=== block 1 ===
**Block 1: cell sizes after repair**

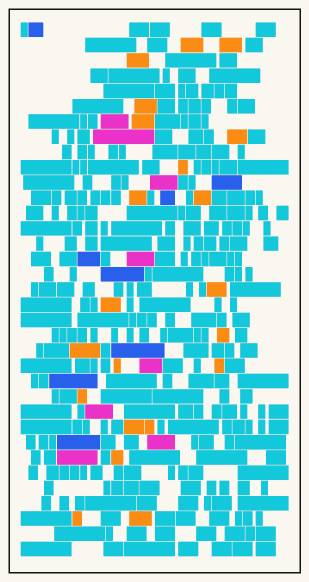
**Block 1: ports around the boundary**

Bar = 20 um. Pins as bars across the die edge, other pins in gray.
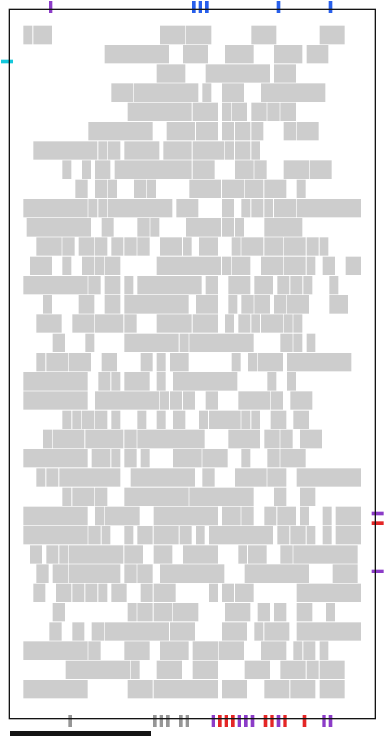
===== src/rtl/lcd_command_sequencer.sv =====
// lcd_command_sequencer
// Feeds the single-instruction LCD transmitter: the fixed configuration list,
// then a 2x16 character message read from an external ROM. Each entry is issued
// as a 10-bit {RS,RW,D[7:0]} word with a one-cycle next_instruction strobe. The
// sequencer then waits for the transmitter's done pulse and the LCD execution
// delay before fetching the next entry.
module lcd_command_sequencer #(
  parameter int WAIT_CMD_CYCLES   = 2000,
  parameter int WAIT_CLEAR_CYCLES = 82000,
  parameter int CNT_W             = 17
) (
  input  logic       clk,
  input  logic       reset,
  input  logic       start,
  output logic       busy,
  output logic [4:0] char_addr,
  input  logic [7:0] char_data,
  output logic       next_instruction,
  output logic [9:0] db,
  input  logic       done,
  output logic       seq_done
);

  localparam logic [2:0] S_IDLE      = 3'd0;
  localparam logic [2:0] S_FETCH     = 3'd1;
  localparam logic [2:0] S_ISSUE     = 3'd2;
  localparam logic [2:0] S_WAIT_DONE = 3'd3;
  localparam logic [2:0] S_DELAY     = 3'd4;
  localparam logic [2:0] S_FINISH    = 3'd5;

  localparam logic [5:0] CLEAR_STEP = 6'd3;
  localparam logic [5:0] LAST_STEP  = 6'd37;

  // Counter reload values: the DELAY state lasts exactly N cycles, counting N-1 down to 0.
  localparam logic [CNT_W-1:0] CMD_LOAD   = CNT_W'(WAIT_CMD_CYCLES - 1);
  localparam logic [CNT_W-1:0] CLEAR_LOAD = CNT_W'(WAIT_CLEAR_CYCLES - 1);

  logic [2:0]       state_q, state_d;
  logic [5:0]       step_q, step_d;
  logic [CNT_W-1:0] cnt_q, cnt_d;
  logic [9:0]       db_q, db_d;
  logic [4:0]       addr_q, addr_d;
  logic [5:0]       step_inc;

  // Steps 5..20 write line 1 characters, 22..37 write line 2 characters.
  function automatic logic is_char_step(input logic [5:0] s);
    return ((s >= 6'd5) && (s <= 6'd20)) || ((s >= 6'd22) && (s <= 6'd37));
  endfunction

  // Message byte index for a character step (line 2 skips the 0xC0 address step).
  function automatic logic [4:0] char_index(input logic [5:0] s);
    logic [5:0] idx;
    idx = (s <= 6'd20) ? (s - 6'd5) : (s - 6'd6);
    return idx[4:0];
  endfunction

  // Instruction word for a step: fixed commands use RS=0, character writes use RS=1.
  function automatic logic [9:0] step_word(input logic [5:0] s, input logic [7:0] ch);
    case (s)
      6'd0:    return 10'h028;
      6'd1:    return 10'h006;
      6'd2:    return 10'h00C;
      6'd3:    return 10'h001;
      6'd4:    return 10'h080;
      6'd21:   return 10'h0C0;
      default: return {2'b10, ch};
    endcase
  endfunction

  assign step_inc = step_q + 6'd1;

  // Next-state logic. char_addr is advanced on the transition into FETCH so the
  // ROM byte is already valid while FETCH registers the instruction word.
  always_comb begin
    state_d = state_q;
    step_d  = step_q;
    cnt_d   = cnt_q;
    db_d    = db_q;
    addr_d  = addr_q;
    case (state_q)
      S_IDLE: begin
        if (start) begin
          state_d = S_FETCH;
          step_d  = 6'd0;
        end
      end
      S_FETCH: begin
        db_d    = step_word(step_q, char_data);
        state_d = S_ISSUE;
      end
      S_ISSUE: begin
        state_d = S_WAIT_DONE;
      end
      S_WAIT_DONE: begin
        if (done) begin
          cnt_d   = (step_q == CLEAR_STEP) ? CLEAR_LOAD : CMD_LOAD;
          state_d = S_DELAY;
        end
      end
      S_DELAY: begin
        if (cnt_q == '0) begin
          if (step_q == LAST_STEP) begin
            state_d = S_FINISH;
          end else begin
            step_d  = step_inc;
            state_d = S_FETCH;
            if (is_char_step(step_inc)) begin
              addr_d = char_index(step_inc);
            end
          end
        end else begin
          cnt_d = cnt_q - {{(CNT_W-1){1'b0}}, 1'b1};
        end
      end
      S_FINISH: begin
        state_d = S_IDLE;
      end
      default: begin
        state_d = S_IDLE;
      end
    endcase
  end

  // State, step, delay counter, instruction word and ROM address registers.
  always_ff @(posedge clk or negedge reset) begin
    if (!reset) begin
      state_q <= S_IDLE;
      step_q  <= 6'd0;
      cnt_q   <= '0;
      db_q    <= 10'h000;
      addr_q  <= 5'd0;
    end else begin
      state_q <= state_d;
      step_q  <= step_d;
      cnt_q   <= cnt_d;
      db_q    <= db_d;
      addr_q  <= addr_d;
    end
  end

  assign db               = db_q;
  assign char_addr        = addr_q;
  assign next_instruction = (state_q == S_ISSUE);
  assign seq_done         = (state_q == S_FINISH);
  assign busy             = (state_q == S_FETCH) || (state_q == S_ISSUE) ||
                            (state_q == S_WAIT_DONE) || (state_q == S_DELAY);

endmodule


===== config.mk =====
export PLATFORM = sky130hd
export DESIGN_NAME = lcd_command_sequencer
export DESIGN_NICKNAME = d
export VERILOG_FILES = /design/src/rtl/lcd_command_sequencer.sv
export SDC_FILE = /design/constraint.sdc
export NUM_CORES = 1
export LEC_CHECK = 0
export CAP_MARGIN = 20
export CORE_ASPECT_RATIO = 2
export CORE_MARGIN = 1.5
export CORE_UTILIZATION = 55
export CTS_BUF_LIST = sky130_fd_sc_hd__clkbuf_8
export CTS_CLUSTER_SIZE = 12
export DETAILED_ROUTE_END_ITERATION = 8
export GPL_TIMING_DRIVEN = 0
export HOLD_SLACK_MARGIN = 0.15
export PLACE_DENSITY = 0.8
export SLEW_MARGIN = 20
export SYNTH_ARGS = -nofsm -noshare
export SYNTH_HDL_FRONTEND = slang
export SYNTH_SLANG_ARGS = --single-unit

===== constraint.sdc =====
create_clock -name clk -period 3.5 [get_ports clk]
set_input_delay 0.7 -clock clk [delete_from_list [all_inputs] [get_ports clk]]
set_output_delay 0.7 -clock clk [all_outputs]
set_load 0.01 [all_outputs]

==> Changelog: implementation <==
### Physical design

* Setup Viol. Count Final at 0
* Largest net degree at the start of global routing at 31
* Ys async rst share at 100%
* Wire per inst at 16.5 um
* Critical path, cell by cell: ha_1 -> buf_2 -> clkbuf_1 -> xor2_1 -> ha_1 -> o211ai_1 -> o22a_1 -> o211ai_1 -> nand3_1 -> a31o_2 -> mux2_2
* Final-report hold violation count at 0
* Status: finished, final reports clean
* Non-filler cells, final at 384
* Syn Area/Cell at 8.88 um2
* Critical path buffers and inverters at 2
* Top delay family on crit path: AND-OR/OR-AND gates
* Slew Viols, Final at 0
* Flop-to-flop setup slack at 310 ps
* GRT Total Usage at 27.0%
* Clk pwr share at 21.9%
* Final wirelength at 6320 um
* Share of cells above drive strength 1 at 11.2%
* GR Util met2 at 49.8%
* Synthesized cell area at 0.00259 mm2
* Via count at 2369
* Max FO, Critical Path at 10
* Worst-margin pin slew at 924 ps
* Hold_buf cts at 0
* Area leader, netlist: dfrtp_1
* Comb pwr at 0.676 mW
* Met3 Usage GRT at 3.27%
* Slowest-stage cell, CP: dfrtp_1
* Placed Cells at 376
* Top non-seq family: simple AND/OR/NAND/NOR gates
* Worst Setup EP: char_addr[2]$_DFFE_PN0P_
* Final Power at 1.74 mW
* Root buffer cell: clkbuf_8
* Vias in the first global route at 2437
* Seq cells post-synth at 40
Notes on 'cell sizes after repair' of block 1 above:
Magenta stands for x6 and larger, cells 8, share 2.4%. Cyan stands for x1 and smaller, cells 292, share 89%. Blue stands for x3 and x4, cells 8, share 2.4%. Orange stands for x2, cells 21, share 6.4%.

Notes on 'ports around the boundary' of block 1 above:
Red stands for char_data, pins 8, direction input, edge 7 south, 1 east. Cyan stands for clk, pins 1, direction input, edge west. Blue stands for char_addr, pins 5, direction output, edge north. Purple stands for db, pins 10, direction output, edge 7 south, 2 east, 1 north.
All pins by edge: 20 south, 6 north, 3 east, 1 west.

-- layout make-up --
type	instances	area (um2)	share of cell area, %
sequential	40	1000	32.6
clock buffer	5	68.8	2.24
tap	55	68.8	2.24
buffer	13	63.8	2.08
inverter	9	33.8	1.10
clock inverter	3	42.5	1.39
multi-input combinational	230	1500	48.7
timing repair buffer	29	295	9.62
-- registers in the layout (all words and copies together) (netlist names) --
| signal | count |
|---|---|
| state_q | 3 |
| db | 9 |
| step_q | 6 |
| char_addr | 5 |
| cnt_q | 17 |

=== block 2 ===
**Block 2: cell placement**

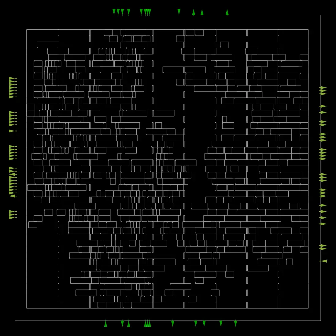
**Block 2: placement density heat map**

The die is cut into 13 by 13 equal tiles; white is low, dark blue is high, 0 to 100% covered.
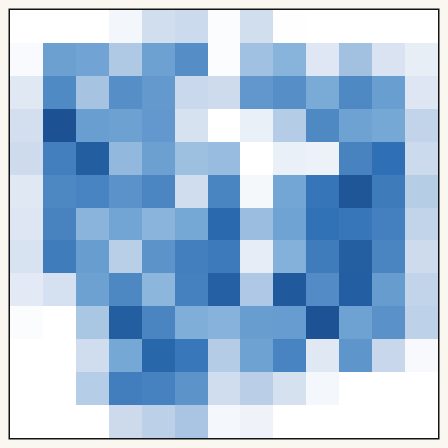
<file path="config.mk">
export PLATFORM = sky130hd
export DESIGN_NAME = spi_master
export DESIGN_NICKNAME = d
export VERILOG_FILES = /design/src/rtl/spi_master.sv
export SDC_FILE = /design/constraint.sdc
export NUM_CORES = 1
export LEC_CHECK = 0
export CORE_MARGIN = 5
export CORE_UTILIZATION = 36
export CTS_BUF_LIST = sky130_fd_sc_hd__clkbuf_4 sky130_fd_sc_hd__clkbuf_8
export DETAILED_ROUTE_END_ITERATION = 10
export SLEW_MARGIN = 20
export SYNTH_ARGS = -nofsm -noshare
export SYNTH_HDL_FRONTEND = slang
export SYNTH_SLANG_ARGS = --single-unit
</file>
<file path="constraint.sdc">
create_clock -name clk -period 2.5 [get_ports clk]
set_input_delay 0.625 -clock clk [delete_from_list [all_inputs] [get_ports clk]]
set_output_delay 0.625 -clock clk [all_outputs]
set_load 0.05 [all_outputs]
</file>
<file path="src/rtl/spi_master.sv">
// SPI mode-0 master: one fixed-width frame per start pulse, MSB first,
// with programmable half-period and registered sclk/ss/mosi outputs.
module spi_master #(
    parameter int FRAME_W = 32,
    parameter int DIV_W   = 8
) (
    input  logic               clk,
    input  logic               rst,
    input  logic               start,
    input  logic [DIV_W-1:0]   clk_div,
    input  logic [FRAME_W-1:0] tx_data,
    output logic [FRAME_W-1:0] rx_data,
    output logic               busy,
    output logic               done,
    output logic               sclk,
    output logic               ss,
    output logic               mosi,
    input  logic               miso
);

    localparam int CNT_W = $clog2(FRAME_W + 1);

    typedef enum logic [2:0] {IDLE, LEAD, XFER, TRAIL, GAP} state_t;

    state_t             state, state_d;
    logic [DIV_W-1:0]   hc, hc_d;
    logic [DIV_W-1:0]   clk_div_q, clk_div_q_d;
    logic [FRAME_W-1:0] tx_sh, tx_sh_d;
    logic [FRAME_W-1:0] rx_sh, rx_sh_d;
    logic [FRAME_W-1:0] rx_data_d;
    logic [CNT_W-1:0]   bit_cnt, bit_cnt_d;
    logic               sclk_d, ss_d, mosi_d, busy_d, done_d;
    logic               terminal;

    assign terminal = (hc == clk_div_q);

    always_ff @(posedge clk or negedge rst) begin
        if (!rst) begin
            state     <= IDLE;
            hc        <= '0;
            clk_div_q <= '0;
            tx_sh     <= '0;
            rx_sh     <= '0;
            rx_data   <= '0;
            bit_cnt   <= '0;
            sclk      <= 1'b0;
            ss        <= 1'b1;
            mosi      <= 1'b0;
            busy      <= 1'b0;
            done      <= 1'b0;
        end else begin
            state     <= state_d;
            hc        <= hc_d;
            clk_div_q <= clk_div_q_d;
            tx_sh     <= tx_sh_d;
            rx_sh     <= rx_sh_d;
            rx_data   <= rx_data_d;
            bit_cnt   <= bit_cnt_d;
            sclk      <= sclk_d;
            ss        <= ss_d;
            mosi      <= mosi_d;
            busy      <= busy_d;
            done      <= done_d;
        end
    end

    always_comb begin
        state_d     = state;
        hc_d        = hc + 1'b1;
        clk_div_q_d = clk_div_q;
        tx_sh_d     = tx_sh;
        rx_sh_d     = rx_sh;
        rx_data_d   = rx_data;
        bit_cnt_d   = bit_cnt;
        sclk_d      = sclk;
        ss_d        = ss;
        mosi_d      = mosi;
        busy_d      = busy;
        done_d      = 1'b0;

        unique case (state)
            IDLE: begin
                hc_d   = '0;
                ss_d   = 1'b1;
                sclk_d = 1'b0;
                mosi_d = 1'b0;
                busy_d = 1'b0;
                if (start) begin
                    tx_sh_d     = tx_data;
                    clk_div_q_d = clk_div;
                    rx_sh_d     = '0;
                    bit_cnt_d   = '0;
                    ss_d        = 1'b0;
                    mosi_d      = tx_data[FRAME_W-1];
                    busy_d      = 1'b1;
                    state_d     = LEAD;
                end
            end
            LEAD: begin
                if (terminal) begin
                    hc_d      = '0;
                    sclk_d    = 1'b1;
                    rx_sh_d   = {rx_sh[FRAME_W-2:0], miso};
                    bit_cnt_d = CNT_W'(1);
                    state_d   = XFER;
                end
            end
            XFER: begin
                // The low phase after the last falling edge is spent here,
                // so TRAIL starts one full half-period after that edge.
                if (terminal) begin
                    hc_d = '0;
                    if (sclk) begin
                        sclk_d  = 1'b0;
                        tx_sh_d = tx_sh << 1;
                        mosi_d  = tx_sh[FRAME_W-2];
                    end else if (bit_cnt == CNT_W'(FRAME_W)) begin
                        state_d = TRAIL;
                    end else begin
                        sclk_d    = 1'b1;
                        rx_sh_d   = {rx_sh[FRAME_W-2:0], miso};
                        bit_cnt_d = bit_cnt + 1'b1;
                    end
                end
            end
            TRAIL: begin
                if (terminal) begin
                    hc_d      = '0;
                    ss_d      = 1'b1;
                    rx_data_d = rx_sh;
                    done_d    = 1'b1;
                    state_d   = GAP;
                end
            end
            GAP: begin
                if (terminal) begin
                    hc_d    = '0;
                    busy_d  = 1'b0;
                    state_d = IDLE;
                end
            end
            default: begin
                state_d = IDLE;
            end
        endcase
    end

endmodule

</file>
==> Changelog: implementation <==
### Physical design

* M1 WL at 5420 um
* Clock-net power at 1.73 mW
* Floorplan net count at 517
* WL met3 at 580 um
* Critical path, cell by cell: clkdlybuf4s50_1
* Final-report hold violation count at 0
* Status: finished, final reports clean
* Comb pwr at 0.136 mW
* Ys async rst share at 100%
* Largest net degree at the start of global routing at 50
* Most common cell in the synthesized netlist: dfrtp_1
* IO Port Bufs at 80
* Pre-CTS WS at 189 ps
* Area leader, netlist: dfrtp_1
* Total CTS buffers at 17
* NumNets Final at 605
* Via count at 3726
* DRC Markers at 0
* Placed Cells at 727
* Leak pwr at 3.40 nW
* Slowest-stage cell, CP: clkdlybuf4s50_1
* Cell variety after synth at 47
* Hold/Removal Path Class: in -> async
* # clock sinks at 125
* Critical Path Source Type: flip-flop
* Seq cells post-synth at 125
* Antenna violations before repair at 0
* GR Util met2 at 19.6%
* First-pass GRT wire length at 19300 um
* Clk pin slew, worst setup/hold paths at 70 ps
* Top power group: registers
* Syn Area/Cell at 11.8 um2
Notes on 'cell placement' of block 2 above:
row count: 45
Tap Count: 188
fill count: 1368
CORE AREA: 0.0151 mm2
sequential share of cell area: 44.9%

Notes on 'placement density heat map' of block 2 above:
17% of the tiles are nearly empty. The densest ninth of the die: east. 6.5% of the tiles are over 75% full.

## area by class of cell
type                    instances  area [um2]
clock inverters                 5        55.1
clock buffers                  26         339
fillers                      1368        8180
repair buffers                 96         971
well taps                     188         235
multi-input cells             311        2210
flip-flops and latches        125        3130
inverters                       7        26.3
## registers in the layout (all words and copies together) (netlist names)
| register | flops |
|---|---|
| rx_data | 32 |
| rx_sh | 32 |
| tx_sh | 31 |
| clk_div_q | 8 |
| hc | 8 |
| bit_cnt | 6 |
| state | 3 |
| busy | 1 |
| done | 1 |
| mosi | 1 |
| sclk | 1 |
| ss | 1 |

=== block 3 ===
[config.mk]
export PLATFORM = sky130hd
export DESIGN_NAME = rr_arbiter_fsm
export DESIGN_NICKNAME = d
export VERILOG_FILES = /design/src/rtl/rr_arbiter_fsm.sv
export SDC_FILE = /design/constraint.sdc
export NUM_CORES = 1
export LEC_CHECK = 0
export CAP_MARGIN = 15
export CORE_UTILIZATION = 30
export CTS_BUF_LIST = sky130_fd_sc_hd__clkbuf_8
export CTS_CLUSTER_DIAMETER = 120
export CTS_CLUSTER_SIZE = 20
export DETAILED_ROUTE_END_ITERATION = 12
export PLACE_DENSITY_LB_ADDON = 0.15
export REMOVE_ABC_BUFFERS = 1
export SLEW_MARGIN = 30
export SYNTH_ARGS = -nofsm -noshare
export SYNTH_HDL_FRONTEND = slang
export SYNTH_SLANG_ARGS = --single-unit
[constraint.sdc]
create_clock -name clk -period 1.6 [get_ports clk]
set_clock_uncertainty 0.2 [all_clocks]
set_input_delay 0.32 -clock clk [delete_from_list [all_inputs] [get_ports clk]]
set_output_delay 0.32 -clock clk [all_outputs]
set_load 0.01 [all_outputs]
[src/rtl/rr_arbiter_fsm.sv]
// rr_arbiter_fsm: round-robin Moore arbiter (IDLE/GRANT/RELEASE) sharing one
// resource among N requesters; ports: clk, reset(n), req, done, grant, gnt_id, busy, timeout.
module rr_arbiter_fsm #(
  parameter int N        = 4,
  parameter int IDW      = 2,
  parameter int MAX_HOLD = 15
) (
  input  logic           clk,
  input  logic           reset,
  input  logic [N-1:0]   req,
  input  logic [N-1:0]   done,
  output logic [N-1:0]   grant,
  output logic [IDW-1:0] gnt_id,
  output logic           busy,
  output logic           timeout
);

  typedef enum logic [1:0] {
    S_IDLE  = 2'd0,
    S_GRANT = 2'd1,
    S_REL   = 2'd2
  } state_t;

  localparam int HW = 8;

  state_t         state_q, state_d;
  logic [N-1:0]   grant_d;
  logic [IDW-1:0] id_d;
  logic           busy_d;
  logic           tmo_d;
  logic [HW-1:0]  hold_q, hold_d;
  logic [IDW-1:0] last_q, last_d;

  logic           sel_vld;
  logic [IDW-1:0] sel_idx;
  logic           id_done;
  logic           id_req;
  logic           hit_max;
  logic           grant_exit;

  // Rotating search, starting just past the last served requester.
  always_comb begin : pick
    int idx;
    sel_vld = 1'b0;
    sel_idx = '0;
    idx     = 0;
    for (int i = 0; i < N; i++) begin
      idx = (int'(last_q) + 1 + i) % N;
      if (!sel_vld && req[idx[IDW-1:0]]) begin
        sel_vld = 1'b1;
        sel_idx = idx[IDW-1:0];
      end
    end
  end

  assign id_done    = done[gnt_id];
  assign id_req     = req[gnt_id];
  assign hit_max    = (hold_q == HW'(MAX_HOLD));
  assign grant_exit = id_done | ~id_req | hit_max;

  always_ff @(posedge clk or negedge reset) begin
    if (!reset) begin
      state_q <= S_IDLE;
      grant   <= '0;
      gnt_id  <= '0;
      busy    <= 1'b0;
      timeout <= 1'b0;
      hold_q  <= '0;
      last_q  <= IDW'(N - 1);
    end else begin
      state_q <= state_d;
      grant   <= grant_d;
      gnt_id  <= id_d;
      busy    <= busy_d;
      timeout <= tmo_d;
      hold_q  <= hold_d;
      last_q  <= last_d;
    end
  end

  always_comb begin
    state_d = S_IDLE;
    case (state_q)
      S_IDLE:  state_d = sel_vld ? S_GRANT : S_IDLE;
      S_GRANT: state_d = grant_exit ? S_REL : S_GRANT;
      S_REL:   state_d = S_IDLE;
      default: state_d = S_IDLE;
    endcase
  end

  always_comb begin
    grant_d = '0;
    id_d    = gnt_id;
    busy_d  = 1'b0;
    tmo_d   = 1'b0;
    hold_d  = '0;
    last_d  = last_q;
    case (state_q)
      S_IDLE: begin
        if (sel_vld) begin
          grant_d[sel_idx] = 1'b1;
          id_d             = sel_idx;
          busy_d           = 1'b1;
          hold_d           = HW'(1);
        end
      end
      S_GRANT: begin
        if (grant_exit) begin
          // done wins over the hold limit
          tmo_d = hit_max & ~id_done & id_req;
        end else begin
          grant_d = grant;
          busy_d  = 1'b1;
          hold_d  = hit_max ? hold_q : hold_q + HW'(1);
        end
      end
      S_REL: begin
        last_d = gnt_id;
      end
      default: begin
        id_d = '0;
      end
    endcase
  end

endmodule

==> Changelog: implementation <==
### Physical design

* Cell Pwr Density at 1350 mW/mm2
* Setup Viol. Count Final at 13
* MI comb cells at 70
* Row count at 20
* Setup slack after layout at -136 ps
* Flop-to-flop setup slack at -140 ps
* Worst reg2reg path startpoint: last_q[0]$_DFFE_PN1N_
* Most instantiated cells after synthesis: dfrtp_1 (17), nor2_1 (7), nand2_1 (6), nand3_1 (6)
* Period utilisation layout at 108%
* Violated checks: negative setup slack
* Registers at 19
* Simple-Gate Area Share at 21.7%
* Syn Area/Cell at 10.6 um2
* Cell variety after synth at 34
* Largest net degree at the start of global routing at 20
* Status: complete, but fails checks
==> worst min-delay path by stage <==
stage | from | slack, ps | to
floorplan | reset | -180 | gnt_id[0]$_DFFE_PN0P_
global placement | grant[3]$_DFFE_PN0N_ | 290 | grant[3]$_DFFE_PN0N_
detailed placement | grant[0]$_DFFE_PN0N_ | 300 | grant[0]$_DFFE_PN0N_
CTS | reset | 190 | hold_q[3]$_DFFE_PN0P_
global route | reset | 220 | hold_q[5]$_DFFE_PN0P_
finish | reset | 190 | hold_q[5]$_DFFE_PN0P_
**Block 3: ports around the boundary**

Bar = 20 um. Pins as bars across the die edge, other pins in gray.
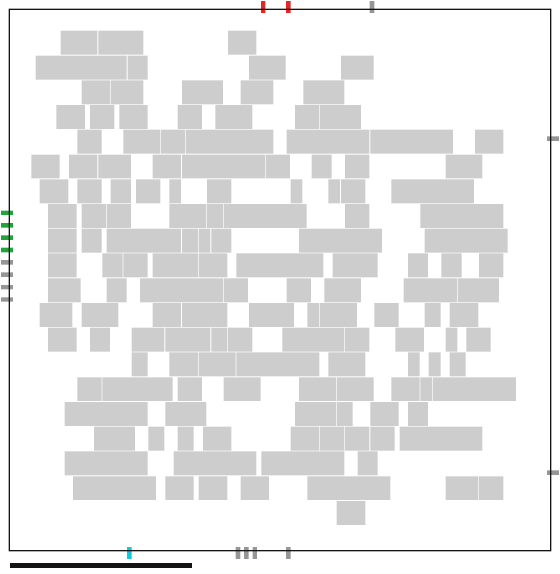
Cyan stands for clk, pins 1, direction input, edge south. Red stands for gnt_id, pins 2, direction output, edge north. Green stands for done, pins 4, direction input, edge west.
All pins by edge: 8 west, 5 south, 3 north, 2 east.


=== block 4 ===
**Block 4: ports around the boundary**

Bar = 50 um. Pins as bars across the die edge, other pins in gray.
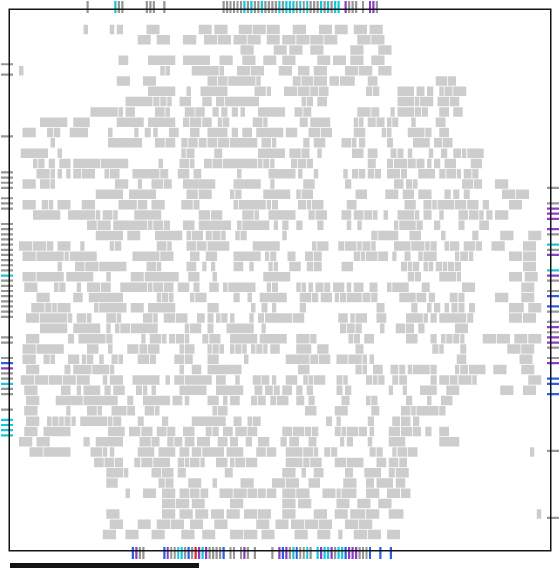
**Block 4: zoomed window**

Region (97, 97) to (117, 117) um. Cells in gray, sequential cells in the stronger gray; small squares are vias.
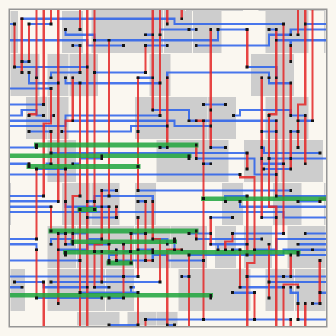
==> config.mk <==
export PLATFORM = sky130hd
export DESIGN_NAME = pc_sequencer
export DESIGN_NICKNAME = d
export VERILOG_FILES = /design/src/rtl/pc_sequencer.sv
export SDC_FILE = /design/constraint.sdc
export NUM_CORES = 1
export LEC_CHECK = 0
export CELL_PAD_IN_SITES_DETAIL_PLACEMENT = 0
export CELL_PAD_IN_SITES_GLOBAL_PLACEMENT = 1
export CORE_MARGIN = 2
export CORE_UTILIZATION = 35
export CTS_CLUSTER_DIAMETER = 60
export DETAILED_ROUTE_END_ITERATION = 8
export MAX_ROUTING_LAYER = met4
export PLACE_DENSITY = 0.83
export SYNTH_ARGS = -nofsm -noshare
export SYNTH_HDL_FRONTEND = slang
export SYNTH_SLANG_ARGS = --single-unit
==> constraint.sdc <==
create_clock -name clk -period 6.1 [get_ports clk]
set_clock_uncertainty 0.1 [all_clocks]
set_input_delay 1.22 -clock clk [delete_from_list [all_inputs] [get_ports clk]]
set_output_delay 1.22 -clock clk [all_outputs]
set_load 0.005 [all_outputs]
==> src/rtl/pc_sequencer.sv <==
// Program-counter sequencer: fetch/wait/execute control with branch, jump and register-jump redirects.
// Define DELAY_SLOT_EN to route taken redirects through one delay-slot instruction.
module pc_sequencer #(
    parameter logic [31:0] RESET_PC = 32'h0040_0000
) (
    input  logic        clk,
    input  logic        reset,
    input  logic        stall_in,
    output logic        imem_req_out,
    output logic [31:0] imem_addr_out,
    input  logic        imem_ready_in,
    output logic        inst_valid_out,
    input  logic        resolve_in,
    input  logic        branch_in,
    input  logic        jump_in,
    input  logic        jump_reg_in,
    input  logic [31:0] alu_result_in,
    input  logic [15:0] imm16_in,
    input  logic [25:0] target26_in,
    output logic [31:0] pc_out,
    output logic [31:0] link_out,
    output logic        misalign_err_out
);

    typedef enum logic [1:0] {RST, FETCH, WAIT_MEM, EXECUTE} state_t;

`ifdef DELAY_SLOT_EN
    localparam logic [31:0] LINK_OFS = 32'd8;
`else
    localparam logic [31:0] LINK_OFS = 32'd4;
`endif

    state_t             state;
    logic [31:0]        pc;
    logic [31:0]        pc4;
    logic signed [31:0] br_off;
    logic [31:0]        target;
    logic [31:0]        npc;
    logic               taken;
    logic               misalign_hit;

`ifdef DELAY_SLOT_EN
    logic               pend_vld;
    logic [31:0]        pend_pc;
    logic               load_pend;
`endif

    assign pc4           = pc + 32'd4;
    assign br_off        = {{14{imm16_in[15]}}, imm16_in, 2'b00};
    assign pc_out        = pc;
    assign imem_addr_out = pc;

    always_comb begin
        taken        = resolve_in & (jump_in | branch_in);
        misalign_hit = resolve_in & jump_in & jump_reg_in & (alu_result_in[1:0] != 2'b00);
        target       = pc4;
        if (jump_in & jump_reg_in)
            target = {alu_result_in[31:2], 2'b00};
        else if (jump_in)
            target = {pc4[31:28], target26_in, 2'b00};
        else if (branch_in)
            target = pc4 + br_off;
`ifdef DELAY_SLOT_EN
        // Redirects resolved inside a delay slot are dropped; the pending target wins.
        load_pend = ~pend_vld & taken;
        npc       = pend_vld ? pend_pc : pc4;
        if (pend_vld)
            misalign_hit = 1'b0;
`else
        npc = taken ? target : pc4;
`endif
    end

    always_ff @(posedge clk) begin
        if (reset) begin
            state            <= RST;
            pc               <= RESET_PC;
            link_out         <= RESET_PC + LINK_OFS;
            imem_req_out     <= 1'b0;
            inst_valid_out   <= 1'b0;
            misalign_err_out <= 1'b0;
`ifdef DELAY_SLOT_EN
            pend_vld         <= 1'b0;
`endif
        end else begin
            case (state)
                RST: begin
                    state        <= FETCH;
                    imem_req_out <= 1'b1;
                end
                FETCH, WAIT_MEM: begin
                    if (imem_ready_in) begin
                        state          <= EXECUTE;
                        imem_req_out   <= 1'b0;
                        inst_valid_out <= 1'b1;
                    end else begin
                        state <= WAIT_MEM;
                    end
                end
                EXECUTE: begin
                    // A stalled instruction keeps every register, including resolution state.
                    if (!stall_in) begin
                        state          <= FETCH;
                        imem_req_out   <= 1'b1;
                        inst_valid_out <= 1'b0;
                        pc             <= npc;
                        link_out       <= npc + LINK_OFS;
                        if (misalign_hit)
                            misalign_err_out <= 1'b1;
`ifdef DELAY_SLOT_EN
                        pend_vld <= load_pend;
`endif
                    end
                end
                default: begin
                    state        <= RST;
                    imem_req_out <= 1'b0;
                end
            endcase
        end
    end

`ifdef DELAY_SLOT_EN
    // Target storage carries no reset; pend_vld qualifies it.
    always_ff @(posedge clk) begin
        if (state == EXECUTE && !stall_in && load_pend)
            pend_pc <= target;
    end
`endif

endmodule

==> Changelog: implementation <==
### Physical design

* Slew Viols, Final at 0
* Worst reg2reg path depth at 15
* Max_cap viols at 0
* Internal at 0.969 mW
* Logic share of the area at 55.8%
* Yosys cell count at 918
* Final Power at 1.44 mW
* Avg Vias per Cell at 5.76
* Root buffer cell: clkbuf_16
* Clk cell area share at 3.20%
* Crit path top cell by count: ha_1
* Max FO, Critical Path at 11
* Status: finished, final reports clean
* Critical Path Source Type: flip-flop
* GRT Total Usage at 23.8%
* Top non-seq family: simple AND/OR/NAND/NOR gates
* Non-filler cells, final at 1270
* Area after DPL at 0.00836 mm2
* Final-report hold violation count at 0
* Synthesized cell area at 0.00671 mm2
* CTS tree: yes
* Clk pin slew, worst setup/hold paths at 50 ps
* Most common cell in the synthesized netlist: nand2_1
* Cell Pwr Density at 166 mW/mm2
* CTS-repair resized insts at 0
* Critical path required time at 6210 ps
* IO Port Bufs at 174
* Crit path from: imem_addr_out[2]$_SDFFE_PP0P_
* Flop pwr share at 33.4%
* Relative slew slack at 39.3%
* Period utilisation layout at 90.0%
* Clk pwr share at 33.3%
* Inverters, non-clock at 26
* Max-area cell share at 19.4%
* Slowest-stage cell, CP: o311ai_0
* CP endpoint kind: flip-flop
* Pre-CTS WS at 590 ps
* Top power group: registers
* Xor/xnor share at 6.65%
* Diodes inserted at 0
* Synth-to-Final Area Change at 28.7%
## Picture notes: 'ports around the boundary' of block 4
Red stands for jump_in, pins 1, direction input, edge south. Blue stands for imm16_in, pins 16, direction input, edge 10 south, 5 east, 1 west. Purple stands for target26_in, pins 26, direction input, edge 12 south, 10 east, 3 north, 1 west. Cyan stands for pc_out, pins 32, direction output, edge 14 north, 10 south, 6 west, 2 east.
All pins by edge: 57 south, 50 north, 44 west, 30 east.

## Picture notes: 'zoomed window' of block 4
Green stands for M3. Red stands for M2. Blue stands for M1.
Sequential cells in the window: 0. Most frequent: a21oi_1 (8). 37 logic cells have their middle in the window.

[layout by cell type (no fill, tap or decap), types with 27 or more instances in the layout]
| cell type | n |
|---|---|
| clkdlybuf4s50_1 | 173 |
| ha_1 | 32 |
| a21oi_1 | 80 |
| dfxtp_1 | 65 |
| a211oi_1 | 38 |
| nand2_1 | 103 |
| nor2_1 | 83 |
| nand3_1 | 34 |
| o21ai_0 | 27 |
| xnor2_1 | 33 |
[per-layer routing]
layer,routed length (um),up-vias
met5,0,-
met4,395,0
met3,1860,30
met2,10400,318
met1,11500,3388
li1,-,3583

=== block 5 ===
===== config.mk =====
export PLATFORM = sky130hd
export DESIGN_NAME = dp_result_buffer
export DESIGN_NICKNAME = d
export VERILOG_FILES = /design/src/rtl/dp_result_buffer.sv
export SDC_FILE = /design/constraint.sdc
export NUM_CORES = 1
export LEC_CHECK = 0
export ABC_CLOCK_PERIOD_IN_PS = 2200
export CORE_UTILIZATION = 50
export DETAILED_ROUTE_END_ITERATION = 8
export GPL_ROUTABILITY_DRIVEN = 0
export PLACE_DENSITY = 0.77
export SLEW_MARGIN = 10
export SYNTH_ARGS = -nofsm -noshare
export SYNTH_HDL_FRONTEND = slang
export SYNTH_SLANG_ARGS = --single-unit

===== constraint.sdc =====
create_clock -name CLK -period 2.2 [get_ports CLK]
set_clock_uncertainty 0.1 [all_clocks]
set_input_delay 0.22 -clock CLK [delete_from_list [all_inputs] [get_ports CLK]]
set_output_delay 0.22 -clock CLK [all_outputs]
set_load 0.02 [all_outputs]

===== src/rtl/dp_result_buffer.sv =====
// Elastic FIFO for datapath {x,z} result pairs with sticky overflow flag.
// Optional popped-x accumulator is built when DP_RESULT_ACC_EN is defined.
module dp_result_buffer #(
  parameter int XWIDTH = 16,
  parameter int ZWIDTH = 8,
  parameter int DEPTH  = 4
) (
  input  logic                       CLK,
  input  logic                       RST,
  input  logic                       in_valid,
  input  logic [XWIDTH-1:0]          x_in,
  input  logic [ZWIDTH-1:0]          z_in,
  output logic                       in_ready,
  output logic                       out_valid,
  output logic [XWIDTH-1:0]          x_out,
  output logic [ZWIDTH-1:0]          z_out,
  input  logic                       out_ready,
  output logic [$clog2(DEPTH):0]     count,
  output logic                       ovf,
  output logic [XWIDTH+7:0]          acc_out
);

  localparam int AW = $clog2(DEPTH);
  localparam int CW = AW + 1;
  localparam logic [CW-1:0] FULL = CW'(DEPTH);

  logic [XWIDTH-1:0] xmem [DEPTH];
  logic [ZWIDTH-1:0] zmem [DEPTH];
  logic [AW-1:0]     wr_ptr;
  logic [AW-1:0]     rd_ptr;
  logic              push;
  logic              pop;

  // in_ready looks only at registered count, so full refuses even on a pop
  assign in_ready  = (count != FULL);
  assign out_valid = (count != '0);
  assign push      = in_valid & in_ready;
  assign pop       = out_valid & out_ready;
  assign x_out     = out_valid ? xmem[rd_ptr] : '0;
  assign z_out     = out_valid ? zmem[rd_ptr] : '0;

  always_ff @(posedge CLK) begin
    if (push) begin
      xmem[wr_ptr] <= x_in;
      zmem[wr_ptr] <= z_in;
    end
  end

  always_ff @(posedge CLK or posedge RST) begin
    if (RST) begin
      wr_ptr <= '0;
      rd_ptr <= '0;
      count  <= '0;
      ovf    <= 1'b0;
    end else begin
      if (push)
        wr_ptr <= wr_ptr + 1'b1;
      if (pop)
        rd_ptr <= rd_ptr + 1'b1;
      unique case ({push, pop})
        2'b10:   count <= count + 1'b1;
        2'b01:   count <= count - 1'b1;
        default: count <= count;
      endcase
      if (in_valid && !in_ready)
        ovf <= 1'b1;
    end
  end

`ifdef DP_RESULT_ACC_EN
  logic [XWIDTH+7:0] acc_q;

  always_ff @(posedge CLK or posedge RST) begin
    if (RST)
      acc_q <= '0;
    else if (pop)
      acc_q <= acc_q + {{8{x_out[XWIDTH-1]}}, x_out};
  end

  assign acc_out = acc_q;
`else
  assign acc_out = '0;
`endif

endmodule


**Block 5: zoomed window**

Region (61, 61) to (81, 81) um. Cells in gray, sequential cells in the stronger gray; small squares are vias.
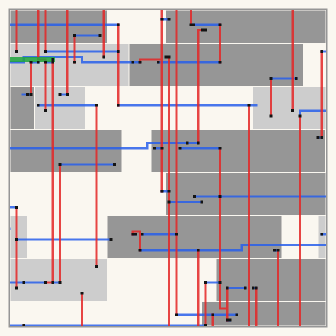
Green stands for M3. Blue stands for M1. Red stands for M2.
Sequential cells in the window: 9. Most frequent: edfxtp_1 (9), mux4_2 (3), and2_4 (1). 13 logic cells have their middle in the window. Netlist names of flops here include xmem (9).

==> Changelog: implementation <==
### Physical design

* Status: finished, final reports clean
* Clock-net power at 1.26 mW
* Non-filler cells, final at 409
* Register area share after synthesis at 71.5%
* Clock buffer depth at 2
* Count of library flops with an enable pin at 96
* Yosys stat chip area at 0.00431 mm2
* Syn Area/Cell at 19.7 um2
* Commonest Layout Cell: edfxtp_1
* Top cells, area: edfxtp_1 (67%), mux4_2 (9.4%), dfrtp_1 (4.6%), and2_1 (4.2%), buf_4 (4.2%)
* Layout clock buffers at 9
* Register Area at 0.00308 mm2
* CTS-repair resized insts at 122
* Vias in the first global route at 2158
* Slew Viols, Final at 0
* Hold_buf cts at 0
* Hold_ws at 13.2 ps
* Tool warning count at 31
* Synthesized cell area at 0.00431 mm2
* Post-DP HPWL at 4820 um
* Simple-Gate Area Share at 4.88%
* Setup slack after layout at 25.6 ps
* GRT Total Usage at 18.0%
* Worst reg2reg path startpoint: count[2]$_DFFE_PP0P_
* Yosys cell count at 219
* Wire per inst at 17.9 um
* Peak VDD IR at 0.000901 V
* Flop-to-flop setup slack at 90 ps
* Clk pwr share at 16.4%
* Adder share at 1.92%
* Cells after Synth at 219
routing by layer:
metal	up-vias	global-route usage (%)	routed length, um
li1	941	-	-
met1	1044	21.7	3040
met2	78	31.5	3870
met3	10	3.38	335
met4	0	8.21	95
met5	-	0	0
worst max-delay path, stage by stage, from the launching register on:
cell and delay, ps:
dfrtp_2 410, buf_12 130, buf_6 120, mux4_1 530
and2_1 160, buf_4 150
sequential cells by signal, summed over array words and instances (netlist names):
signal	cells
xmem	64
zmem	32
count	3
rd_ptr	2
wr_ptr	2
ovf	1

=== block 6 ===
===== src/rtl/ariane_pkg.sv =====
// Minimal slice of the core package: only the transaction-id width the
// SMAQA issue controller depends on.
package ariane_pkg;
  localparam int unsigned TRANS_ID_BITS = 3;
endpackage


===== src/rtl/smaqa_pkg.sv =====
// Shared SMAQA types: controller state encoding and watchdog default.
package smaqa_pkg;
  localparam int unsigned WDT_CYCLES_DEF = 64;

  typedef enum logic [2:0] {
    ST_IDLE  = 3'd0,
    ST_READ  = 3'd1,
    ST_ISSUE = 3'd2,
    ST_WAIT  = 3'd3,
    ST_WB    = 3'd4
  } state_e;
endpackage


===== src/rtl/smaqa_wdt.sv =====
// WAIT-state watchdog: counts while i_run is high, restarts from zero each
// time i_run drops, and flags expiry on the CYCLES-th consecutive cycle.
module smaqa_wdt #(
  parameter int unsigned CYCLES = 64
) (
  input  logic clk_i,
  input  logic rst_i,
  input  logic i_run,
  output logic o_expired
);
  localparam int unsigned CW = $clog2(CYCLES + 1);
  localparam logic [CW-1:0] LAST = CW'(CYCLES - 1);

  logic [CW-1:0] r_cnt;

  // Count WAIT cycles; hold at the last value so expiry cannot wrap.
  always_ff @(posedge clk_i) begin
    if (rst_i || !i_run) r_cnt <= '0;
    else if (r_cnt != LAST) r_cnt <= r_cnt + 1'b1;
  end

  assign o_expired = i_run && (r_cnt == LAST);
endmodule


===== src/rtl/smaqa_issue_ctrl.sv =====
// SMAQA issue controller: reads rs1/rs2/rd from the regfile, issues one
// multiply-accumulate to the multiplier, waits for the matching result and
// writes it back to rd. One operation in flight at most.
// Optional build macro SMAQA_WDT_EN adds a WAIT-state timeout (err_o).
module smaqa_issue_ctrl
  import smaqa_pkg::*;
#(
  parameter int unsigned TRANS_ID_BITS = ariane_pkg::TRANS_ID_BITS,
  parameter int unsigned WDT_CYCLES    = WDT_CYCLES_DEF
) (
  input  logic                     clk_i,
  input  logic                     rst_i,
  input  logic                     instr_valid_i,
  output logic                     instr_ready_o,
  input  logic [4:0]               rs1_i,
  input  logic [4:0]               rs2_i,
  input  logic [4:0]               rd_i,
  output logic [2:0][4:0]          raddr_o,
  input  logic [2:0][31:0]         rdata_i,
  output logic                     mult_valid_o,
  input  logic                     mult_ready_i,
  output logic [31:0]              operand_a_o,
  output logic [31:0]              operand_b_o,
  output logic [31:0]              operand_c_o,
  output logic [TRANS_ID_BITS-1:0] trans_id_o,
  input  logic                     mult_valid_i,
  input  logic [31:0]              mult_result_i,
  input  logic [TRANS_ID_BITS-1:0] mult_trans_id_i,
  output logic [4:0]               waddr_o,
  output logic [31:0]              wdata_o,
  output logic                     we_o,
  output logic                     busy_o,
  output logic                     done_o,
  output logic                     err_o
);
  state_e                   r_state, w_state_nxt;
  logic [4:0]               r_rs1, r_rs2, r_rd;
  logic [31:0]              r_op_a, r_op_b, r_op_c, r_result;
  logic [TRANS_ID_BITS-1:0] r_tid;
  logic                     w_hs_instr, w_res_hit, w_err, w_retire;

  assign w_hs_instr = (r_state == ST_IDLE) && instr_valid_i;
  assign w_res_hit  = (r_state == ST_WAIT) && mult_valid_i && (mult_trans_id_i == r_tid);
  // The id advances only when the outstanding op retires, so WAIT compares
  // against the id that was actually issued.
  assign w_retire   = w_res_hit || w_err;

`ifdef SMAQA_WDT_EN
  logic w_wdt_exp;

  smaqa_wdt #(.CYCLES(WDT_CYCLES)) u_wdt (
    .clk_i     (clk_i),
    .rst_i     (rst_i),
    .i_run     (r_state == ST_WAIT),
    .o_expired (w_wdt_exp)
  );
`else
  logic w_unused_wdt;
  assign w_unused_wdt = (WDT_CYCLES == 0);
`endif

  // State register.
  always_ff @(posedge clk_i) begin
    if (rst_i) r_state <= ST_IDLE;
    else       r_state <= w_state_nxt;
  end

  // Next-state and handshake/strobe decode.
  always_comb begin
    w_state_nxt   = r_state;
    instr_ready_o = 1'b0;
    mult_valid_o  = 1'b0;
    we_o          = 1'b0;
    done_o        = 1'b0;
    w_err         = 1'b0;
    case (r_state)
      ST_IDLE: begin
        instr_ready_o = 1'b1;
        if (instr_valid_i) w_state_nxt = ST_READ;
      end
      ST_READ:  w_state_nxt = ST_ISSUE;
      ST_ISSUE: begin
        mult_valid_o = 1'b1;
        if (mult_ready_i) w_state_nxt = ST_WAIT;
      end
      ST_WAIT: begin
        if (w_res_hit) w_state_nxt = ST_WB;
`ifdef SMAQA_WDT_EN
        else if (w_wdt_exp) begin
          w_err       = 1'b1;
          w_state_nxt = ST_IDLE;
        end
`endif
      end
      ST_WB: begin
        done_o      = 1'b1;
        we_o        = (r_rd != 5'd0);
        w_state_nxt = ST_IDLE;
      end
      default: w_state_nxt = ST_IDLE;
    endcase
  end

  // Instruction fields latch only on the IDLE handshake.
  always_ff @(posedge clk_i) begin
    if (rst_i) begin
      r_rs1 <= '0;
      r_rs2 <= '0;
      r_rd  <= '0;
    end else if (w_hs_instr) begin
      r_rs1 <= rs1_i;
      r_rs2 <= rs2_i;
      r_rd  <= rd_i;
    end
  end

  // Operand capture in READ, result capture on a matching response.
  always_ff @(posedge clk_i) begin
    if (rst_i) begin
      r_op_a   <= '0;
      r_op_b   <= '0;
      r_op_c   <= '0;
      r_result <= '0;
    end else begin
      if (r_state == ST_READ) begin
        r_op_a <= rdata_i[0];
        r_op_b <= rdata_i[1];
        r_op_c <= rdata_i[2];
      end
      if (w_res_hit) r_result <= mult_result_i;
    end
  end

  // Transaction id, wraps naturally at 2^TRANS_ID_BITS.
  always_ff @(posedge clk_i) begin
    if (rst_i)         r_tid <= '0;
    else if (w_retire) r_tid <= r_tid + 1'b1;
  end

  // Present addresses combinationally at the handshake so the synchronous
  // regfile returns data during READ; hold the latched ones afterwards.
  always_comb begin
    if (r_state == ST_IDLE) raddr_o = {rd_i, rs2_i, rs1_i};
    else                    raddr_o = {r_rd, r_rs2, r_rs1};
  end

  assign operand_a_o = r_op_a;
  assign operand_b_o = r_op_b;
  assign operand_c_o = r_op_c;
  assign trans_id_o  = r_tid;
  assign waddr_o     = r_rd;
  assign wdata_o     = r_result;
  assign busy_o      = (r_state != ST_IDLE);
  assign err_o       = w_err;
endmodule


===== config.mk =====
export PLATFORM = sky130hd
export DESIGN_NAME = smaqa_issue_ctrl
export DESIGN_NICKNAME = d
export VERILOG_FILES = /design/src/rtl/ariane_pkg.sv /design/src/rtl/smaqa_pkg.sv /design/src/rtl/smaqa_wdt.sv /design/src/rtl/smaqa_issue_ctrl.sv
export SDC_FILE = /design/constraint.sdc
export NUM_CORES = 1
export LEC_CHECK = 0
export ABC_AREA = 1
export CAP_MARGIN = 20
export CORE_MARGIN = 3
export CORE_UTILIZATION = 42
export CTS_CLUSTER_DIAMETER = 50
export DETAILED_ROUTE_END_ITERATION = 6
export PLACE_DENSITY_LB_ADDON = 0.2
export SLEW_MARGIN = 10
export SYNTH_ARGS = -nofsm -noshare
export SYNTH_HDL_FRONTEND = slang
export SYNTH_SLANG_ARGS = --single-unit

===== constraint.sdc =====
create_clock -name clk_i -period 3.9 [get_ports clk_i]
set_input_delay 0.585 -clock clk_i [delete_from_list [all_inputs] [get_ports clk_i]]
set_output_delay 0.585 -clock clk_i [all_outputs]
set_load 0.01 [all_outputs]

**Block 6: placement density heat map**

The die is cut into 12 by 12 equal tiles; white is low, dark blue is high, 0 to 100% covered.
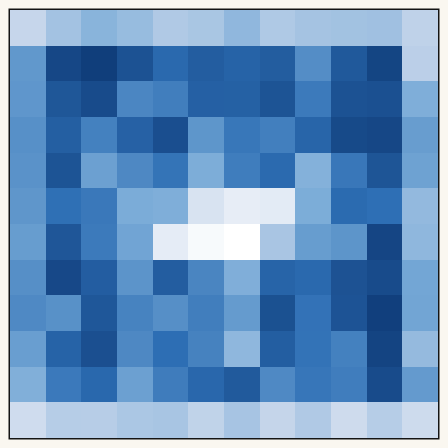
The fullest tile reaches 94%. The emptiest ninth of the die: center. 33% of the tiles are over 75% full. The mean over all tiles is 61%.

==> Changelog: implementation <==
### Physical design

* Status: finished, final reports clean
* Util after Layout at 71.9%
* Achievable Freq at 333 MHz
* Clock Latency Late Sink at 420 ps
* Worst reg2reg path startpoint: r_state[0]$_SDFFE_PP0P_
* Max FO, Critical Path at 19
* Synth-to-Final Area Change at 64.7%
* Yosys cell count at 730
* Crit-path max cell delay at 580 ps
* Critical path required time at 3310 ps
* Antenna Violating Nets Remaining at 0
* Setup slack after layout at 900 ps
* Top cells, area: dfxtp_1 (53%), nor2_1 (13%), o21ai_0 (11%), nand2_1 (4.6%), a21oi_1 (4.5%)
* Ports at 308
* Post-DP HPWL at 12300 um
* Registers at 149
* Combinational gate area at 0.00221 mm2
* Seq cells post-synth at 149
* Most common cell in the synthesized netlist: nor2_1
* Crit path top cell by count: nand2_1
* CTS tree: yes
* Commonest Layout Cell: clkdlybuf4s50_1
* Worst hold stages at 2
* MI comb cells at 494
* CP Depth at 7
* Most used flip-flop cell: dfxtp_1
* Most frequent cells in the layout: clkdlybuf4s50_1 (306), nor2_1 (197), dfxtp_1 (149), o21ai_0 (120), nand2_1 (69)
**Block 6: cell placement**

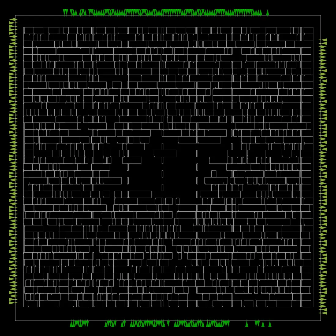
fill count: 995
sequential share of cell area: 32.2%

[cell families (layout without fill, tap and decap cells)]
kind of cell               count (synthesis)  count (layout)  synth area share, %
and+or+nand+nor                          311             311                 22.7
AOI/OAI and AO/OA                        179             179                 15.9
DFF                                      149             149                 53.1
buffers and inverters                     87             382                 7.52
xor gates and xnor gates                   2               2                0.445
adders and majority gates                  1               1                0.223
other                                      1               1               0.0667
[layer usage]
metal	part of all wire [%]	wire, um
met1	38	6650
met2	50	8820
met3	11	1890
met4	2.0	349
met5	0	0

=== block 7 ===
**Block 7: cell placement**

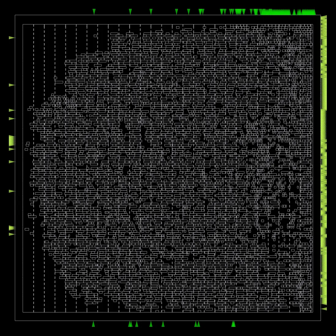
### src/rtl/instruction_decode_pipelined_pkg.sv
// Shared constants for the ID stage: forward-select codes, opcodes and the bubble encoding.
package id_pkg;

  // Operand source select, in the encoding the EX-side tooling expects.
  typedef enum logic [1:0] {
    FWD_BANK   = 2'd0,
    FWD_EX_MEM = 2'd1,
    FWD_MEM_WB = 2'd2,
    FWD_ID_EX  = 2'd3
  } fwd_sel_e;

  localparam logic [5:0] OP_RTYPE = 6'b000000;
  localparam logic [5:0] OP_BEQ   = 6'b000100;
  localparam logic [5:0] OP_BNE   = 6'b000101;
  localparam logic [5:0] OP_LW    = 6'b100011;
  localparam logic [5:0] OP_SW    = 6'b101011;

  // A bubble is the all-zero instruction (sll r0,r0,0 == NOP).
  localparam logic [31:0] BUBBLE_INSTR = 32'h0000_0000;

  function automatic logic is_branch(input logic [5:0] op);
    return (op == OP_BEQ) || (op == OP_BNE);
  endfunction

  // rt is a true source only for R-type, compare-branches and stores;
  // for loads and immediates it is the destination.
  function automatic logic uses_rt(input logic [5:0] op);
    logic used;
    case (op)
      OP_RTYPE, OP_BEQ, OP_BNE, OP_SW: used = 1'b1;
      OP_LW:                           used = 1'b0;
      default:                         used = 1'b0;
    endcase
    return used;
  endfunction

endpackage

### src/rtl/instruction_decode_pipelined_hazard_unit.sv
// Combinational hazard detection and operand forward selection for the ID stage.
module hazard_unit
  import id_pkg::*;
#(
  parameter int SIZE_REG_DIR = 5,
  parameter int SIZE_OP      = 6
) (
  input  logic                    i_valid,
  input  logic [SIZE_OP-1:0]      op,
  input  logic [SIZE_REG_DIR-1:0] rs,
  input  logic [SIZE_REG_DIR-1:0] rt,
  input  logic [SIZE_REG_DIR-1:0] rd_id_ex,
  input  logic [SIZE_REG_DIR-1:0] rd_ex_mem,
  input  logic [SIZE_REG_DIR-1:0] rd_mem_wb,
  input  logic                    reg_wr_id_ex,
  input  logic                    reg_wr_ex_mem,
  input  logic                    reg_wr_mem_wb,
  input  logic                    mem_read_id_ex,
  input  logic                    mem_read_ex_mem,
  output logic                    hz,
  output fwd_sel_e                sel_a,
  output fwd_sel_e                sel_b
);

  logic [SIZE_REG_DIR-1:0] src [2];
  fwd_sel_e                sel [2];
  logic [1:0]              src_used;
  logic [1:0]              load_use_hit;
  logic [1:0]              br_alu_hit;
  logic [1:0]              br_load_hit;
  logic                    branch_op;

  assign src[0]    = rs;
  assign src[1]    = rt;
  assign branch_op = is_branch(op);
  assign src_used  = {uses_rt(op), 1'b1};

  genvar gi;
  generate
    for (gi = 0; gi < 2; gi++) begin : g_src
      // Nearest producer wins; a load still in ID/EX has no data yet so it is skipped.
      assign sel[gi] = (src[gi] == '0)                                        ? FWD_BANK   :
                       (reg_wr_id_ex && !mem_read_id_ex && rd_id_ex == src[gi]) ? FWD_ID_EX  :
                       (reg_wr_ex_mem && rd_ex_mem == src[gi])                  ? FWD_EX_MEM :
                       (reg_wr_mem_wb && rd_mem_wb == src[gi])                  ? FWD_MEM_WB :
                                                                                  FWD_BANK;

      assign load_use_hit[gi] = src_used[gi] && mem_read_id_ex &&
                                (rd_id_ex != '0) && (rd_id_ex == src[gi]);
      // Branches resolve in ID, so an ALU result still in EX is one cycle too late.
      assign br_alu_hit[gi]   = branch_op && reg_wr_id_ex && (rd_id_ex == src[gi]);
      // A load in MEM only has data at the end of the cycle; the branch must wait for WB.
      assign br_load_hit[gi]  = branch_op && mem_read_ex_mem && (rd_ex_mem == src[gi]);
    end
  endgenerate

  assign hz    = i_valid && ((|load_use_hit) || (|br_alu_hit) || (|br_load_hit));
  assign sel_a = sel[0];
  assign sel_b = sel[1];

endmodule

### src/rtl/instruction_decode_pipelined.sv
// MIPS ID stage: decode, register bank, forwarding, hazard stalls, branch resolution,
// ID/EX pipeline register and a saturating stall counter.
module instruction_decode_pipelined
  import id_pkg::*;
#(
  parameter int SIZE          = 32,
  parameter int NUM_REGISTERS = 32,
  parameter int SIZE_REG_DIR  = $clog2(NUM_REGISTERS),
  parameter int SIZE_OP       = 6,
  parameter int CNT_WIDTH     = 16
) (
  input  logic                    clk,
  input  logic                    rst,
  input  logic [SIZE-1:0]         i_instruction,
  input  logic                    i_valid,
  input  logic [SIZE-1:0]         i_pc_plus4,
  input  logic                    i_flush,
  input  logic                    i_ex_stall,
  input  logic                    i_write_enable,
  input  logic [SIZE_REG_DIR-1:0] i_w_dir,
  input  logic [SIZE-1:0]         i_w_data,
  input  logic [SIZE_REG_DIR-1:0] i_rd_id_ex,
  input  logic [SIZE_REG_DIR-1:0] i_rd_ex_mem,
  input  logic [SIZE_REG_DIR-1:0] i_rd_mem_wb,
  input  logic                    i_reg_wr_id_ex,
  input  logic                    i_reg_wr_ex_mem,
  input  logic                    i_reg_wr_mem_wb,
  input  logic                    i_mem_read_id_ex,
  input  logic                    i_mem_read_ex_mem,
  input  logic [SIZE-1:0]         i_data_id_ex,
  input  logic [SIZE-1:0]         i_data_ex_mem,
  input  logic [SIZE-1:0]         i_data_mem_wb,
  output logic                    o_stall_if,
  output logic                    o_branch_taken,
  output logic [SIZE-1:0]         o_branch_target,
  output logic                    o_valid,
  output logic [SIZE_OP-1:0]      o_op,
  output logic [5:0]              o_funct,
  output logic [SIZE-1:0]         o_reg_A,
  output logic [SIZE-1:0]         o_reg_B,
  output logic [SIZE-1:0]         o_immediate,
  output logic [SIZE_REG_DIR-1:0] o_dir_rs,
  output logic [SIZE_REG_DIR-1:0] o_dir_rt,
  output logic [SIZE_REG_DIR-1:0] o_dir_rd,
  output logic [CNT_WIDTH-1:0]    o_stall_count
);

  typedef struct packed {
    logic                    valid;
    logic [SIZE_OP-1:0]      op;
    logic [5:0]              funct;
    logic [SIZE-1:0]         reg_a;
    logic [SIZE-1:0]         reg_b;
    logic [SIZE-1:0]         imm;
    logic [SIZE_REG_DIR-1:0] rs;
    logic [SIZE_REG_DIR-1:0] rt;
    logic [SIZE_REG_DIR-1:0] rd;
  } idex_t;

  // ---------------- decode ----------------
  logic [SIZE_OP-1:0]      op;
  logic [5:0]              funct;
  logic [SIZE_REG_DIR-1:0] rs;
  logic [SIZE_REG_DIR-1:0] rt;
  logic [SIZE_REG_DIR-1:0] rd;
  logic [SIZE-1:0]         imm_ext;
  logic                    unused_shamt;

  assign op           = i_instruction[SIZE-1 -: SIZE_OP];
  assign rs           = i_instruction[21 +: SIZE_REG_DIR];
  assign rt           = i_instruction[16 +: SIZE_REG_DIR];
  assign rd           = i_instruction[11 +: SIZE_REG_DIR];
  assign funct        = i_instruction[5:0];
  assign imm_ext      = {{(SIZE-16){i_instruction[15]}}, i_instruction[15:0]};
  assign unused_shamt = ^i_instruction[10:6];

  // ---------------- register bank ----------------
  logic [SIZE-1:0] bank_reg [NUM_REGISTERS];

  // Register bank write port; r0 is hard-wired to zero by never being written.
  always_ff @(posedge clk or negedge rst) begin
    if (!rst) begin
      for (int i = 0; i < NUM_REGISTERS; i++) bank_reg[i] <= '0;
    end else if (i_write_enable && (i_w_dir != '0)) begin
      bank_reg[i_w_dir] <= i_w_data;
    end
  end

  // ---------------- hazards and forwarding ----------------
  logic     hz;
  fwd_sel_e sel_a;
  fwd_sel_e sel_b;

  hazard_unit #(
    .SIZE_REG_DIR (SIZE_REG_DIR),
    .SIZE_OP      (SIZE_OP)
  ) u_hazard_unit (
    .i_valid         (i_valid),
    .op              (op),
    .rs              (rs),
    .rt              (rt),
    .rd_id_ex        (i_rd_id_ex),
    .rd_ex_mem       (i_rd_ex_mem),
    .rd_mem_wb       (i_rd_mem_wb),
    .reg_wr_id_ex    (i_reg_wr_id_ex),
    .reg_wr_ex_mem   (i_reg_wr_ex_mem),
    .reg_wr_mem_wb   (i_reg_wr_mem_wb),
    .mem_read_id_ex  (i_mem_read_id_ex),
    .mem_read_ex_mem (i_mem_read_ex_mem),
    .hz              (hz),
    .sel_a           (sel_a),
    .sel_b           (sel_b)
  );

  logic [SIZE_REG_DIR-1:0] src_dir [2];
  fwd_sel_e                fwd_sel [2];
  logic [SIZE-1:0]         operand [2];

  assign src_dir[0] = rs;
  assign src_dir[1] = rt;
  assign fwd_sel[0] = sel_a;
  assign fwd_sel[1] = sel_b;

  genvar gi;
  generate
    for (gi = 0; gi < 2; gi++) begin : g_operand
      assign operand[gi] = (fwd_sel[gi] == FWD_ID_EX)  ? i_data_id_ex  :
                           (fwd_sel[gi] == FWD_EX_MEM) ? i_data_ex_mem :
                           (fwd_sel[gi] == FWD_MEM_WB) ? i_data_mem_wb :
                                                         bank_reg[src_dir[gi]];
    end
  endgenerate

  // ---------------- branch resolution ----------------
  logic operands_equal;
  assign operands_equal  = (operand[0] == operand[1]);
  assign o_branch_taken  = i_valid && !hz && !i_ex_stall &&
                           (((op == OP_BEQ) && operands_equal) ||
                            ((op == OP_BNE) && !operands_equal));
  assign o_branch_target = i_pc_plus4 + {imm_ext[SIZE-3:0], 2'b00};
  assign o_stall_if      = hz || i_ex_stall;

  // ---------------- ID/EX register ----------------
  idex_t idex_reg;
  idex_t idex_next;
  idex_t idex_decoded;
  idex_t idex_bubble;

  // Decoded record and the bubble record (the NOP instruction decoded with zero operands).
  always_comb begin
    idex_decoded       = '0;
    idex_decoded.valid = i_valid;
    idex_decoded.op    = op;
    idex_decoded.funct = funct;
    idex_decoded.reg_a = operand[0];
    idex_decoded.reg_b = operand[1];
    idex_decoded.imm   = imm_ext;
    idex_decoded.rs    = rs;
    idex_decoded.rt    = rt;
    idex_decoded.rd    = rd;

    idex_bubble        = '0;
    idex_bubble.op     = BUBBLE_INSTR[31 -: SIZE_OP];
    idex_bubble.funct  = BUBBLE_INSTR[5:0];
    idex_bubble.imm    = {{(SIZE-16){BUBBLE_INSTR[15]}}, BUBBLE_INSTR[15:0]};
    idex_bubble.rs     = BUBBLE_INSTR[21 +: SIZE_REG_DIR];
    idex_bubble.rt     = BUBBLE_INSTR[16 +: SIZE_REG_DIR];
    idex_bubble.rd     = BUBBLE_INSTR[11 +: SIZE_REG_DIR];
  end

  // Next ID/EX contents: flush beats a downstream stall, which beats a local hazard.
  always_comb begin
    idex_next = idex_reg;
    if (i_flush)         idex_next = idex_bubble;
    else if (i_ex_stall) idex_next = idex_reg;
    else if (hz)         idex_next = idex_bubble;
    else                 idex_next = idex_decoded;
  end

  // ID/EX pipeline register.
  always_ff @(posedge clk or negedge rst) begin
    if (!rst) idex_reg <= '0;
    else      idex_reg <= idex_next;
  end

  // ---------------- stall counter ----------------
  logic [CNT_WIDTH-1:0] cnt_reg;
  logic [CNT_WIDTH-1:0] cnt_next;

  // Count only cycles this stage itself stalls; a downstream stall is not our hazard.
  always_comb begin
    cnt_next = cnt_reg;
    if (hz && !i_ex_stall && (cnt_reg != '1)) cnt_next = cnt_reg + 1'b1;
  end

  // Stall counter register.
  always_ff @(posedge clk or negedge rst) begin
    if (!rst) cnt_reg <= '0;
    else      cnt_reg <= cnt_next;
  end

  assign o_valid       = idex_reg.valid;
  assign o_op          = idex_reg.op;
  assign o_funct       = idex_reg.funct;
  assign o_reg_A       = idex_reg.reg_a;
  assign o_reg_B       = idex_reg.reg_b;
  assign o_immediate   = idex_reg.imm;
  assign o_dir_rs      = idex_reg.rs;
  assign o_dir_rt      = idex_reg.rt;
  assign o_dir_rd      = idex_reg.rd;
  assign o_stall_count = cnt_reg;

endmodule

### config.mk
export PLATFORM = sky130hd
export DESIGN_NAME = instruction_decode_pipelined
export DESIGN_NICKNAME = d
export VERILOG_FILES = /design/src/rtl/instruction_decode_pipelined_pkg.sv /design/src/rtl/instruction_decode_pipelined_hazard_unit.sv /design/src/rtl/instruction_decode_pipelined.sv
export SDC_FILE = /design/constraint.sdc
export NUM_CORES = 2
export LEC_CHECK = 0
export CAP_MARGIN = 20
export CORE_MARGIN = 10
export CORE_UTILIZATION = 45
export DETAILED_ROUTE_END_ITERATION = 7
export SYNTH_ARGS = -nofsm -noshare
export SYNTH_HDL_FRONTEND = slang
export SYNTH_SLANG_ARGS = --single-unit
### constraint.sdc
create_clock -name clk -period 14.41 [get_ports clk]
set_input_delay 2.1615 -clock clk [delete_from_list [all_inputs] [get_ports clk]]
set_output_delay 2.1615 -clock clk [all_outputs]
set_load 0.01 [all_outputs]
==> Changelog: implementation <==
### Physical design

* Status: finished, final reports clean
* Critical path required time at 12250 ps
* Met2 wire length at 110000 um
* Register Area at 0.0285 mm2
* Avg Vias per Cell at 6.62
* Root buffer cell: clkbuf_16
* Synthesized cell area at 0.0635 mm2
* Setup Total Neg Slack at 0 ps
* Total grt overflow at 0
* Met1 GRT Util at 42.2%
* P_sw at 2.88 mW
* Flop-to-flop setup slack at 11440 ps
* Relative slew slack at 20.1%
* Inverters, non-clock at 27
* Worst Hold End: bank_reg[1023]$_DFFE_PN0P_
* Registers at 1137
* Count of non-CTS buffers in the layout at 515
* # clock sinks at 1137
* Count of library flops with an enable pin at 0
* Aoi share at 6.46%
* Ports at 397
* Syn. warnings at 0
* Area after DPL at 0.0683 mm2
* Top non-seq family: multiplexers
* Area leader, netlist: dfrtp_1
* Worst-margin pin slew at 1170 ps
* Floorplan net count at 4830
* Final-report hold violation count at 0
* CTS tree: yes
* Top delay family on crit path: buffers and inverters
* Clock buffer depth at 3
* Die Y at 396 um
* Adder share at 0.623%
* Worst hold stages at 0
* Top cells, area: dfrtp_1 (45%), mux2_2 (18%), mux4_2 (17%), mux2i_1 (3.4%), clkbuf_1 (1.4%)
* Most instantiated cells after synthesis: dfrtp_1 (1137), mux2_2 (1010), mux4_2 (483)
* DRC Markers at 0
* Max Used Layer: met5
* Yosys stat chip area at 0.0635 mm2
* Max FO, Critical Path at 48
* Cells after Synth at 4576
* GRT Total Usage at 30.9%
* Sw frac at 28.9%
About 'cell placement' of block 7:
CORE AREA: 0.140 mm2
row count: 137

cells in the final DEF (no fill, tap or decap), drive strengths merged, types with 24 or more instances in the layout:
cell and count:
buf 129, nor3 59, dfrtp 1137, a211oi 38, nor2 117, mux2i 214, ha 30, xor2 30
xnor2 63, o21ai 87, nor2b 24, a21oi 73, nand2 143, clkdlybuf4s50 381, clkbuf 215, nand3 46
mux2 1010, a22o 66, o22ai 53, a22oi 41, inv 30, mux4 486
logic make-up after synthesis:
logic type,Yosys count
buf+inv,517
xor+xnor,93
fa+ha+maj,31
flops,1137
simple gates,524
compound gates,564
mux,1710

=== block 8 ===
[config.mk]
export PLATFORM = sky130hd
export DESIGN_NAME = linebuffer_2x2_frame_ctrl
export DESIGN_NICKNAME = d
export VERILOG_FILES = /design/src/rtl/lb_pkg.sv /design/src/rtl/lb_win_delay.sv /design/src/rtl/linebuffer_2x2_frame_ctrl.sv
export SDC_FILE = /design/constraint.sdc
export NUM_CORES = 1
export LEC_CHECK = 0
export CAP_MARGIN = 20
export CORE_MARGIN = 5
export CORE_UTILIZATION = 45
export CTS_CLUSTER_SIZE = 12
export DETAILED_ROUTE_END_ITERATION = 16
export PLACE_DENSITY = 0.68
export SYNTH_ARGS = -nofsm -noshare
export SYNTH_HDL_FRONTEND = slang
export SYNTH_SLANG_ARGS = --single-unit
export TNS_END_PERCENT = 100
[constraint.sdc]
create_clock -name clk -period 4.5 [get_ports clk]
set_clock_uncertainty 0.1 [all_clocks]
set_input_delay 0.675 -clock clk [delete_from_list [all_inputs] [get_ports clk]]
set_output_delay 0.675 -clock clk [all_outputs]
set_load 0.02 [all_outputs]
[src/rtl/lb_pkg.sv]
// Shared definitions for the 2x2 line-buffer collector: size codes,
// the size-code-to-width decode, controller state encoding and the
// pooled window-coordinate width.
package lb_pkg;

  localparam logic [2:0] SEL_16  = 3'd0;
  localparam logic [2:0] SEL_14  = 3'd1;
  localparam logic [2:0] SEL_28  = 3'd2;
  localparam logic [2:0] SEL_56  = 3'd3;
  localparam logic [2:0] SEL_112 = 3'd4;
  localparam logic [2:0] SEL_224 = 3'd5;

  localparam int WIN_COORD_W = 7;

  typedef enum logic [1:0] {
    ST_IDLE  = 2'd0,
    ST_ARM   = 2'd1,
    ST_RUN   = 2'd2,
    ST_FLUSH = 2'd3
  } lb_state_e;

  // Square feature-map width for a size code; illegal codes decode to 0.
  function automatic logic [7:0] sel_to_width(input logic [2:0] sel);
    case (sel)
      SEL_16:  return 8'd16;
      SEL_14:  return 8'd14;
      SEL_28:  return 8'd28;
      SEL_56:  return 8'd56;
      SEL_112: return 8'd112;
      SEL_224: return 8'd224;
      default: return 8'd0;
    endcase
  endfunction

  function automatic logic sel_is_legal(input logic [2:0] sel);
    return (sel <= SEL_224);
  endfunction

endpackage

[src/rtl/lb_win_delay.sv]
// WIN_LAT-stage delay line carrying {valid, row, col} of a completed
// 2x2 window so it lines up with the line-buffer outputs.
module lb_win_delay
  import lb_pkg::*;
#(
  parameter int WIN_LAT = 1
) (
  input  logic                   clk,
  input  logic                   i_clr,
  input  logic                   i_vld,
  input  logic [WIN_COORD_W-1:0] i_row,
  input  logic [WIN_COORD_W-1:0] i_col,
  output logic                   o_vld,
  output logic [WIN_COORD_W-1:0] o_row,
  output logic [WIN_COORD_W-1:0] o_col
);

  logic                   r_vld [WIN_LAT];
  logic [WIN_COORD_W-1:0] r_row [WIN_LAT];
  logic [WIN_COORD_W-1:0] r_col [WIN_LAT];

  // Shift one stage per clock; a clear empties every stage at once.
  always_ff @(posedge clk) begin
    if (i_clr) begin
      for (int i = 0; i < WIN_LAT; i++) begin
        r_vld[i] <= 1'b0;
        r_row[i] <= '0;
        r_col[i] <= '0;
      end
    end else begin
      r_vld[0] <= i_vld;
      r_row[0] <= i_row;
      r_col[0] <= i_col;
      for (int i = 1; i < WIN_LAT; i++) begin
        r_vld[i] <= r_vld[i-1];
        r_row[i] <= r_row[i-1];
        r_col[i] <= r_col[i-1];
      end
    end
  end

  assign o_vld = r_vld[WIN_LAT-1];
  assign o_row = r_row[WIN_LAT-1];
  assign o_col = r_col[WIN_LAT-1];

endmodule

[src/rtl/linebuffer_2x2_frame_ctrl.sv]
// Frame sequencer for the 8-channel 2x2 line-buffer collector: latches
// the size code, tracks row/col of a contiguous pixel stream, flags the
// cycles carrying complete non-overlapping 2x2 windows, and reports
// frame completion and protocol errors.
module linebuffer_2x2_frame_ctrl
  import lb_pkg::*;
#(
  parameter int WIN_LAT = 1
) (
  input  logic                   clk,
  input  logic                   rst,
  input  logic [2:0]             cfg_sel,
  input  logic                   start,
  input  logic                   in_valid,
  output logic [2:0]             lb_sel,
  output logic                   in_ready,
  output logic                   win_valid,
  output logic [WIN_COORD_W-1:0] win_row,
  output logic [WIN_COORD_W-1:0] win_col,
  output logic                   busy,
  output logic                   done,
  output logic                   cfg_err,
  output logic                   gap_err
);

  lb_state_e  r_state;
  lb_state_e  w_next;
  logic [7:0] r_col;
  logic [7:0] r_row;
  logic [2:0] r_lb_sel;
  logic [2:0] r_flush_cnt;
  logic       r_done;
  logic       r_cfg_err;
  logic       r_gap_err;

  logic [7:0] w_width;
  logic       w_in_ready;
  logic       w_busy;
  logic       w_accept;
  logic       w_beat;
  logic       w_col_end;
  logic       w_row_end;
  logic       w_last;
  logic       w_gap;
  logic       w_push;
  logic       w_flush_end;
  logic       w_dl_clr;

  assign w_width     = sel_to_width(r_lb_sel);
  assign w_accept    = (r_state == ST_IDLE) && start && sel_is_legal(cfg_sel);
  assign w_beat      = in_valid && w_in_ready;
  assign w_col_end   = (r_col == w_width - 8'd1);
  assign w_row_end   = (r_row == w_width - 8'd1);
  assign w_last      = w_col_end && w_row_end;
  assign w_gap       = (r_state == ST_RUN) && !in_valid;
  // Odd row and odd column closes a non-overlapping 2x2 window.
  assign w_push      = w_beat && r_row[0] && r_col[0];
  assign w_flush_end = (r_state == ST_FLUSH) && (r_flush_cnt == 3'(WIN_LAT - 1));
  // A broken stream invalidates any window still in flight.
  assign w_dl_clr    = rst || w_gap;

  // State register.
  always_ff @(posedge clk) begin
    if (rst) r_state <= ST_IDLE;
    else     r_state <= w_next;
  end

  // Next-state logic.
  always_comb begin
    w_next = r_state;
    case (r_state)
      ST_IDLE:  if (w_accept) w_next = ST_ARM;
      ST_ARM:   if (in_valid) w_next = ST_RUN;
      ST_RUN: begin
        if (!in_valid)   w_next = ST_IDLE;
        else if (w_last) w_next = ST_FLUSH;
      end
      ST_FLUSH: if (w_flush_end) w_next = ST_IDLE;
      default:  w_next = ST_IDLE;
    endcase
  end

  // State-decoded outputs.
  always_comb begin
    w_in_ready = (r_state == ST_ARM) || (r_state == ST_RUN);
    w_busy     = (r_state != ST_IDLE);
  end

  // Pixel position counters; col wraps at W-1 and carries into row.
  always_ff @(posedge clk) begin
    if (rst || w_accept) begin
      r_col <= '0;
      r_row <= '0;
    end else if (w_beat) begin
      if (w_col_end) begin
        r_col <= '0;
        r_row <= w_row_end ? 8'd0 : r_row + 8'd1;
      end else begin
        r_col <= r_col + 8'd1;
      end
    end
  end

  // Drain timer for FLUSH; restarts whenever the state is elsewhere.
  always_ff @(posedge clk) begin
    if (rst || (r_state != ST_FLUSH)) r_flush_cnt <= '0;
    else                              r_flush_cnt <= r_flush_cnt + 3'd1;
  end

  // Frame configuration, completion pulse and error flags.
  always_ff @(posedge clk) begin
    if (rst) begin
      r_lb_sel  <= '0;
      r_done    <= 1'b0;
      r_cfg_err <= 1'b0;
      r_gap_err <= 1'b0;
    end else begin
      r_done    <= w_flush_end;
      r_cfg_err <= (r_state == ST_IDLE) && start && !sel_is_legal(cfg_sel);
      if (w_accept) begin
        r_lb_sel  <= cfg_sel;
        r_gap_err <= 1'b0;
      end else if (w_gap) begin
        r_gap_err <= 1'b1;
      end
    end
  end

  lb_win_delay #(
    .WIN_LAT (WIN_LAT)
  ) u_win_delay (
    .clk   (clk),
    .i_clr (w_dl_clr),
    .i_vld (w_push),
    .i_row (r_row[7:1]),
    .i_col (r_col[7:1]),
    .o_vld (win_valid),
    .o_row (win_row),
    .o_col (win_col)
  );

  assign lb_sel   = r_lb_sel;
  assign in_ready = w_in_ready;
  assign busy     = w_busy;
  assign done     = r_done;
  assign cfg_err  = r_cfg_err;
  assign gap_err  = r_gap_err;

endmodule

**Block 8: cell sizes after repair**

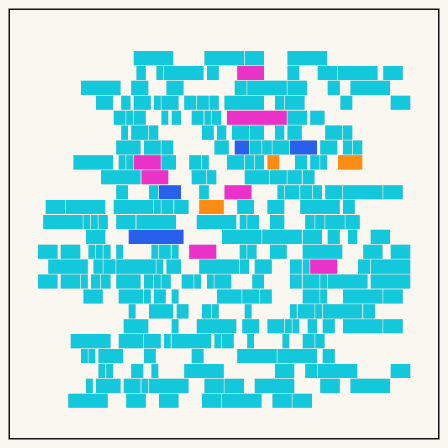
Magenta stands for x6 and larger, cells 7, share 2.7%. Cyan stands for x1 and smaller, cells 250, share 95%. Orange stands for x2, cells 3, share 1.1%. Blue stands for x3 and x4, cells 4, share 1.5%.

==> Changelog: implementation <==
### Physical design

* Synth-to-Final Area Change at 20.1%
* Ys async rst share at 0%
* Top cells, area: dfxtp_1 (40%), ha_1 (6.0%), and2_1 (5.1%), nor2_1 (4.3%), xnor2_1 (3.4%)
* Hold_ws at 349 ps
* Final Power at 1.03 mW
* Most instantiated cells after synthesis: dfxtp_1 (42), nor2_1 (24), nand2_1 (18)
* Period utilisation layout at 68.7%
* Most common cell in the synthesized netlist: dfxtp_1
* Yosys cell count at 239
* Worst-margin pin slew at 772 ps
* Total grt overflow at 0
* Logic share of the area at 46.2%
* IO Port Bufs at 29
* Cell variety after synth at 49
* Combinational gate area at 0.00116 mm2
* Setup slack after layout at 1410 ps
* Util after Layout at 56.5%
* Status: finished, final reports clean
* Clock Latency Late Sink at 290 ps
* Final wirelength at 4460 um
* Crit-path max cell delay at 650 ps
* Placed Cells at 309
* P_sw at 0.333 mW
* Tmin final at 3090 ps
* Clk pin slew, worst setup/hold paths at 80 ps
* Max_cap viols at 0
* Achievable Freq at 323 MHz
* Critical Path Source Type: flip-flop
* Sw frac at 32.4%
* H-tree depth at 2
* Non-filler cells, final at 316
* Clock-net power at 0.304 mW
* MI comb cells at 176
* Via count at 1708
**Block 8: cell placement**

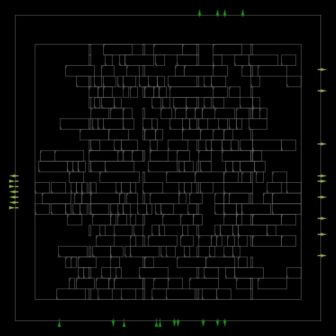
CORE AREA: 0.00444 mm2
sequential share of cell area: 33.5%

[flip-flops by register name, summed over array words and instances, names as in the netlist]
name,flops
cfg_err,1
gap_err,1
u_win_delay.r_vld,1
lb_sel,3
r_state,2
r_col,8
r_flush_cnt,3
done,1
u_win_delay.r_col,7
u_win_delay.r_row,7
r_row,8
[layer usage]
layer / vias to the layer above / global-route usage [%] / share of wire, %
li1: 886 / - / -
met1: 780 / 21.1 / 48
met2: 35 / 24.2 / 46
met3: 7 / 4.23 / 5.1
met4: 0 / 5.77 / 1.6
met5: - / 0 / 0

=== block 9 ===
File: src/rtl/ram_arb_pkg.sv
// Shared types and constants for the two-master RAM port arbiter.
package ram_arb_pkg;

  localparam int unsigned DEF_ADDR_W = 5;
  localparam int unsigned DEF_DATA_W = 8;

  localparam logic OWNER_M0 = 1'b0;
  localparam logic OWNER_M1 = 1'b1;

  typedef enum logic [1:0] {
    IDLE = 2'd0,
    OWN0 = 2'd1,
    OWN1 = 2'd2
  } arb_state_e;

endpackage

File: src/rtl/ram_rd_tag_pipe.sv
// Delay line of {valid, owner} tags that follows each read through the RAM.
module ram_rd_tag_pipe #(
  parameter int unsigned DEPTH = 2
) (
  input  logic clk,
  input  logic rst_n,
  input  logic in_valid,
  input  logic in_owner,
  output logic out_valid,
  output logic out_owner
);

  logic [DEPTH-1:0] vld_q;
  logic [DEPTH-1:0] own_q;

  always_ff @(posedge clk or negedge rst_n) begin
    if (!rst_n) begin
      vld_q <= '0;
      own_q <= '0;
    end else begin
      vld_q[0] <= in_valid;
      own_q[0] <= in_owner;
      for (int unsigned i = 1; i < DEPTH; i++) begin
        vld_q[i] <= vld_q[i-1];
        own_q[i] <= own_q[i-1];
      end
    end
  end

  assign out_valid = vld_q[DEPTH-1];
  assign out_owner = own_q[DEPTH-1];

endmodule

File: src/rtl/ram_port_arb.sv
// Round-robin arbiter with burst-fairness limit sharing one single-port RAM between two masters.
module ram_port_arb
  import ram_arb_pkg::*;
#(
  parameter int unsigned ADDR_W    = DEF_ADDR_W,
  parameter int unsigned DATA_W    = DEF_DATA_W,
  parameter int unsigned RD_LAT    = 1,
  parameter int unsigned MAX_BURST = 4
) (
  input  logic              clk,
  input  logic              rst_n,
  input  logic              m0_req,
  input  logic              m0_we,
  input  logic [ADDR_W-1:0] m0_addr,
  input  logic [DATA_W-1:0] m0_wdata,
  output logic              m0_gnt,
  output logic [DATA_W-1:0] m0_rdata,
  output logic              m0_rvalid,
  input  logic              m1_req,
  input  logic              m1_we,
  input  logic [ADDR_W-1:0] m1_addr,
  input  logic [DATA_W-1:0] m1_wdata,
  output logic              m1_gnt,
  output logic [DATA_W-1:0] m1_rdata,
  output logic              m1_rvalid,
  output logic              ram_wr_en,
  output logic              ram_rd_en,
  output logic [ADDR_W-1:0] ram_addr,
  output logic [DATA_W-1:0] ram_wr_data,
  input  logic [DATA_W-1:0] ram_rd_data
);

  localparam int unsigned BURST_W = $clog2(MAX_BURST + 1);
  localparam logic [BURST_W-1:0] BURST_MAX = BURST_W'(MAX_BURST);
  localparam logic [BURST_W-1:0] BURST_ONE = BURST_W'(1);

  arb_state_e          state_q, state_d;
  logic                last_q, last_d;
  logic [BURST_W-1:0]  burst_q, burst_d;
  logic                grant, grant_sel;
  logic                cur, cur_req, oth_req;

  always_ff @(posedge clk or negedge rst_n) begin
    if (!rst_n) begin
      state_q <= IDLE;
      last_q  <= OWNER_M1;
      burst_q <= '0;
    end else begin
      state_q <= state_d;
      last_q  <= last_d;
      burst_q <= burst_d;
    end
  end

  always_comb begin
    state_d   = state_q;
    last_d    = last_q;
    burst_d   = burst_q;
    grant     = 1'b0;
    grant_sel = OWNER_M0;
    cur       = (state_q == OWN1) ? OWNER_M1 : OWNER_M0;
    cur_req   = cur ? m1_req : m0_req;
    oth_req   = cur ? m0_req : m1_req;
    unique case (state_q)
      IDLE: begin
        if (m0_req || m1_req) begin
          grant     = 1'b1;
          grant_sel = (m0_req && m1_req) ? ~last_q : m1_req;
          state_d   = grant_sel ? OWN1 : OWN0;
          burst_d   = BURST_ONE;
        end
      end
      OWN0, OWN1: begin
        // Owner keeps the port unless contested at the burst limit; lone owner saturates.
        if (cur_req && (!oth_req || burst_q != BURST_MAX)) begin
          grant     = 1'b1;
          grant_sel = cur;
          if (burst_q != BURST_MAX) burst_d = burst_q + BURST_ONE;
        end else if (oth_req) begin
          grant     = 1'b1;
          grant_sel = ~cur;
          state_d   = cur ? OWN0 : OWN1;
          burst_d   = BURST_ONE;
          if (cur_req) last_d = cur;
        end else begin
          state_d = IDLE;
          last_d  = cur;
        end
      end
      default: state_d = IDLE;
    endcase
  end

  assign m0_gnt = grant & (grant_sel == OWNER_M0);
  assign m1_gnt = grant & (grant_sel == OWNER_M1);

  logic              acc_we;
  logic [ADDR_W-1:0] acc_addr;
  logic [DATA_W-1:0] acc_wdata;

  assign acc_we    = grant_sel ? m1_we    : m0_we;
  assign acc_addr  = grant_sel ? m1_addr  : m0_addr;
  assign acc_wdata = grant_sel ? m1_wdata : m0_wdata;

  always_ff @(posedge clk or negedge rst_n) begin
    if (!rst_n) begin
      ram_wr_en   <= 1'b0;
      ram_rd_en   <= 1'b0;
      ram_addr    <= '0;
      ram_wr_data <= '0;
    end else begin
      ram_wr_en <= grant & acc_we;
      ram_rd_en <= grant & ~acc_we;
      if (grant) begin
        ram_addr    <= acc_addr;
        ram_wr_data <= acc_wdata;
      end
    end
  end

  logic tag_valid, tag_owner;

  ram_rd_tag_pipe #(
    .DEPTH (1 + RD_LAT)
  ) u_tag_pipe (
    .clk       (clk),
    .rst_n     (rst_n),
    .in_valid  (grant & ~acc_we),
    .in_owner  (grant_sel),
    .out_valid (tag_valid),
    .out_owner (tag_owner)
  );

  logic [DATA_W-1:0] rdata_q;
  logic [DATA_W-1:0] rdata_out;

  always_ff @(posedge clk or negedge rst_n) begin
    if (!rst_n)         rdata_q <= '0;
    else if (tag_valid) rdata_q <= ram_rd_data;
  end

  // Return data is live during the rvalid cycle and held from the register afterwards.
  assign rdata_out = tag_valid ? ram_rd_data : rdata_q;
  assign m0_rdata  = rdata_out;
  assign m1_rdata  = rdata_out;
  assign m0_rvalid = tag_valid & (tag_owner == OWNER_M0);
  assign m1_rvalid = tag_valid & (tag_owner == OWNER_M1);

endmodule

File: config.mk
export PLATFORM = sky130hd
export DESIGN_NAME = ram_port_arb
export DESIGN_NICKNAME = d
export VERILOG_FILES = /design/src/rtl/ram_arb_pkg.sv /design/src/rtl/ram_rd_tag_pipe.sv /design/src/rtl/ram_port_arb.sv
export SDC_FILE = /design/constraint.sdc
export NUM_CORES = 1
export LEC_CHECK = 0
export CORE_MARGIN = 2
export CORE_UTILIZATION = 33
export DETAILED_ROUTE_END_ITERATION = 8
export PLACE_DENSITY_LB_ADDON = 0.12
export SETUP_SLACK_MARGIN = 0.4
export SLEW_MARGIN = 20
export SYNTH_ARGS = -nofsm -noshare
export SYNTH_HDL_FRONTEND = slang
export SYNTH_SLANG_ARGS = --single-unit
File: constraint.sdc
create_clock -name clk -period 2.7 [get_ports clk]
set_input_delay 0.27 -clock clk [delete_from_list [all_inputs] [get_ports clk]]
set_output_delay 0.27 -clock clk [all_outputs]
set_load 0.01 [all_outputs]
**Block 9: ports around the boundary**

Bar = 20 um. Pins as bars across the die edge, other pins in gray.
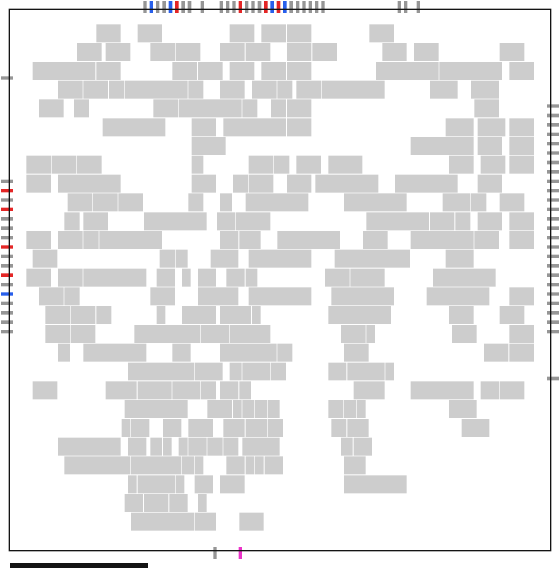
Magenta stands for m1_req, pins 1, direction input, edge south. Blue stands for m1_addr, pins 5, direction input, edge 4 north, 1 west. Red stands for m1_wdata, pins 8, direction input, edge 4 west, 4 north.

**Block 9: zoomed window**

Region (49, 49) to (69, 69) um. Cells in gray, sequential cells in the stronger gray; small squares are vias.
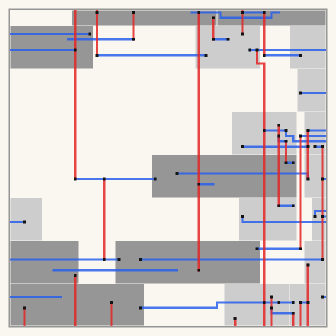
Red stands for M2. Blue stands for M1.
Sequential cells in the window: 4. 10 logic cells have their middle in the window. Netlist names of flops here include rdata_q (2). Most frequent: mux2_2 (4), dfrtp_1 (4).

==> Changelog: implementation <==
### Physical design

* Worst Setup EP: m0_gnt
* Comb pwr at 2.16 mW
* Yosys cell count at 158
* Hold/Removal Path Class: reg -> reg
* Via count at 1486
* Critical path required time at 2430 ps
* Inverters, non-clock at 6
* Slowest-stage cell, CP: dfrtp_1
* Total grt overflow at 0
* DIE AREA at 0.00611 mm2
* Area fraction in mux cells at 8.96%
* Total CTS buffers at 5
* Die Wd at 78.2 um
* Worst reg2reg path depth at 8
* Logic share of the area at 32.9%
* Register Area at 803 um2
* Status: finished, final reports clean
* NumNets Final at 279
* Seq cells post-synth at 32
* Sw frac at 36.8%
* Seq. pwr at 0.845 mW
* Worst-margin pin slew at 587 ps
* Antenna violations before repair at 0
[layer usage]
metal | vias up | GRT usage [%] | routed length, um
li1 | 714 | - | -
met1 | 711 | 20.3 | 1950
met2 | 55 | 24.7 | 2170
met3 | 6 | 4.71 | 259
met4 | 0 | 4.74 | 52
met5 | - | 0 | 0
[state kept, by name, indices dropped and copies added (netlist names)]
name / flops
ram_wr_data: 8
rdata_q: 8
ram_addr: 5
burst_q: 3
state_q: 2
u_tag_pipe.own_q: 2
u_tag_pipe.vld_q: 2
last_q: 1
ram_wr_en: 1

=== block 10 ===
**Block 10: cell placement**

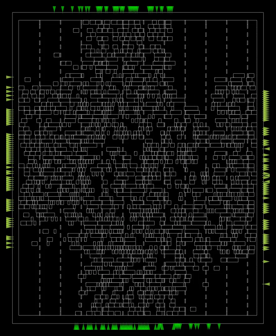
**Block 10: placement density heat map**

The die is cut into 17 by 21 equal tiles; white is low, dark blue is high, 0 to 100% covered.
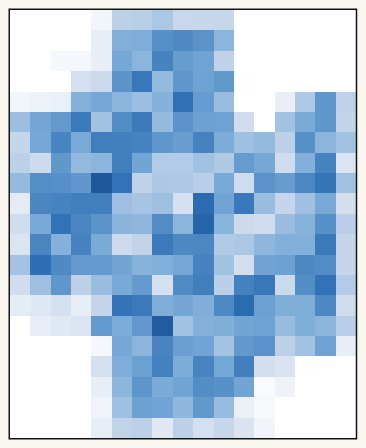
File: config.mk
export PLATFORM = sky130hd
export DESIGN_NAME = ksa_mp_sequencer
export DESIGN_NICKNAME = d
export VERILOG_FILES = /design/src/rtl/ksa_pkg.sv /design/src/rtl/ksa.sv /design/src/rtl/ksa_mp_sequencer.sv
export SDC_FILE = /design/constraint.sdc
export NUM_CORES = 1
export LEC_CHECK = 0
export CAP_MARGIN = 20
export CORE_ASPECT_RATIO = 1.25
export CORE_MARGIN = 4
export CORE_UTILIZATION = 30
export DETAILED_ROUTE_END_ITERATION = 10
export GPL_TIMING_DRIVEN = 1
export PLACE_DENSITY = 0.6
export SLEW_MARGIN = 20
export SYNTH_ARGS = -nofsm -noshare
export SYNTH_HDL_FRONTEND = slang
export SYNTH_SLANG_ARGS = --single-unit
File: constraint.sdc
create_clock -name clk -period 4.1 [get_ports clk]
set_clock_uncertainty 0.05 [all_clocks]
set_input_delay 1.025 -clock clk [delete_from_list [all_inputs] [get_ports clk]]
set_output_delay 1.025 -clock clk [all_outputs]
set_load 0.1 [all_outputs]
File: src/rtl/ksa_pkg.sv
// Shared types and helpers for the multi-precision ksa sequencer.
package ksa_pkg;

  typedef enum logic [1:0] {IDLE, RUN, DONE} ksa_seq_state_t;

  // Slice index width; a single-slice sequencer still keeps a 1-bit index.
  function automatic int unsigned idx_width(input int unsigned words);
    return (words > 1) ? $clog2(words) : 1;
  endfunction

endpackage

File: src/rtl/ksa.sv
// Combinational N-bit Kogge-Stone adder with carry-in and carry-out.
module ksa #(
  parameter int unsigned N = 16
) (
  input  logic [N-1:0] a,
  input  logic [N-1:0] b,
  input  logic         cin,
  output logic [N-1:0] s,
  output logic         cout
);

  localparam int unsigned L = (N > 1) ? $clog2(N) : 0;

  logic [L:0][N-1:0] g;
  logic [L:0][N-1:0] p;
  logic [N:0]        c;

  always_comb begin
    g    = '0;
    p    = '0;
    c    = '0;
    g[0] = a & b;
    p[0] = a ^ b;
    for (int unsigned k = 0; k < L; k++) begin
      for (int unsigned i = 0; i < N; i++) begin
        if (i >= (32'd1 << k)) begin
          g[k+1][i] = g[k][i] | (p[k][i] & g[k][i-(32'd1 << k)]);
          p[k+1][i] = p[k][i] & p[k][i-(32'd1 << k)];
        end else begin
          g[k+1][i] = g[k][i];
          p[k+1][i] = p[k][i];
        end
      end
    end
    // Group generate/propagate from bit 0 lets cin fold in at the end.
    c[0] = cin;
    for (int unsigned i = 0; i < N; i++) begin
      c[i+1] = g[L][i] | (p[L][i] & cin);
    end
    s    = p[0] ^ c[N-1:0];
    cout = c[N];
  end

endmodule

File: src/rtl/ksa_mp_sequencer.sv
// Multi-precision add/subtract: one shared N-bit ksa walks WORDS slices LSB first.
module ksa_mp_sequencer
  import ksa_pkg::*;
#(
  parameter int unsigned N     = 16,
  parameter int unsigned WORDS = 4
) (
  input  logic               clk,
  input  logic               reset,
  input  logic               in_valid,
  output logic               in_ready,
  input  logic [N*WORDS-1:0] in_a,
  input  logic [N*WORDS-1:0] in_b,
  input  logic               in_cin,
  input  logic               in_sub,
  output logic               out_valid,
  input  logic               out_ready,
  output logic [N*WORDS-1:0] out_s,
  output logic               out_cout,
  output logic               out_ovf,
  output logic               busy
);

  localparam int unsigned IW = idx_width(WORDS);

  ksa_seq_state_t            state_q;
  logic [IW-1:0]             idx_q;
  logic [WORDS-1:0][N-1:0]   a_q;
  logic [WORDS-1:0][N-1:0]   b_q;
  logic [WORDS-1:0][N-1:0]   s_q;
  logic                      carry_q;
  logic                      cout_q;
  logic                      ovf_q;

  logic [N-1:0]              a_sl;
  logic [N-1:0]              b_sl;
  logic [N-1:0]              sum;
  logic                      sum_cout;
  logic                      last;

  // Compare-based slice select keeps the index width legal for WORDS == 1.
  always_comb begin
    a_sl = '0;
    b_sl = '0;
    for (int unsigned w = 0; w < WORDS; w++) begin
      if (idx_q == IW'(w)) begin
        a_sl = a_q[w];
        b_sl = b_q[w];
      end
    end
    last = (idx_q == IW'(WORDS - 1));
  end

  ksa #(.N(N)) u_ksa (
    .a    (a_sl),
    .b    (b_sl),
    .cin  (carry_q),
    .s    (sum),
    .cout (sum_cout)
  );

  always_ff @(posedge clk) begin
    if (!reset) begin
      state_q <= IDLE;
      idx_q   <= '0;
      a_q     <= '0;
      b_q     <= '0;
      s_q     <= '0;
      carry_q <= 1'b0;
      cout_q  <= 1'b0;
      ovf_q   <= 1'b0;
    end else begin
      case (state_q)
        IDLE: begin
          if (in_valid) begin
            a_q     <= in_a;
            b_q     <= in_sub ? ~in_b : in_b;
            carry_q <= in_cin ^ in_sub;
            idx_q   <= '0;
            state_q <= RUN;
          end
        end
        RUN: begin
          for (int unsigned w = 0; w < WORDS; w++) begin
            if (idx_q == IW'(w)) s_q[w] <= sum;
          end
          carry_q <= sum_cout;
          idx_q   <= idx_q + IW'(1);
          if (last) begin
            cout_q  <= sum_cout;
            ovf_q   <= (a_q[WORDS-1][N-1] == b_q[WORDS-1][N-1]) &&
                       (sum[N-1] != a_q[WORDS-1][N-1]);
            state_q <= DONE;
          end
        end
        DONE: begin
          if (out_ready) state_q <= IDLE;
        end
        default: state_q <= IDLE;
      endcase
    end
  end

  assign in_ready  = (state_q == IDLE);
  assign out_valid = (state_q == DONE);
  assign busy      = (state_q != IDLE);
  assign out_s     = s_q;
  assign out_cout  = cout_q;
  assign out_ovf   = ovf_q;

endmodule

==> Changelog: implementation <==
### Physical design

* DRC Markers at 0
* Synth-to-Final Area Change at 31.6%
* Worst reg2reg path depth at 16
* Inverters, non-clock at 11
* Status: finished, final reports clean
* Ports at 203
* NumNets Final at 1546
* DIE AREA at 0.0344 mm2
* Area fraction in mux cells at 0.212%
* Area after DPL at 0.0119 mm2
* Worst Hold End: a_q[56]$_SDFFE_PN0P_
* Ys async rst share at 0%
* Floorplan net count at 1399
* Top power group: registers
* Slew Viols, Final at 0
* Flop pwr share at 44.3%
* Cells after Synth at 1244
* Die Y at 206 um
* Yosys stat chip area at 0.00945 mm2
* Tmin final at 3800 ps
* Register area share after synthesis at 42.1%
* Clk pin slew, worst setup/hold paths at 80 ps
* Period utilisation layout at 92.6%
* Internal at 3.31 mW
About 'cell placement' of block 10:
CORE AREA: 0.0310 mm2
Util after Layout: 40.1%
registers: 199
fill count: 3294
sequential share of cell area: 32.0%

About 'placement density heat map' of block 10:
The mean over all tiles is 35%. 21% of the tiles are nearly empty. 1.7% of the tiles are over 75% full.

worst max-delay path: stages (launching register included):
cell,delay [ps]
dfxtp_1,350
inv_1,130
ha_1,270
buf_12,220
nand2_1,70
nor2_1,80
a21oi_1,50
nor2_1,120
a21oi_1,60
o21ai_0,480
ha_1,420
a21oi_1,210
o21ai_0,160
a221o_1,350
or3_4,380
a21o_1,190
a31oi_1,150
registers in the layout, indices dropped and copies added (netlist names):
name      count
b_q          64
idx_q         2
out_s        64
carry_q       1
out_cout      1
a_q          64
out_ovf       1
state_q       2

=== block 11 ===
--- src/rtl/river_crossing_ctrl_pkg.sv ---
`default_nettype none
// ============================================================================
//  Module   : river_crossing_ctrl_pkg
//  Brief    : Shared encodings for the river crossing controller: game
//             states, reject codes and the default conflict matrix.
//  Revision : 1.0 - initial release
// ============================================================================
package river_crossing_ctrl_pkg;

    // Game state as presented on the state output.
    typedef enum logic [1:0] {
        ST_PLAY = 2'd0,
        ST_WIN  = 2'd1,
        ST_LOST = 2'd2
    } game_state_t;

    // Reject reasons reported on reject_code.
    localparam logic [1:0] REJ_NONE    = 2'd0;
    localparam logic [1:0] REJ_SIDE    = 2'd1;
    localparam logic [1:0] REJ_UNSAFE  = 2'd2;
    localparam logic [1:0] REJ_INVALID = 2'd3;

    // Three items: cabbage-goat (bit 0*3+1) and goat-wolf (bit 1*3+2).
    localparam logic [8:0] DEFAULT_CONFLICT_MASK = 9'h022;

endpackage
`default_nettype wire

--- src/rtl/river_crossing_ctrl_if.sv ---
`default_nettype none
// ============================================================================
//  Module   : river_crossing_ctrl_if
//  Brief    : Move request handshake between the switch/button front end
//             (master) and the crossing controller (slave).
//  Revision : 1.0 - initial release
// ============================================================================
interface river_crossing_ctrl_if #(
    parameter int ITEM_W = 2
) ();

    logic              move_valid;
    logic [ITEM_W-1:0] move_item;
    logic              move_ready;
    logic              move_accept;
    logic              move_reject;
    logic [1:0]        reject_code;

    modport master (
        output move_valid,
        output move_item,
        input  move_ready,
        input  move_accept,
        input  move_reject,
        input  reject_code
    );

    modport slave (
        input  move_valid,
        input  move_item,
        output move_ready,
        output move_accept,
        output move_reject,
        output reject_code
    );

endinterface
`default_nettype wire

--- src/rtl/river_crossing_ctrl_safety_check.sv ---
`default_nettype none
// ============================================================================
//  Module   : river_safety_check
//  Brief    : Combinational safety test of a bank configuration. Flags any
//             conflicting item pair left together on a bank without the
//             farmer. With three items and the default mask this is the old
//             four-switch alarm (cabbage, goat, wolf, farmer).
//  Revision : 1.0 - initial release
// ============================================================================
module river_safety_check
    import river_crossing_ctrl_pkg::*;
#(
    parameter int                           N_ITEMS       = 3,
    parameter logic [N_ITEMS*N_ITEMS-1:0]   CONFLICT_MASK = DEFAULT_CONFLICT_MASK
) (
    input  wire logic               farmer_side,
    input  wire logic [N_ITEMS-1:0] pos,
    output logic                    unsafe
);

    // Scan the upper triangle of the conflict matrix; lower entries are ignored.
    always_comb begin
        unsafe = 1'b0;
        for (int i = 0; i < N_ITEMS; i++) begin
            for (int j = i + 1; j < N_ITEMS; j++) begin
                if (CONFLICT_MASK[i*N_ITEMS+j] && (pos[i] == pos[j]) && (pos[i] != farmer_side)) begin
                    unsafe = 1'b1;
                end
            end
        end
    end

endmodule
`default_nettype wire

--- src/rtl/river_crossing_ctrl.sv ---
`default_nettype none
// ============================================================================
//  Module   : river_crossing_ctrl
//  Brief    : Sequential farmer/goat/wolf/cabbage game controller. Holds the
//             bank of the farmer and each item, validates one move per
//             request, tracks PLAY/WIN/LOST and counts accepted moves.
//  Revision : 1.0 - initial release
// ============================================================================
module river_crossing_ctrl
    import river_crossing_ctrl_pkg::*;
#(
    parameter int                           N_ITEMS       = 3,
    parameter logic [N_ITEMS*N_ITEMS-1:0]   CONFLICT_MASK = DEFAULT_CONFLICT_MASK,
    parameter bit                           STRICT_MODE   = 1'b0,
    parameter int                           CNT_W         = 6,
    parameter int                           ITEM_W        = $clog2(N_ITEMS + 1)
) (
    input  wire logic                 clk,
    input  wire logic                 rst_n,
    input  wire logic                 restart,
    river_crossing_ctrl_if.slave      mv,
    output logic                      farmer_side,
    output logic [N_ITEMS-1:0]        pos,
    output logic [1:0]                state,
    output logic                      alarm,
    output logic                      win,
    output logic [CNT_W-1:0]          move_count
);

    localparam logic [CNT_W-1:0] c_CNT_MAX = {CNT_W{1'b1}};

    // Registered game state and its next values.
    game_state_t          r_state,   w_state_nxt;
    logic                 r_farmer,  w_farmer_nxt;
    logic [N_ITEMS-1:0]   r_pos,     w_pos_nxt;
    logic                 r_alarm,   w_alarm_nxt;
    logic [CNT_W-1:0]     r_count,   w_count_nxt;
    logic                 r_accept,  w_accept_nxt;
    logic                 r_reject,  w_reject_nxt;
    logic [1:0]           r_code,    w_code_nxt;

    // Move decode results.
    logic [N_ITEMS-1:0]   w_carry;
    logic                 w_invalid;
    logic                 w_off_side;
    logic [N_ITEMS-1:0]   w_cand_pos;
    logic                 w_cand_farmer;
    logic                 w_unsafe;

    // Decode the move code into a one-hot carry mask and the candidate banks.
    always_comb begin
        w_carry = '0;
        for (int i = 0; i < N_ITEMS; i++) begin
            if (int'(mv.move_item) == i + 1) begin
                w_carry[i] = 1'b1;
            end
        end
        w_invalid     = (int'(mv.move_item) > N_ITEMS);
        w_off_side    = |(w_carry & (r_pos ^ {N_ITEMS{r_farmer}}));
        w_cand_pos    = r_pos ^ w_carry;
        w_cand_farmer = ~r_farmer;
    end

    // Safety is judged on the position the move would produce.
    river_safety_check #(
        .N_ITEMS       (N_ITEMS),
        .CONFLICT_MASK (CONFLICT_MASK)
    ) u_safety (
        .farmer_side (w_cand_farmer),
        .pos         (w_cand_pos),
        .unsafe      (w_unsafe)
    );

    // Next-state and result logic; restart outranks any concurrent request.
    always_comb begin
        w_state_nxt  = r_state;
        w_farmer_nxt = r_farmer;
        w_pos_nxt    = r_pos;
        w_alarm_nxt  = r_alarm;
        w_count_nxt  = r_count;
        w_accept_nxt = 1'b0;
        w_reject_nxt = 1'b0;
        w_code_nxt   = r_code;

        if (restart) begin
            w_state_nxt  = ST_PLAY;
            w_farmer_nxt = 1'b0;
            w_pos_nxt    = '0;
            w_alarm_nxt  = 1'b0;
            w_count_nxt  = '0;
            w_code_nxt   = REJ_NONE;
        end else if (mv.move_valid) begin
            if ((r_state != ST_PLAY) || w_invalid) begin
                w_reject_nxt = 1'b1;
                w_code_nxt   = REJ_INVALID;
            end else if (w_off_side) begin
                w_reject_nxt = 1'b1;
                w_code_nxt   = REJ_SIDE;
            end else if (w_unsafe && STRICT_MODE) begin
                w_reject_nxt = 1'b1;
                w_code_nxt   = REJ_UNSAFE;
            end else begin
                w_accept_nxt = 1'b1;
                w_code_nxt   = REJ_NONE;
                w_farmer_nxt = w_cand_farmer;
                w_pos_nxt    = w_cand_pos;
                if (r_count != c_CNT_MAX) begin
                    w_count_nxt = r_count + CNT_W'(1);
                end
                // An unsafe commit always loses, even if it lands on the win position.
                if (w_unsafe) begin
                    w_state_nxt = ST_LOST;
                    w_alarm_nxt = 1'b1;
                end else if (w_cand_farmer && (&w_cand_pos)) begin
                    w_state_nxt = ST_WIN;
                end
            end
        end
    end

    // State register with asynchronous clear to the start position.
    always_ff @(posedge clk or negedge rst_n) begin
        if (!rst_n) begin
            r_state  <= ST_PLAY;
            r_farmer <= 1'b0;
            r_pos    <= '0;
            r_alarm  <= 1'b0;
            r_count  <= '0;
            r_accept <= 1'b0;
            r_reject <= 1'b0;
            r_code   <= REJ_NONE;
        end else begin
            r_state  <= w_state_nxt;
            r_farmer <= w_farmer_nxt;
            r_pos    <= w_pos_nxt;
            r_alarm  <= w_alarm_nxt;
            r_count  <= w_count_nxt;
            r_accept <= w_accept_nxt;
            r_reject <= w_reject_nxt;
            r_code   <= w_code_nxt;
        end
    end

    assign mv.move_ready  = (r_state == ST_PLAY);
    assign mv.move_accept = r_accept;
    assign mv.move_reject = r_reject;
    assign mv.reject_code = r_code;
    assign farmer_side    = r_farmer;
    assign pos            = r_pos;
    assign state          = r_state;
    assign alarm          = r_alarm;
    assign win            = (r_state == ST_WIN);
    assign move_count     = r_count;

endmodule
`default_nettype wire
--- src/flat_wrapper.sv ---
// flat-port wrapper written by rule: the top's interface ports become plain ports
module river_crossing_ctrl_flat import river_crossing_ctrl_pkg::*;
#(
    parameter int                           N_ITEMS       = 3,
    parameter logic [N_ITEMS*N_ITEMS-1:0]   CONFLICT_MASK = DEFAULT_CONFLICT_MASK,
    parameter bit                           STRICT_MODE   = 1'b0,
    parameter int                           CNT_W         = 6,
    parameter int                           ITEM_W        = $clog2(N_ITEMS + 1)
)
  (clk, rst_n, restart, farmer_side, pos, state, alarm, win, move_count, mv_move_valid, mv_move_item, mv_move_ready, mv_move_accept, mv_move_reject, mv_reject_code);
  river_crossing_ctrl_if #(.ITEM_W(ITEM_W)) mv_i ();
  input  wire logic clk;
  input  wire logic rst_n;
  input  wire logic restart;
  output logic farmer_side;
  output logic [N_ITEMS-1:0] pos;
  output logic [1:0] state;
  output logic alarm;
  output logic win;
  output logic [CNT_W-1:0] move_count;
  input wire logic [$bits(mv_i.move_valid)-1:0] mv_move_valid;
  input wire logic [$bits(mv_i.move_item)-1:0] mv_move_item;
  output wire logic [$bits(mv_i.move_ready)-1:0] mv_move_ready;
  output wire logic [$bits(mv_i.move_accept)-1:0] mv_move_accept;
  output wire logic [$bits(mv_i.move_reject)-1:0] mv_move_reject;
  output wire logic [$bits(mv_i.reject_code)-1:0] mv_reject_code;
  assign mv_i.move_valid = mv_move_valid;
  assign mv_i.move_item = mv_move_item;
  assign mv_move_ready = mv_i.move_ready;
  assign mv_move_accept = mv_i.move_accept;
  assign mv_move_reject = mv_i.move_reject;
  assign mv_reject_code = mv_i.reject_code;
  river_crossing_ctrl #(.N_ITEMS(N_ITEMS), .CONFLICT_MASK(CONFLICT_MASK), .STRICT_MODE(STRICT_MODE), .CNT_W(CNT_W), .ITEM_W(ITEM_W)) u_core (.clk(clk), .rst_n(rst_n), .restart(restart), .mv(mv_i), .farmer_side(farmer_side), .pos(pos), .state(state), .alarm(alarm), .win(win), .move_count(move_count));
endmodule
--- config.mk ---
export PLATFORM = sky130hd
export DESIGN_NAME = river_crossing_ctrl_flat
export DESIGN_NICKNAME = d
export VERILOG_FILES = /design/src/rtl/river_crossing_ctrl_pkg.sv /design/src/rtl/river_crossing_ctrl_if.sv /design/src/rtl/river_crossing_ctrl_safety_check.sv /design/src/rtl/river_crossing_ctrl.sv /design/src/flat_wrapper.sv
export SDC_FILE = /design/constraint.sdc
export NUM_CORES = 1
export LEC_CHECK = 0
export CAP_MARGIN = 5
export CORE_MARGIN = 2
export CORE_UTILIZATION = 45
export CTS_BUF_LIST = sky130_fd_sc_hd__clkbuf_8
export CTS_CLUSTER_DIAMETER = 100
export CTS_CLUSTER_SIZE = 28
export DETAILED_ROUTE_END_ITERATION = 10
export GPL_TIMING_DRIVEN = 1
export PLACE_DENSITY = 0.74
export SLEW_MARGIN = 20
export SYNTH_ARGS = -nofsm -noshare
export SYNTH_HDL_FRONTEND = slang
export SYNTH_SLANG_ARGS = --single-unit
export TNS_END_PERCENT = 50
--- constraint.sdc ---
create_clock -name clk -period 5.61 [get_ports clk]
set_input_delay 0.561 -clock clk [delete_from_list [all_inputs] [get_ports clk]]
set_output_delay 0.561 -clock clk [all_outputs]
set_load 0.1 [all_outputs]
**Block 11: cell sizes after repair**

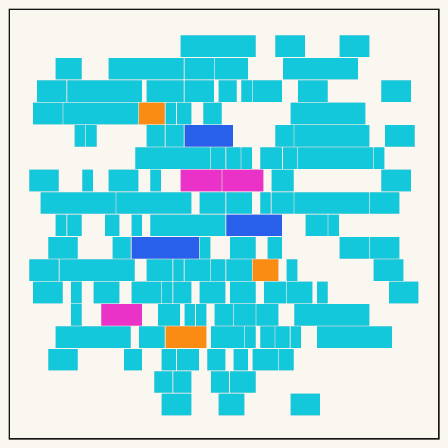
Cyan stands for x1 and smaller, cells 118, share 93%. Magenta stands for x6 and larger, cells 3, share 2.4%. Orange stands for x2, cells 3, share 2.4%. Blue stands for x3 and x4, cells 3, share 2.4%.

==> Changelog: implementation <==
### Physical design

* Status: finished, final reports clean
* First-pass GRT wire length at 3800 um
* Achievable Freq at 366 MHz
* Final Power at 0.453 mW
* Top non-seq family: simple AND/OR/NAND/NOR gates
* Crit-path max cell delay at 1200 ps
* Share of cells above drive strength 1 at 7.09%
* Count of library flops with an enable pin at 0
* NumNets Final at 135
* Avg Vias per Cell at 5.51
* Flop-to-flop setup slack at 3660 ps
* Tool warning count at 26
* Cell variety after synth at 40
* Hold/Removal Path Class: reg -> reg
* Synthesized cell area at 0.00104 mm2
* Area fraction in mux cells at 5.55%
* Area after DPL at 0.00126 mm2
* Largest net degree at the start of global routing at 20
* Peak VDD IR at 0.000216 V
* Top delay family on crit path: buffers and inverters
* Clock Latency Late Sink at 250 ps
* Setup Viol. Count Final at 0
* Busiest grt layer: met2
* Logic pwr share at 46.8%
* CP Data Arrival Time at 2170 ps
* Syn. warnings at 0
* Tmin final at 2730 ps
* Final Cell Area at 0.00131 mm2
* Clk pwr share at 19.4%
* Post-CTS Setup Inserts at 0
* Ys async rst share at 100%
* Pre-Repair DR Iteration Count at 4
* Relative slew slack at 35.0%
* Aoi share at 10.9%
* Worst hold stages at 2
* Diodes inserted at 0
* Max FO, Critical Path at 4
* Top cells, area: dfrtp_1 (41%), xnor2_1 (5.9%), nor2_1 (5.4%), nor4b_1 (4.2%), nand2b_1 (3.0%)
* Xor/xnor share at 6.76%
* Clock buffer depth at 2
* Met1 GRT Util at 27.0%
* Hold_sp: u_core.alarm$_DFFE_PN0P_
power groups by stage:
stage / logic [mW] / clock network, mW / registers (mW)
after CTS: 0.213 / 0.0904 / 0.153
final: 0.212 / 0.0881 / 0.153
after global routing: 0.223 / 0.0995 / 0.155
after detailed placement: 0.212 / 0 / 0.155
after global placement: 0.210 / 0 / 0.154
after floorplan: 0.0826 / 0 / 0.239
area by class of cell:
cell class / count / area [um2]
clock buffer: 3 / 41.3
clock inverter: 1 / 3.75
fill: 186 / 883
inverter: 2 / 7.51
multi-input combinational: 80 / 554
sequential: 17 / 425
tap: 28 / 35.0
timing repair buffer: 24 / 240

=== block 12 ===
**Block 12: zoomed window**

Region (98, 98) to (118, 118) um. Cells in gray, sequential cells in the stronger gray; small squares are vias.
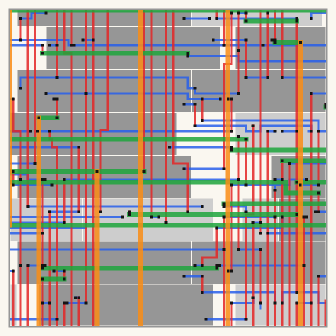
**Block 12: cell sizes after repair**

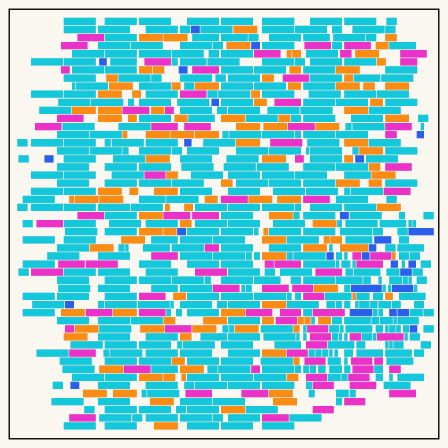
File: src/rtl/opl3_reg_write_queue_if.sv
//------------------------------------------------------------------------------
// Module      : opl3_reg_write_queue_if
// Description : Host-side register write channel (valid/ready with bank,
//               address and data) feeding the OPL3 register write queue.
// Revision    : 1.0 - initial release
//------------------------------------------------------------------------------
`default_nettype none

interface opl3_reg_write_queue_if #(
    parameter int BANK_WIDTH = 1,
    parameter int ADDR_WIDTH = 8,
    parameter int DATA_WIDTH = 8
);
    logic                  wr_valid;
    logic                  wr_ready;
    logic [BANK_WIDTH-1:0] wr_bank;
    logic [ADDR_WIDTH-1:0] wr_addr;
    logic [DATA_WIDTH-1:0] wr_data;

    modport master (
        output wr_valid, wr_bank, wr_addr, wr_data,
        input  wr_ready
    );

    modport slave (
        input  wr_valid, wr_bank, wr_addr, wr_data,
        output wr_ready
    );
endinterface

`default_nettype wire

File: src/rtl/opl3_reg_write_queue.sv
//------------------------------------------------------------------------------
// Module      : opl3_reg_write_queue
// Description : FIFO of host register writes drained into the banked register
//               memory when the sample pipeline allows; sequences full clears.
// Revision    : 1.0 - initial release
//------------------------------------------------------------------------------
`default_nettype none

module opl3_reg_write_queue #(
    parameter int DATA_WIDTH = 8,
    parameter int DEPTH      = 256,
    parameter int NUM_BANKS  = 2,
    parameter int FIFO_DEPTH = 16,
    localparam int ADDR_WIDTH = $clog2(DEPTH),
    localparam int BANK_WIDTH = $clog2(NUM_BANKS),
    localparam int LVL_WIDTH  = $clog2(FIFO_DEPTH) + 1
) (
    input  wire logic                  clk,
    input  wire logic                  reset,
    opl3_reg_write_queue_if.slave      wr,
    input  wire logic                  drain_en,
    input  wire logic                  clear_req,
    output logic                       wea,
    output logic [BANK_WIDTH-1:0]      banka,
    output logic [ADDR_WIDTH-1:0]      addra,
    output logic [DATA_WIDTH-1:0]      dia,
    output logic                       reset_mem,
    input  wire logic                  reset_mem_done_pulse,
    output logic [LVL_WIDTH-1:0]       level,
    output logic                       busy
);

    localparam int c_PTR_W   = $clog2(FIFO_DEPTH);
    localparam int c_ENTRY_W = BANK_WIDTH + ADDR_WIDTH + DATA_WIDTH;
    localparam logic [LVL_WIDTH-1:0] c_FULL    = LVL_WIDTH'(FIFO_DEPTH);
    localparam logic [LVL_WIDTH-1:0] c_LVL_ONE = LVL_WIDTH'(1);
    localparam logic [c_PTR_W-1:0]   c_PTR_ONE = c_PTR_W'(1);

    typedef enum logic [1:0] {
        ST_RUN         = 2'd0,
        ST_CLEAR_ISSUE = 2'd1,
        ST_CLEAR_WAIT  = 2'd2
    } state_t;

    state_t                 r_state;
    state_t                 w_state_nxt;
    logic [c_ENTRY_W-1:0]   r_mem [FIFO_DEPTH];
    logic [c_PTR_W-1:0]     r_wr_ptr;
    logic [c_PTR_W-1:0]     r_rd_ptr;
    logic [LVL_WIDTH-1:0]   r_level;
    logic                   w_run;
    logic                   w_clear_start;
    logic                   w_ready;
    logic                   w_push;
    logic                   w_pop;
    logic [c_ENTRY_W-1:0]   w_head;

    // A clearing cycle blocks both push and pop so nothing slips past the flush.
    assign w_run         = (r_state == ST_RUN);
    assign w_clear_start = w_run && clear_req;
    assign w_ready       = w_run && (r_level != c_FULL) && !clear_req;
    assign w_push        = wr.wr_valid && w_ready;
    assign w_pop         = w_run && !clear_req && drain_en && (r_level != '0);
    assign w_head        = r_mem[r_rd_ptr];

    assign wr.wr_ready = w_ready;
    assign level       = r_level;
    assign busy        = !w_run || (r_level != '0);

    always_ff @(posedge clk or posedge reset) begin
        if (reset) begin
            r_state <= ST_RUN;
        end else begin
            r_state <= w_state_nxt;
        end
    end

    always_comb begin
        w_state_nxt = r_state;
        unique case (r_state)
            ST_RUN:         if (clear_req) w_state_nxt = ST_CLEAR_ISSUE;
            ST_CLEAR_ISSUE: w_state_nxt = ST_CLEAR_WAIT;
            ST_CLEAR_WAIT:  if (reset_mem_done_pulse) w_state_nxt = ST_RUN;
            default:        w_state_nxt = ST_RUN;
        endcase
    end

    always_ff @(posedge clk) begin
        if (w_push) begin
            r_mem[r_wr_ptr] <= {wr.wr_bank, wr.wr_addr, wr.wr_data};
        end
    end

    always_ff @(posedge clk or posedge reset) begin
        if (reset) begin
            r_wr_ptr <= '0;
            r_rd_ptr <= '0;
            r_level  <= '0;
        end else if (w_clear_start) begin
            r_wr_ptr <= '0;
            r_rd_ptr <= '0;
            r_level  <= '0;
        end else begin
            if (w_push) r_wr_ptr <= r_wr_ptr + c_PTR_ONE;
            if (w_pop)  r_rd_ptr <= r_rd_ptr + c_PTR_ONE;
            if (w_push && !w_pop) begin
                r_level <= r_level + c_LVL_ONE;
            end else if (w_pop && !w_push) begin
                r_level <= r_level - c_LVL_ONE;
            end
        end
    end

    always_ff @(posedge clk or posedge reset) begin
        if (reset) begin
            wea       <= 1'b0;
            reset_mem <= 1'b0;
            banka     <= '0;
            addra     <= '0;
            dia       <= '0;
        end else begin
            wea       <= w_pop;
            reset_mem <= w_clear_start;
            if (w_pop) begin
                {banka, addra, dia} <= w_head;
            end
        end
    end

endmodule

`default_nettype wire

File: src/flat_wrapper.sv
// flat-port wrapper written by rule: the top's interface ports become plain ports
module opl3_reg_write_queue_flat 
#(
    parameter int DATA_WIDTH = 8,
    parameter int DEPTH      = 256,
    parameter int NUM_BANKS  = 2,
    parameter int FIFO_DEPTH = 16,
    localparam int ADDR_WIDTH = $clog2(DEPTH),
    localparam int BANK_WIDTH = $clog2(NUM_BANKS),
    localparam int LVL_WIDTH  = $clog2(FIFO_DEPTH) + 1
)
  (clk, reset, drain_en, clear_req, wea, banka, addra, dia, reset_mem, reset_mem_done_pulse, level, busy, wr_wr_valid, wr_wr_bank, wr_wr_addr, wr_wr_data, wr_wr_ready);
  opl3_reg_write_queue_if #(.BANK_WIDTH(1), .ADDR_WIDTH(8), .DATA_WIDTH(DATA_WIDTH)) wr_i ();
  input  wire logic clk;
  input  wire logic reset;
  input  wire logic drain_en;
  input  wire logic clear_req;
  output logic wea;
  output logic [BANK_WIDTH-1:0] banka;
  output logic [ADDR_WIDTH-1:0] addra;
  output logic [DATA_WIDTH-1:0] dia;
  output logic reset_mem;
  input  wire logic reset_mem_done_pulse;
  output logic [LVL_WIDTH-1:0] level;
  output logic busy;
  input wire logic [$bits(wr_i.wr_valid)-1:0] wr_wr_valid;
  input wire logic [$bits(wr_i.wr_bank)-1:0] wr_wr_bank;
  input wire logic [$bits(wr_i.wr_addr)-1:0] wr_wr_addr;
  input wire logic [$bits(wr_i.wr_data)-1:0] wr_wr_data;
  output wire logic [$bits(wr_i.wr_ready)-1:0] wr_wr_ready;
  assign wr_i.wr_valid = wr_wr_valid;
  assign wr_i.wr_bank = wr_wr_bank;
  assign wr_i.wr_addr = wr_wr_addr;
  assign wr_i.wr_data = wr_wr_data;
  assign wr_wr_ready = wr_i.wr_ready;
  opl3_reg_write_queue #(.DATA_WIDTH(DATA_WIDTH), .DEPTH(DEPTH), .NUM_BANKS(NUM_BANKS), .FIFO_DEPTH(FIFO_DEPTH)) u_core (.clk(clk), .reset(reset), .wr(wr_i), .drain_en(drain_en), .clear_req(clear_req), .wea(wea), .banka(banka), .addra(addra), .dia(dia), .reset_mem(reset_mem), .reset_mem_done_pulse(reset_mem_done_pulse), .level(level), .busy(busy));
endmodule
File: config.mk
export PLATFORM = sky130hd
export DESIGN_NAME = opl3_reg_write_queue_flat
export DESIGN_NICKNAME = d
export VERILOG_FILES = /design/src/rtl/opl3_reg_write_queue_if.sv /design/src/rtl/opl3_reg_write_queue.sv /design/src/flat_wrapper.sv
export SDC_FILE = /design/constraint.sdc
export NUM_CORES = 1
export LEC_CHECK = 0
export CORE_UTILIZATION = 60
export CTS_CLUSTER_DIAMETER = 30
export DETAILED_ROUTE_END_ITERATION = 10
export PLACE_DENSITY = 0.9
export SETUP_SLACK_MARGIN = 0.15
export SYNTH_ARGS = -nofsm -noshare
export SYNTH_HDL_FRONTEND = slang
export SYNTH_SLANG_ARGS = --single-unit
File: constraint.sdc
create_clock -name clk -period 3.8 [get_ports clk]
set_clock_uncertainty 0.1 [all_clocks]
set_input_delay 1.14 -clock clk [delete_from_list [all_inputs] [get_ports clk]]
set_output_delay 1.14 -clock clk [all_outputs]
set_load 0.01 [all_outputs]
==> Changelog: implementation <==
### Physical design

* Status: finished, final reports clean
* Area leader, netlist: edfxtp_1
* CTS-repair resized insts at 1
* Commonest Layout Cell: edfxtp_1
* IO Port Bufs at 48
* Aoi share at 4.37%
* Critical path, cell by cell: clkdlybuf4s50_1 -> or3_4 -> a21oi_1 -> clkdlybuf4s15_1
* Largest regs: u_core.r_mem: 272 flops, u_core.addra: 8 flops, u_core.dia: 8 flops
* Achievable Freq at 279 MHz
* Worst Setup EP: wr_wr_ready
* P_sw at 2.69 mW
* Critical Path Source Type: input port
* Hold/Removal Path Class: reg -> reg
* Tmin final at 3590 ps
* Top power group: the clock network
* Crit-path max cell delay at 430 ps
* Ports at 49
* Tool warning count at 30
* RSZ-0062 raised after global routing: false
* Cell Pwr Density at 683 mW/mm2
* Reg-to-Reg End: u_core.level[4]$_DFFE_PP0P_
* CP endpoint kind: output port
* Top delay family on crit path: buffers and inverters
* Met1 GRT Util at 38.8%
* Clk pwr share at 43.0%
* Internal at 7.40 mW
* Pre-CTS WS at -137 ps
* Clock Latency Late Sink at 540 ps
* Non-filler cells, final at 973
* Antenna Violating Nets Remaining at 0
* Vias in the first global route at 6790
* First-pass GRT wire length at 42600 um
* Peak VDD IR at 0.000361 V
* Leak pwr at 4.91 nW
* Count of library flops with an enable pin at 272
* Clock-net power at 4.34 mW
* Biggest register: u_core.r_mem
* Worst reg2reg path depth at 9
* Flop pwr share at 40.6%
About 'zoomed window' of block 12:
Green stands for M3. Orange stands for M4. Blue stands for M1. Red stands for M2.
Most frequent: edfxtp_1 (9), mux4_2 (3), o22ai_1 (1). 13 logic cells have their middle in the window. Sequential cells in the window: 9. Netlist names of flops here include u_core.r_mem (9).

About 'cell sizes after repair' of block 12:
Blue stands for x3 and x4, cells 27, share 3.8%. Cyan stands for x1 and smaller, cells 474, share 67%. Magenta stands for x6 and larger, cells 84, share 12%. Orange stands for x2, cells 123, share 17%.

final cells by class:
type                            count  area, um2  area share [%]
Clock buffer                       51       1200            8.13
Clock inverter                     37        413            2.79
Inverter                           12       45.0           0.305
Multi-Input combinational cell    227       2850            19.3
Sequential cell                   306       9020            61.1
Tap cell                          265        332            2.24
Timing Repair Buffer               75        908            6.15
through the flow:
step / setup TNS [ps] / total power, mW
global placement: -63.8 / 5.64
floorplan: 0 / 5.13
detailed placement: -289 / 5.75
global route: 0 / 10.4
CTS: 0 / 10.1
finish: 0 / 10.1


==> notes/layouts.md <==
Pictures saved along the way, in no particular order.

Cell sizes after repair.
panel A
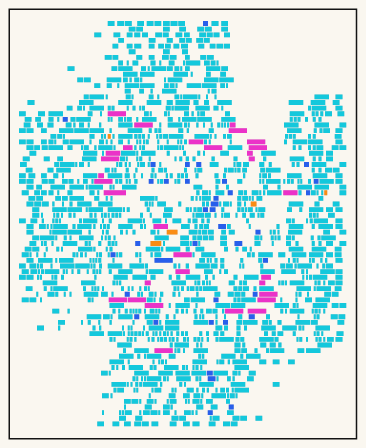
panel B
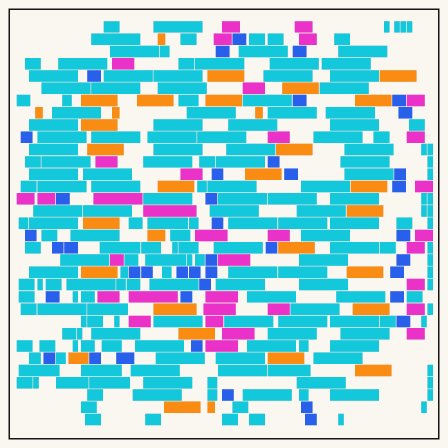
panel C
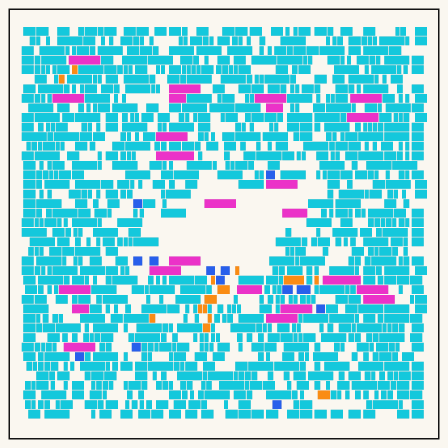
panel D
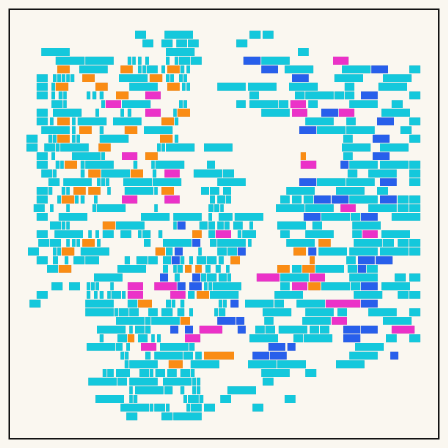
panel E
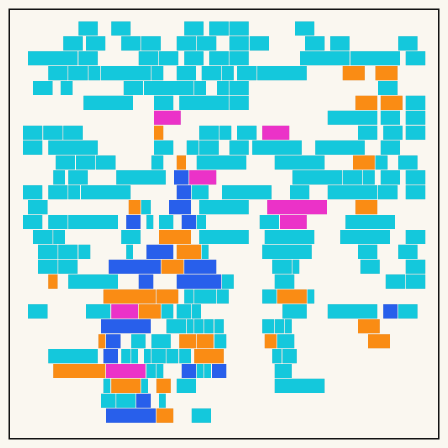
panel F
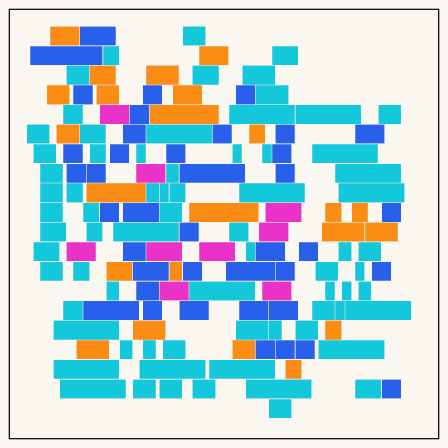
panel C: block 6
panel D: block 2
panel A: block 10
panel B: block 5
panel E: block 9
panel F: block 3
- fewest cells: panel F
- most cells: panel A

Key to panel E:
Blue stands for x3 and x4, cells 18, share 7.7%. Orange stands for x2, cells 28, share 12%. Magenta stands for x6 and larger, cells 7, share 3.0%. Cyan stands for x1 and smaller, cells 181, share 77%.


## Gallery

Cell placement.
image #1
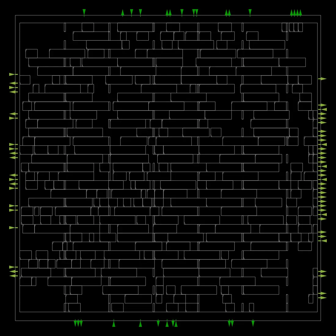
image #2
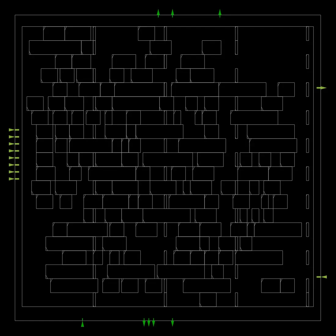
image #3
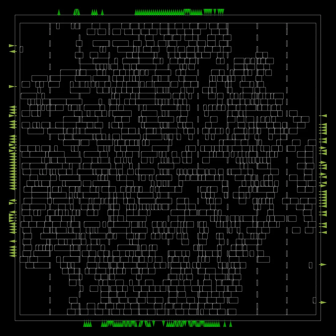
image #4
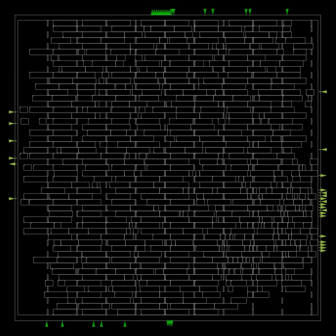
image #5
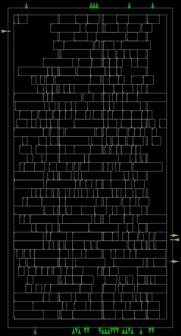
image #6
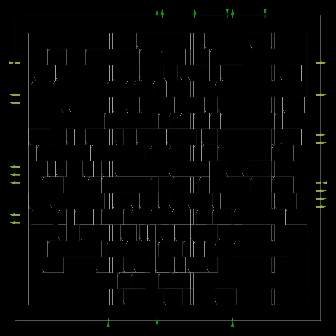
Of these, most cells: image #3
| from | picture |
|---|---|
| block 12 | image #4 |
| block 4 | image #3 |
| block 3 | image #2 |
| block 1 | image #5 |
| block 11 | image #6 |
| block 5 | image #1 |

Power is estimated from default activity; no workload was simulated.
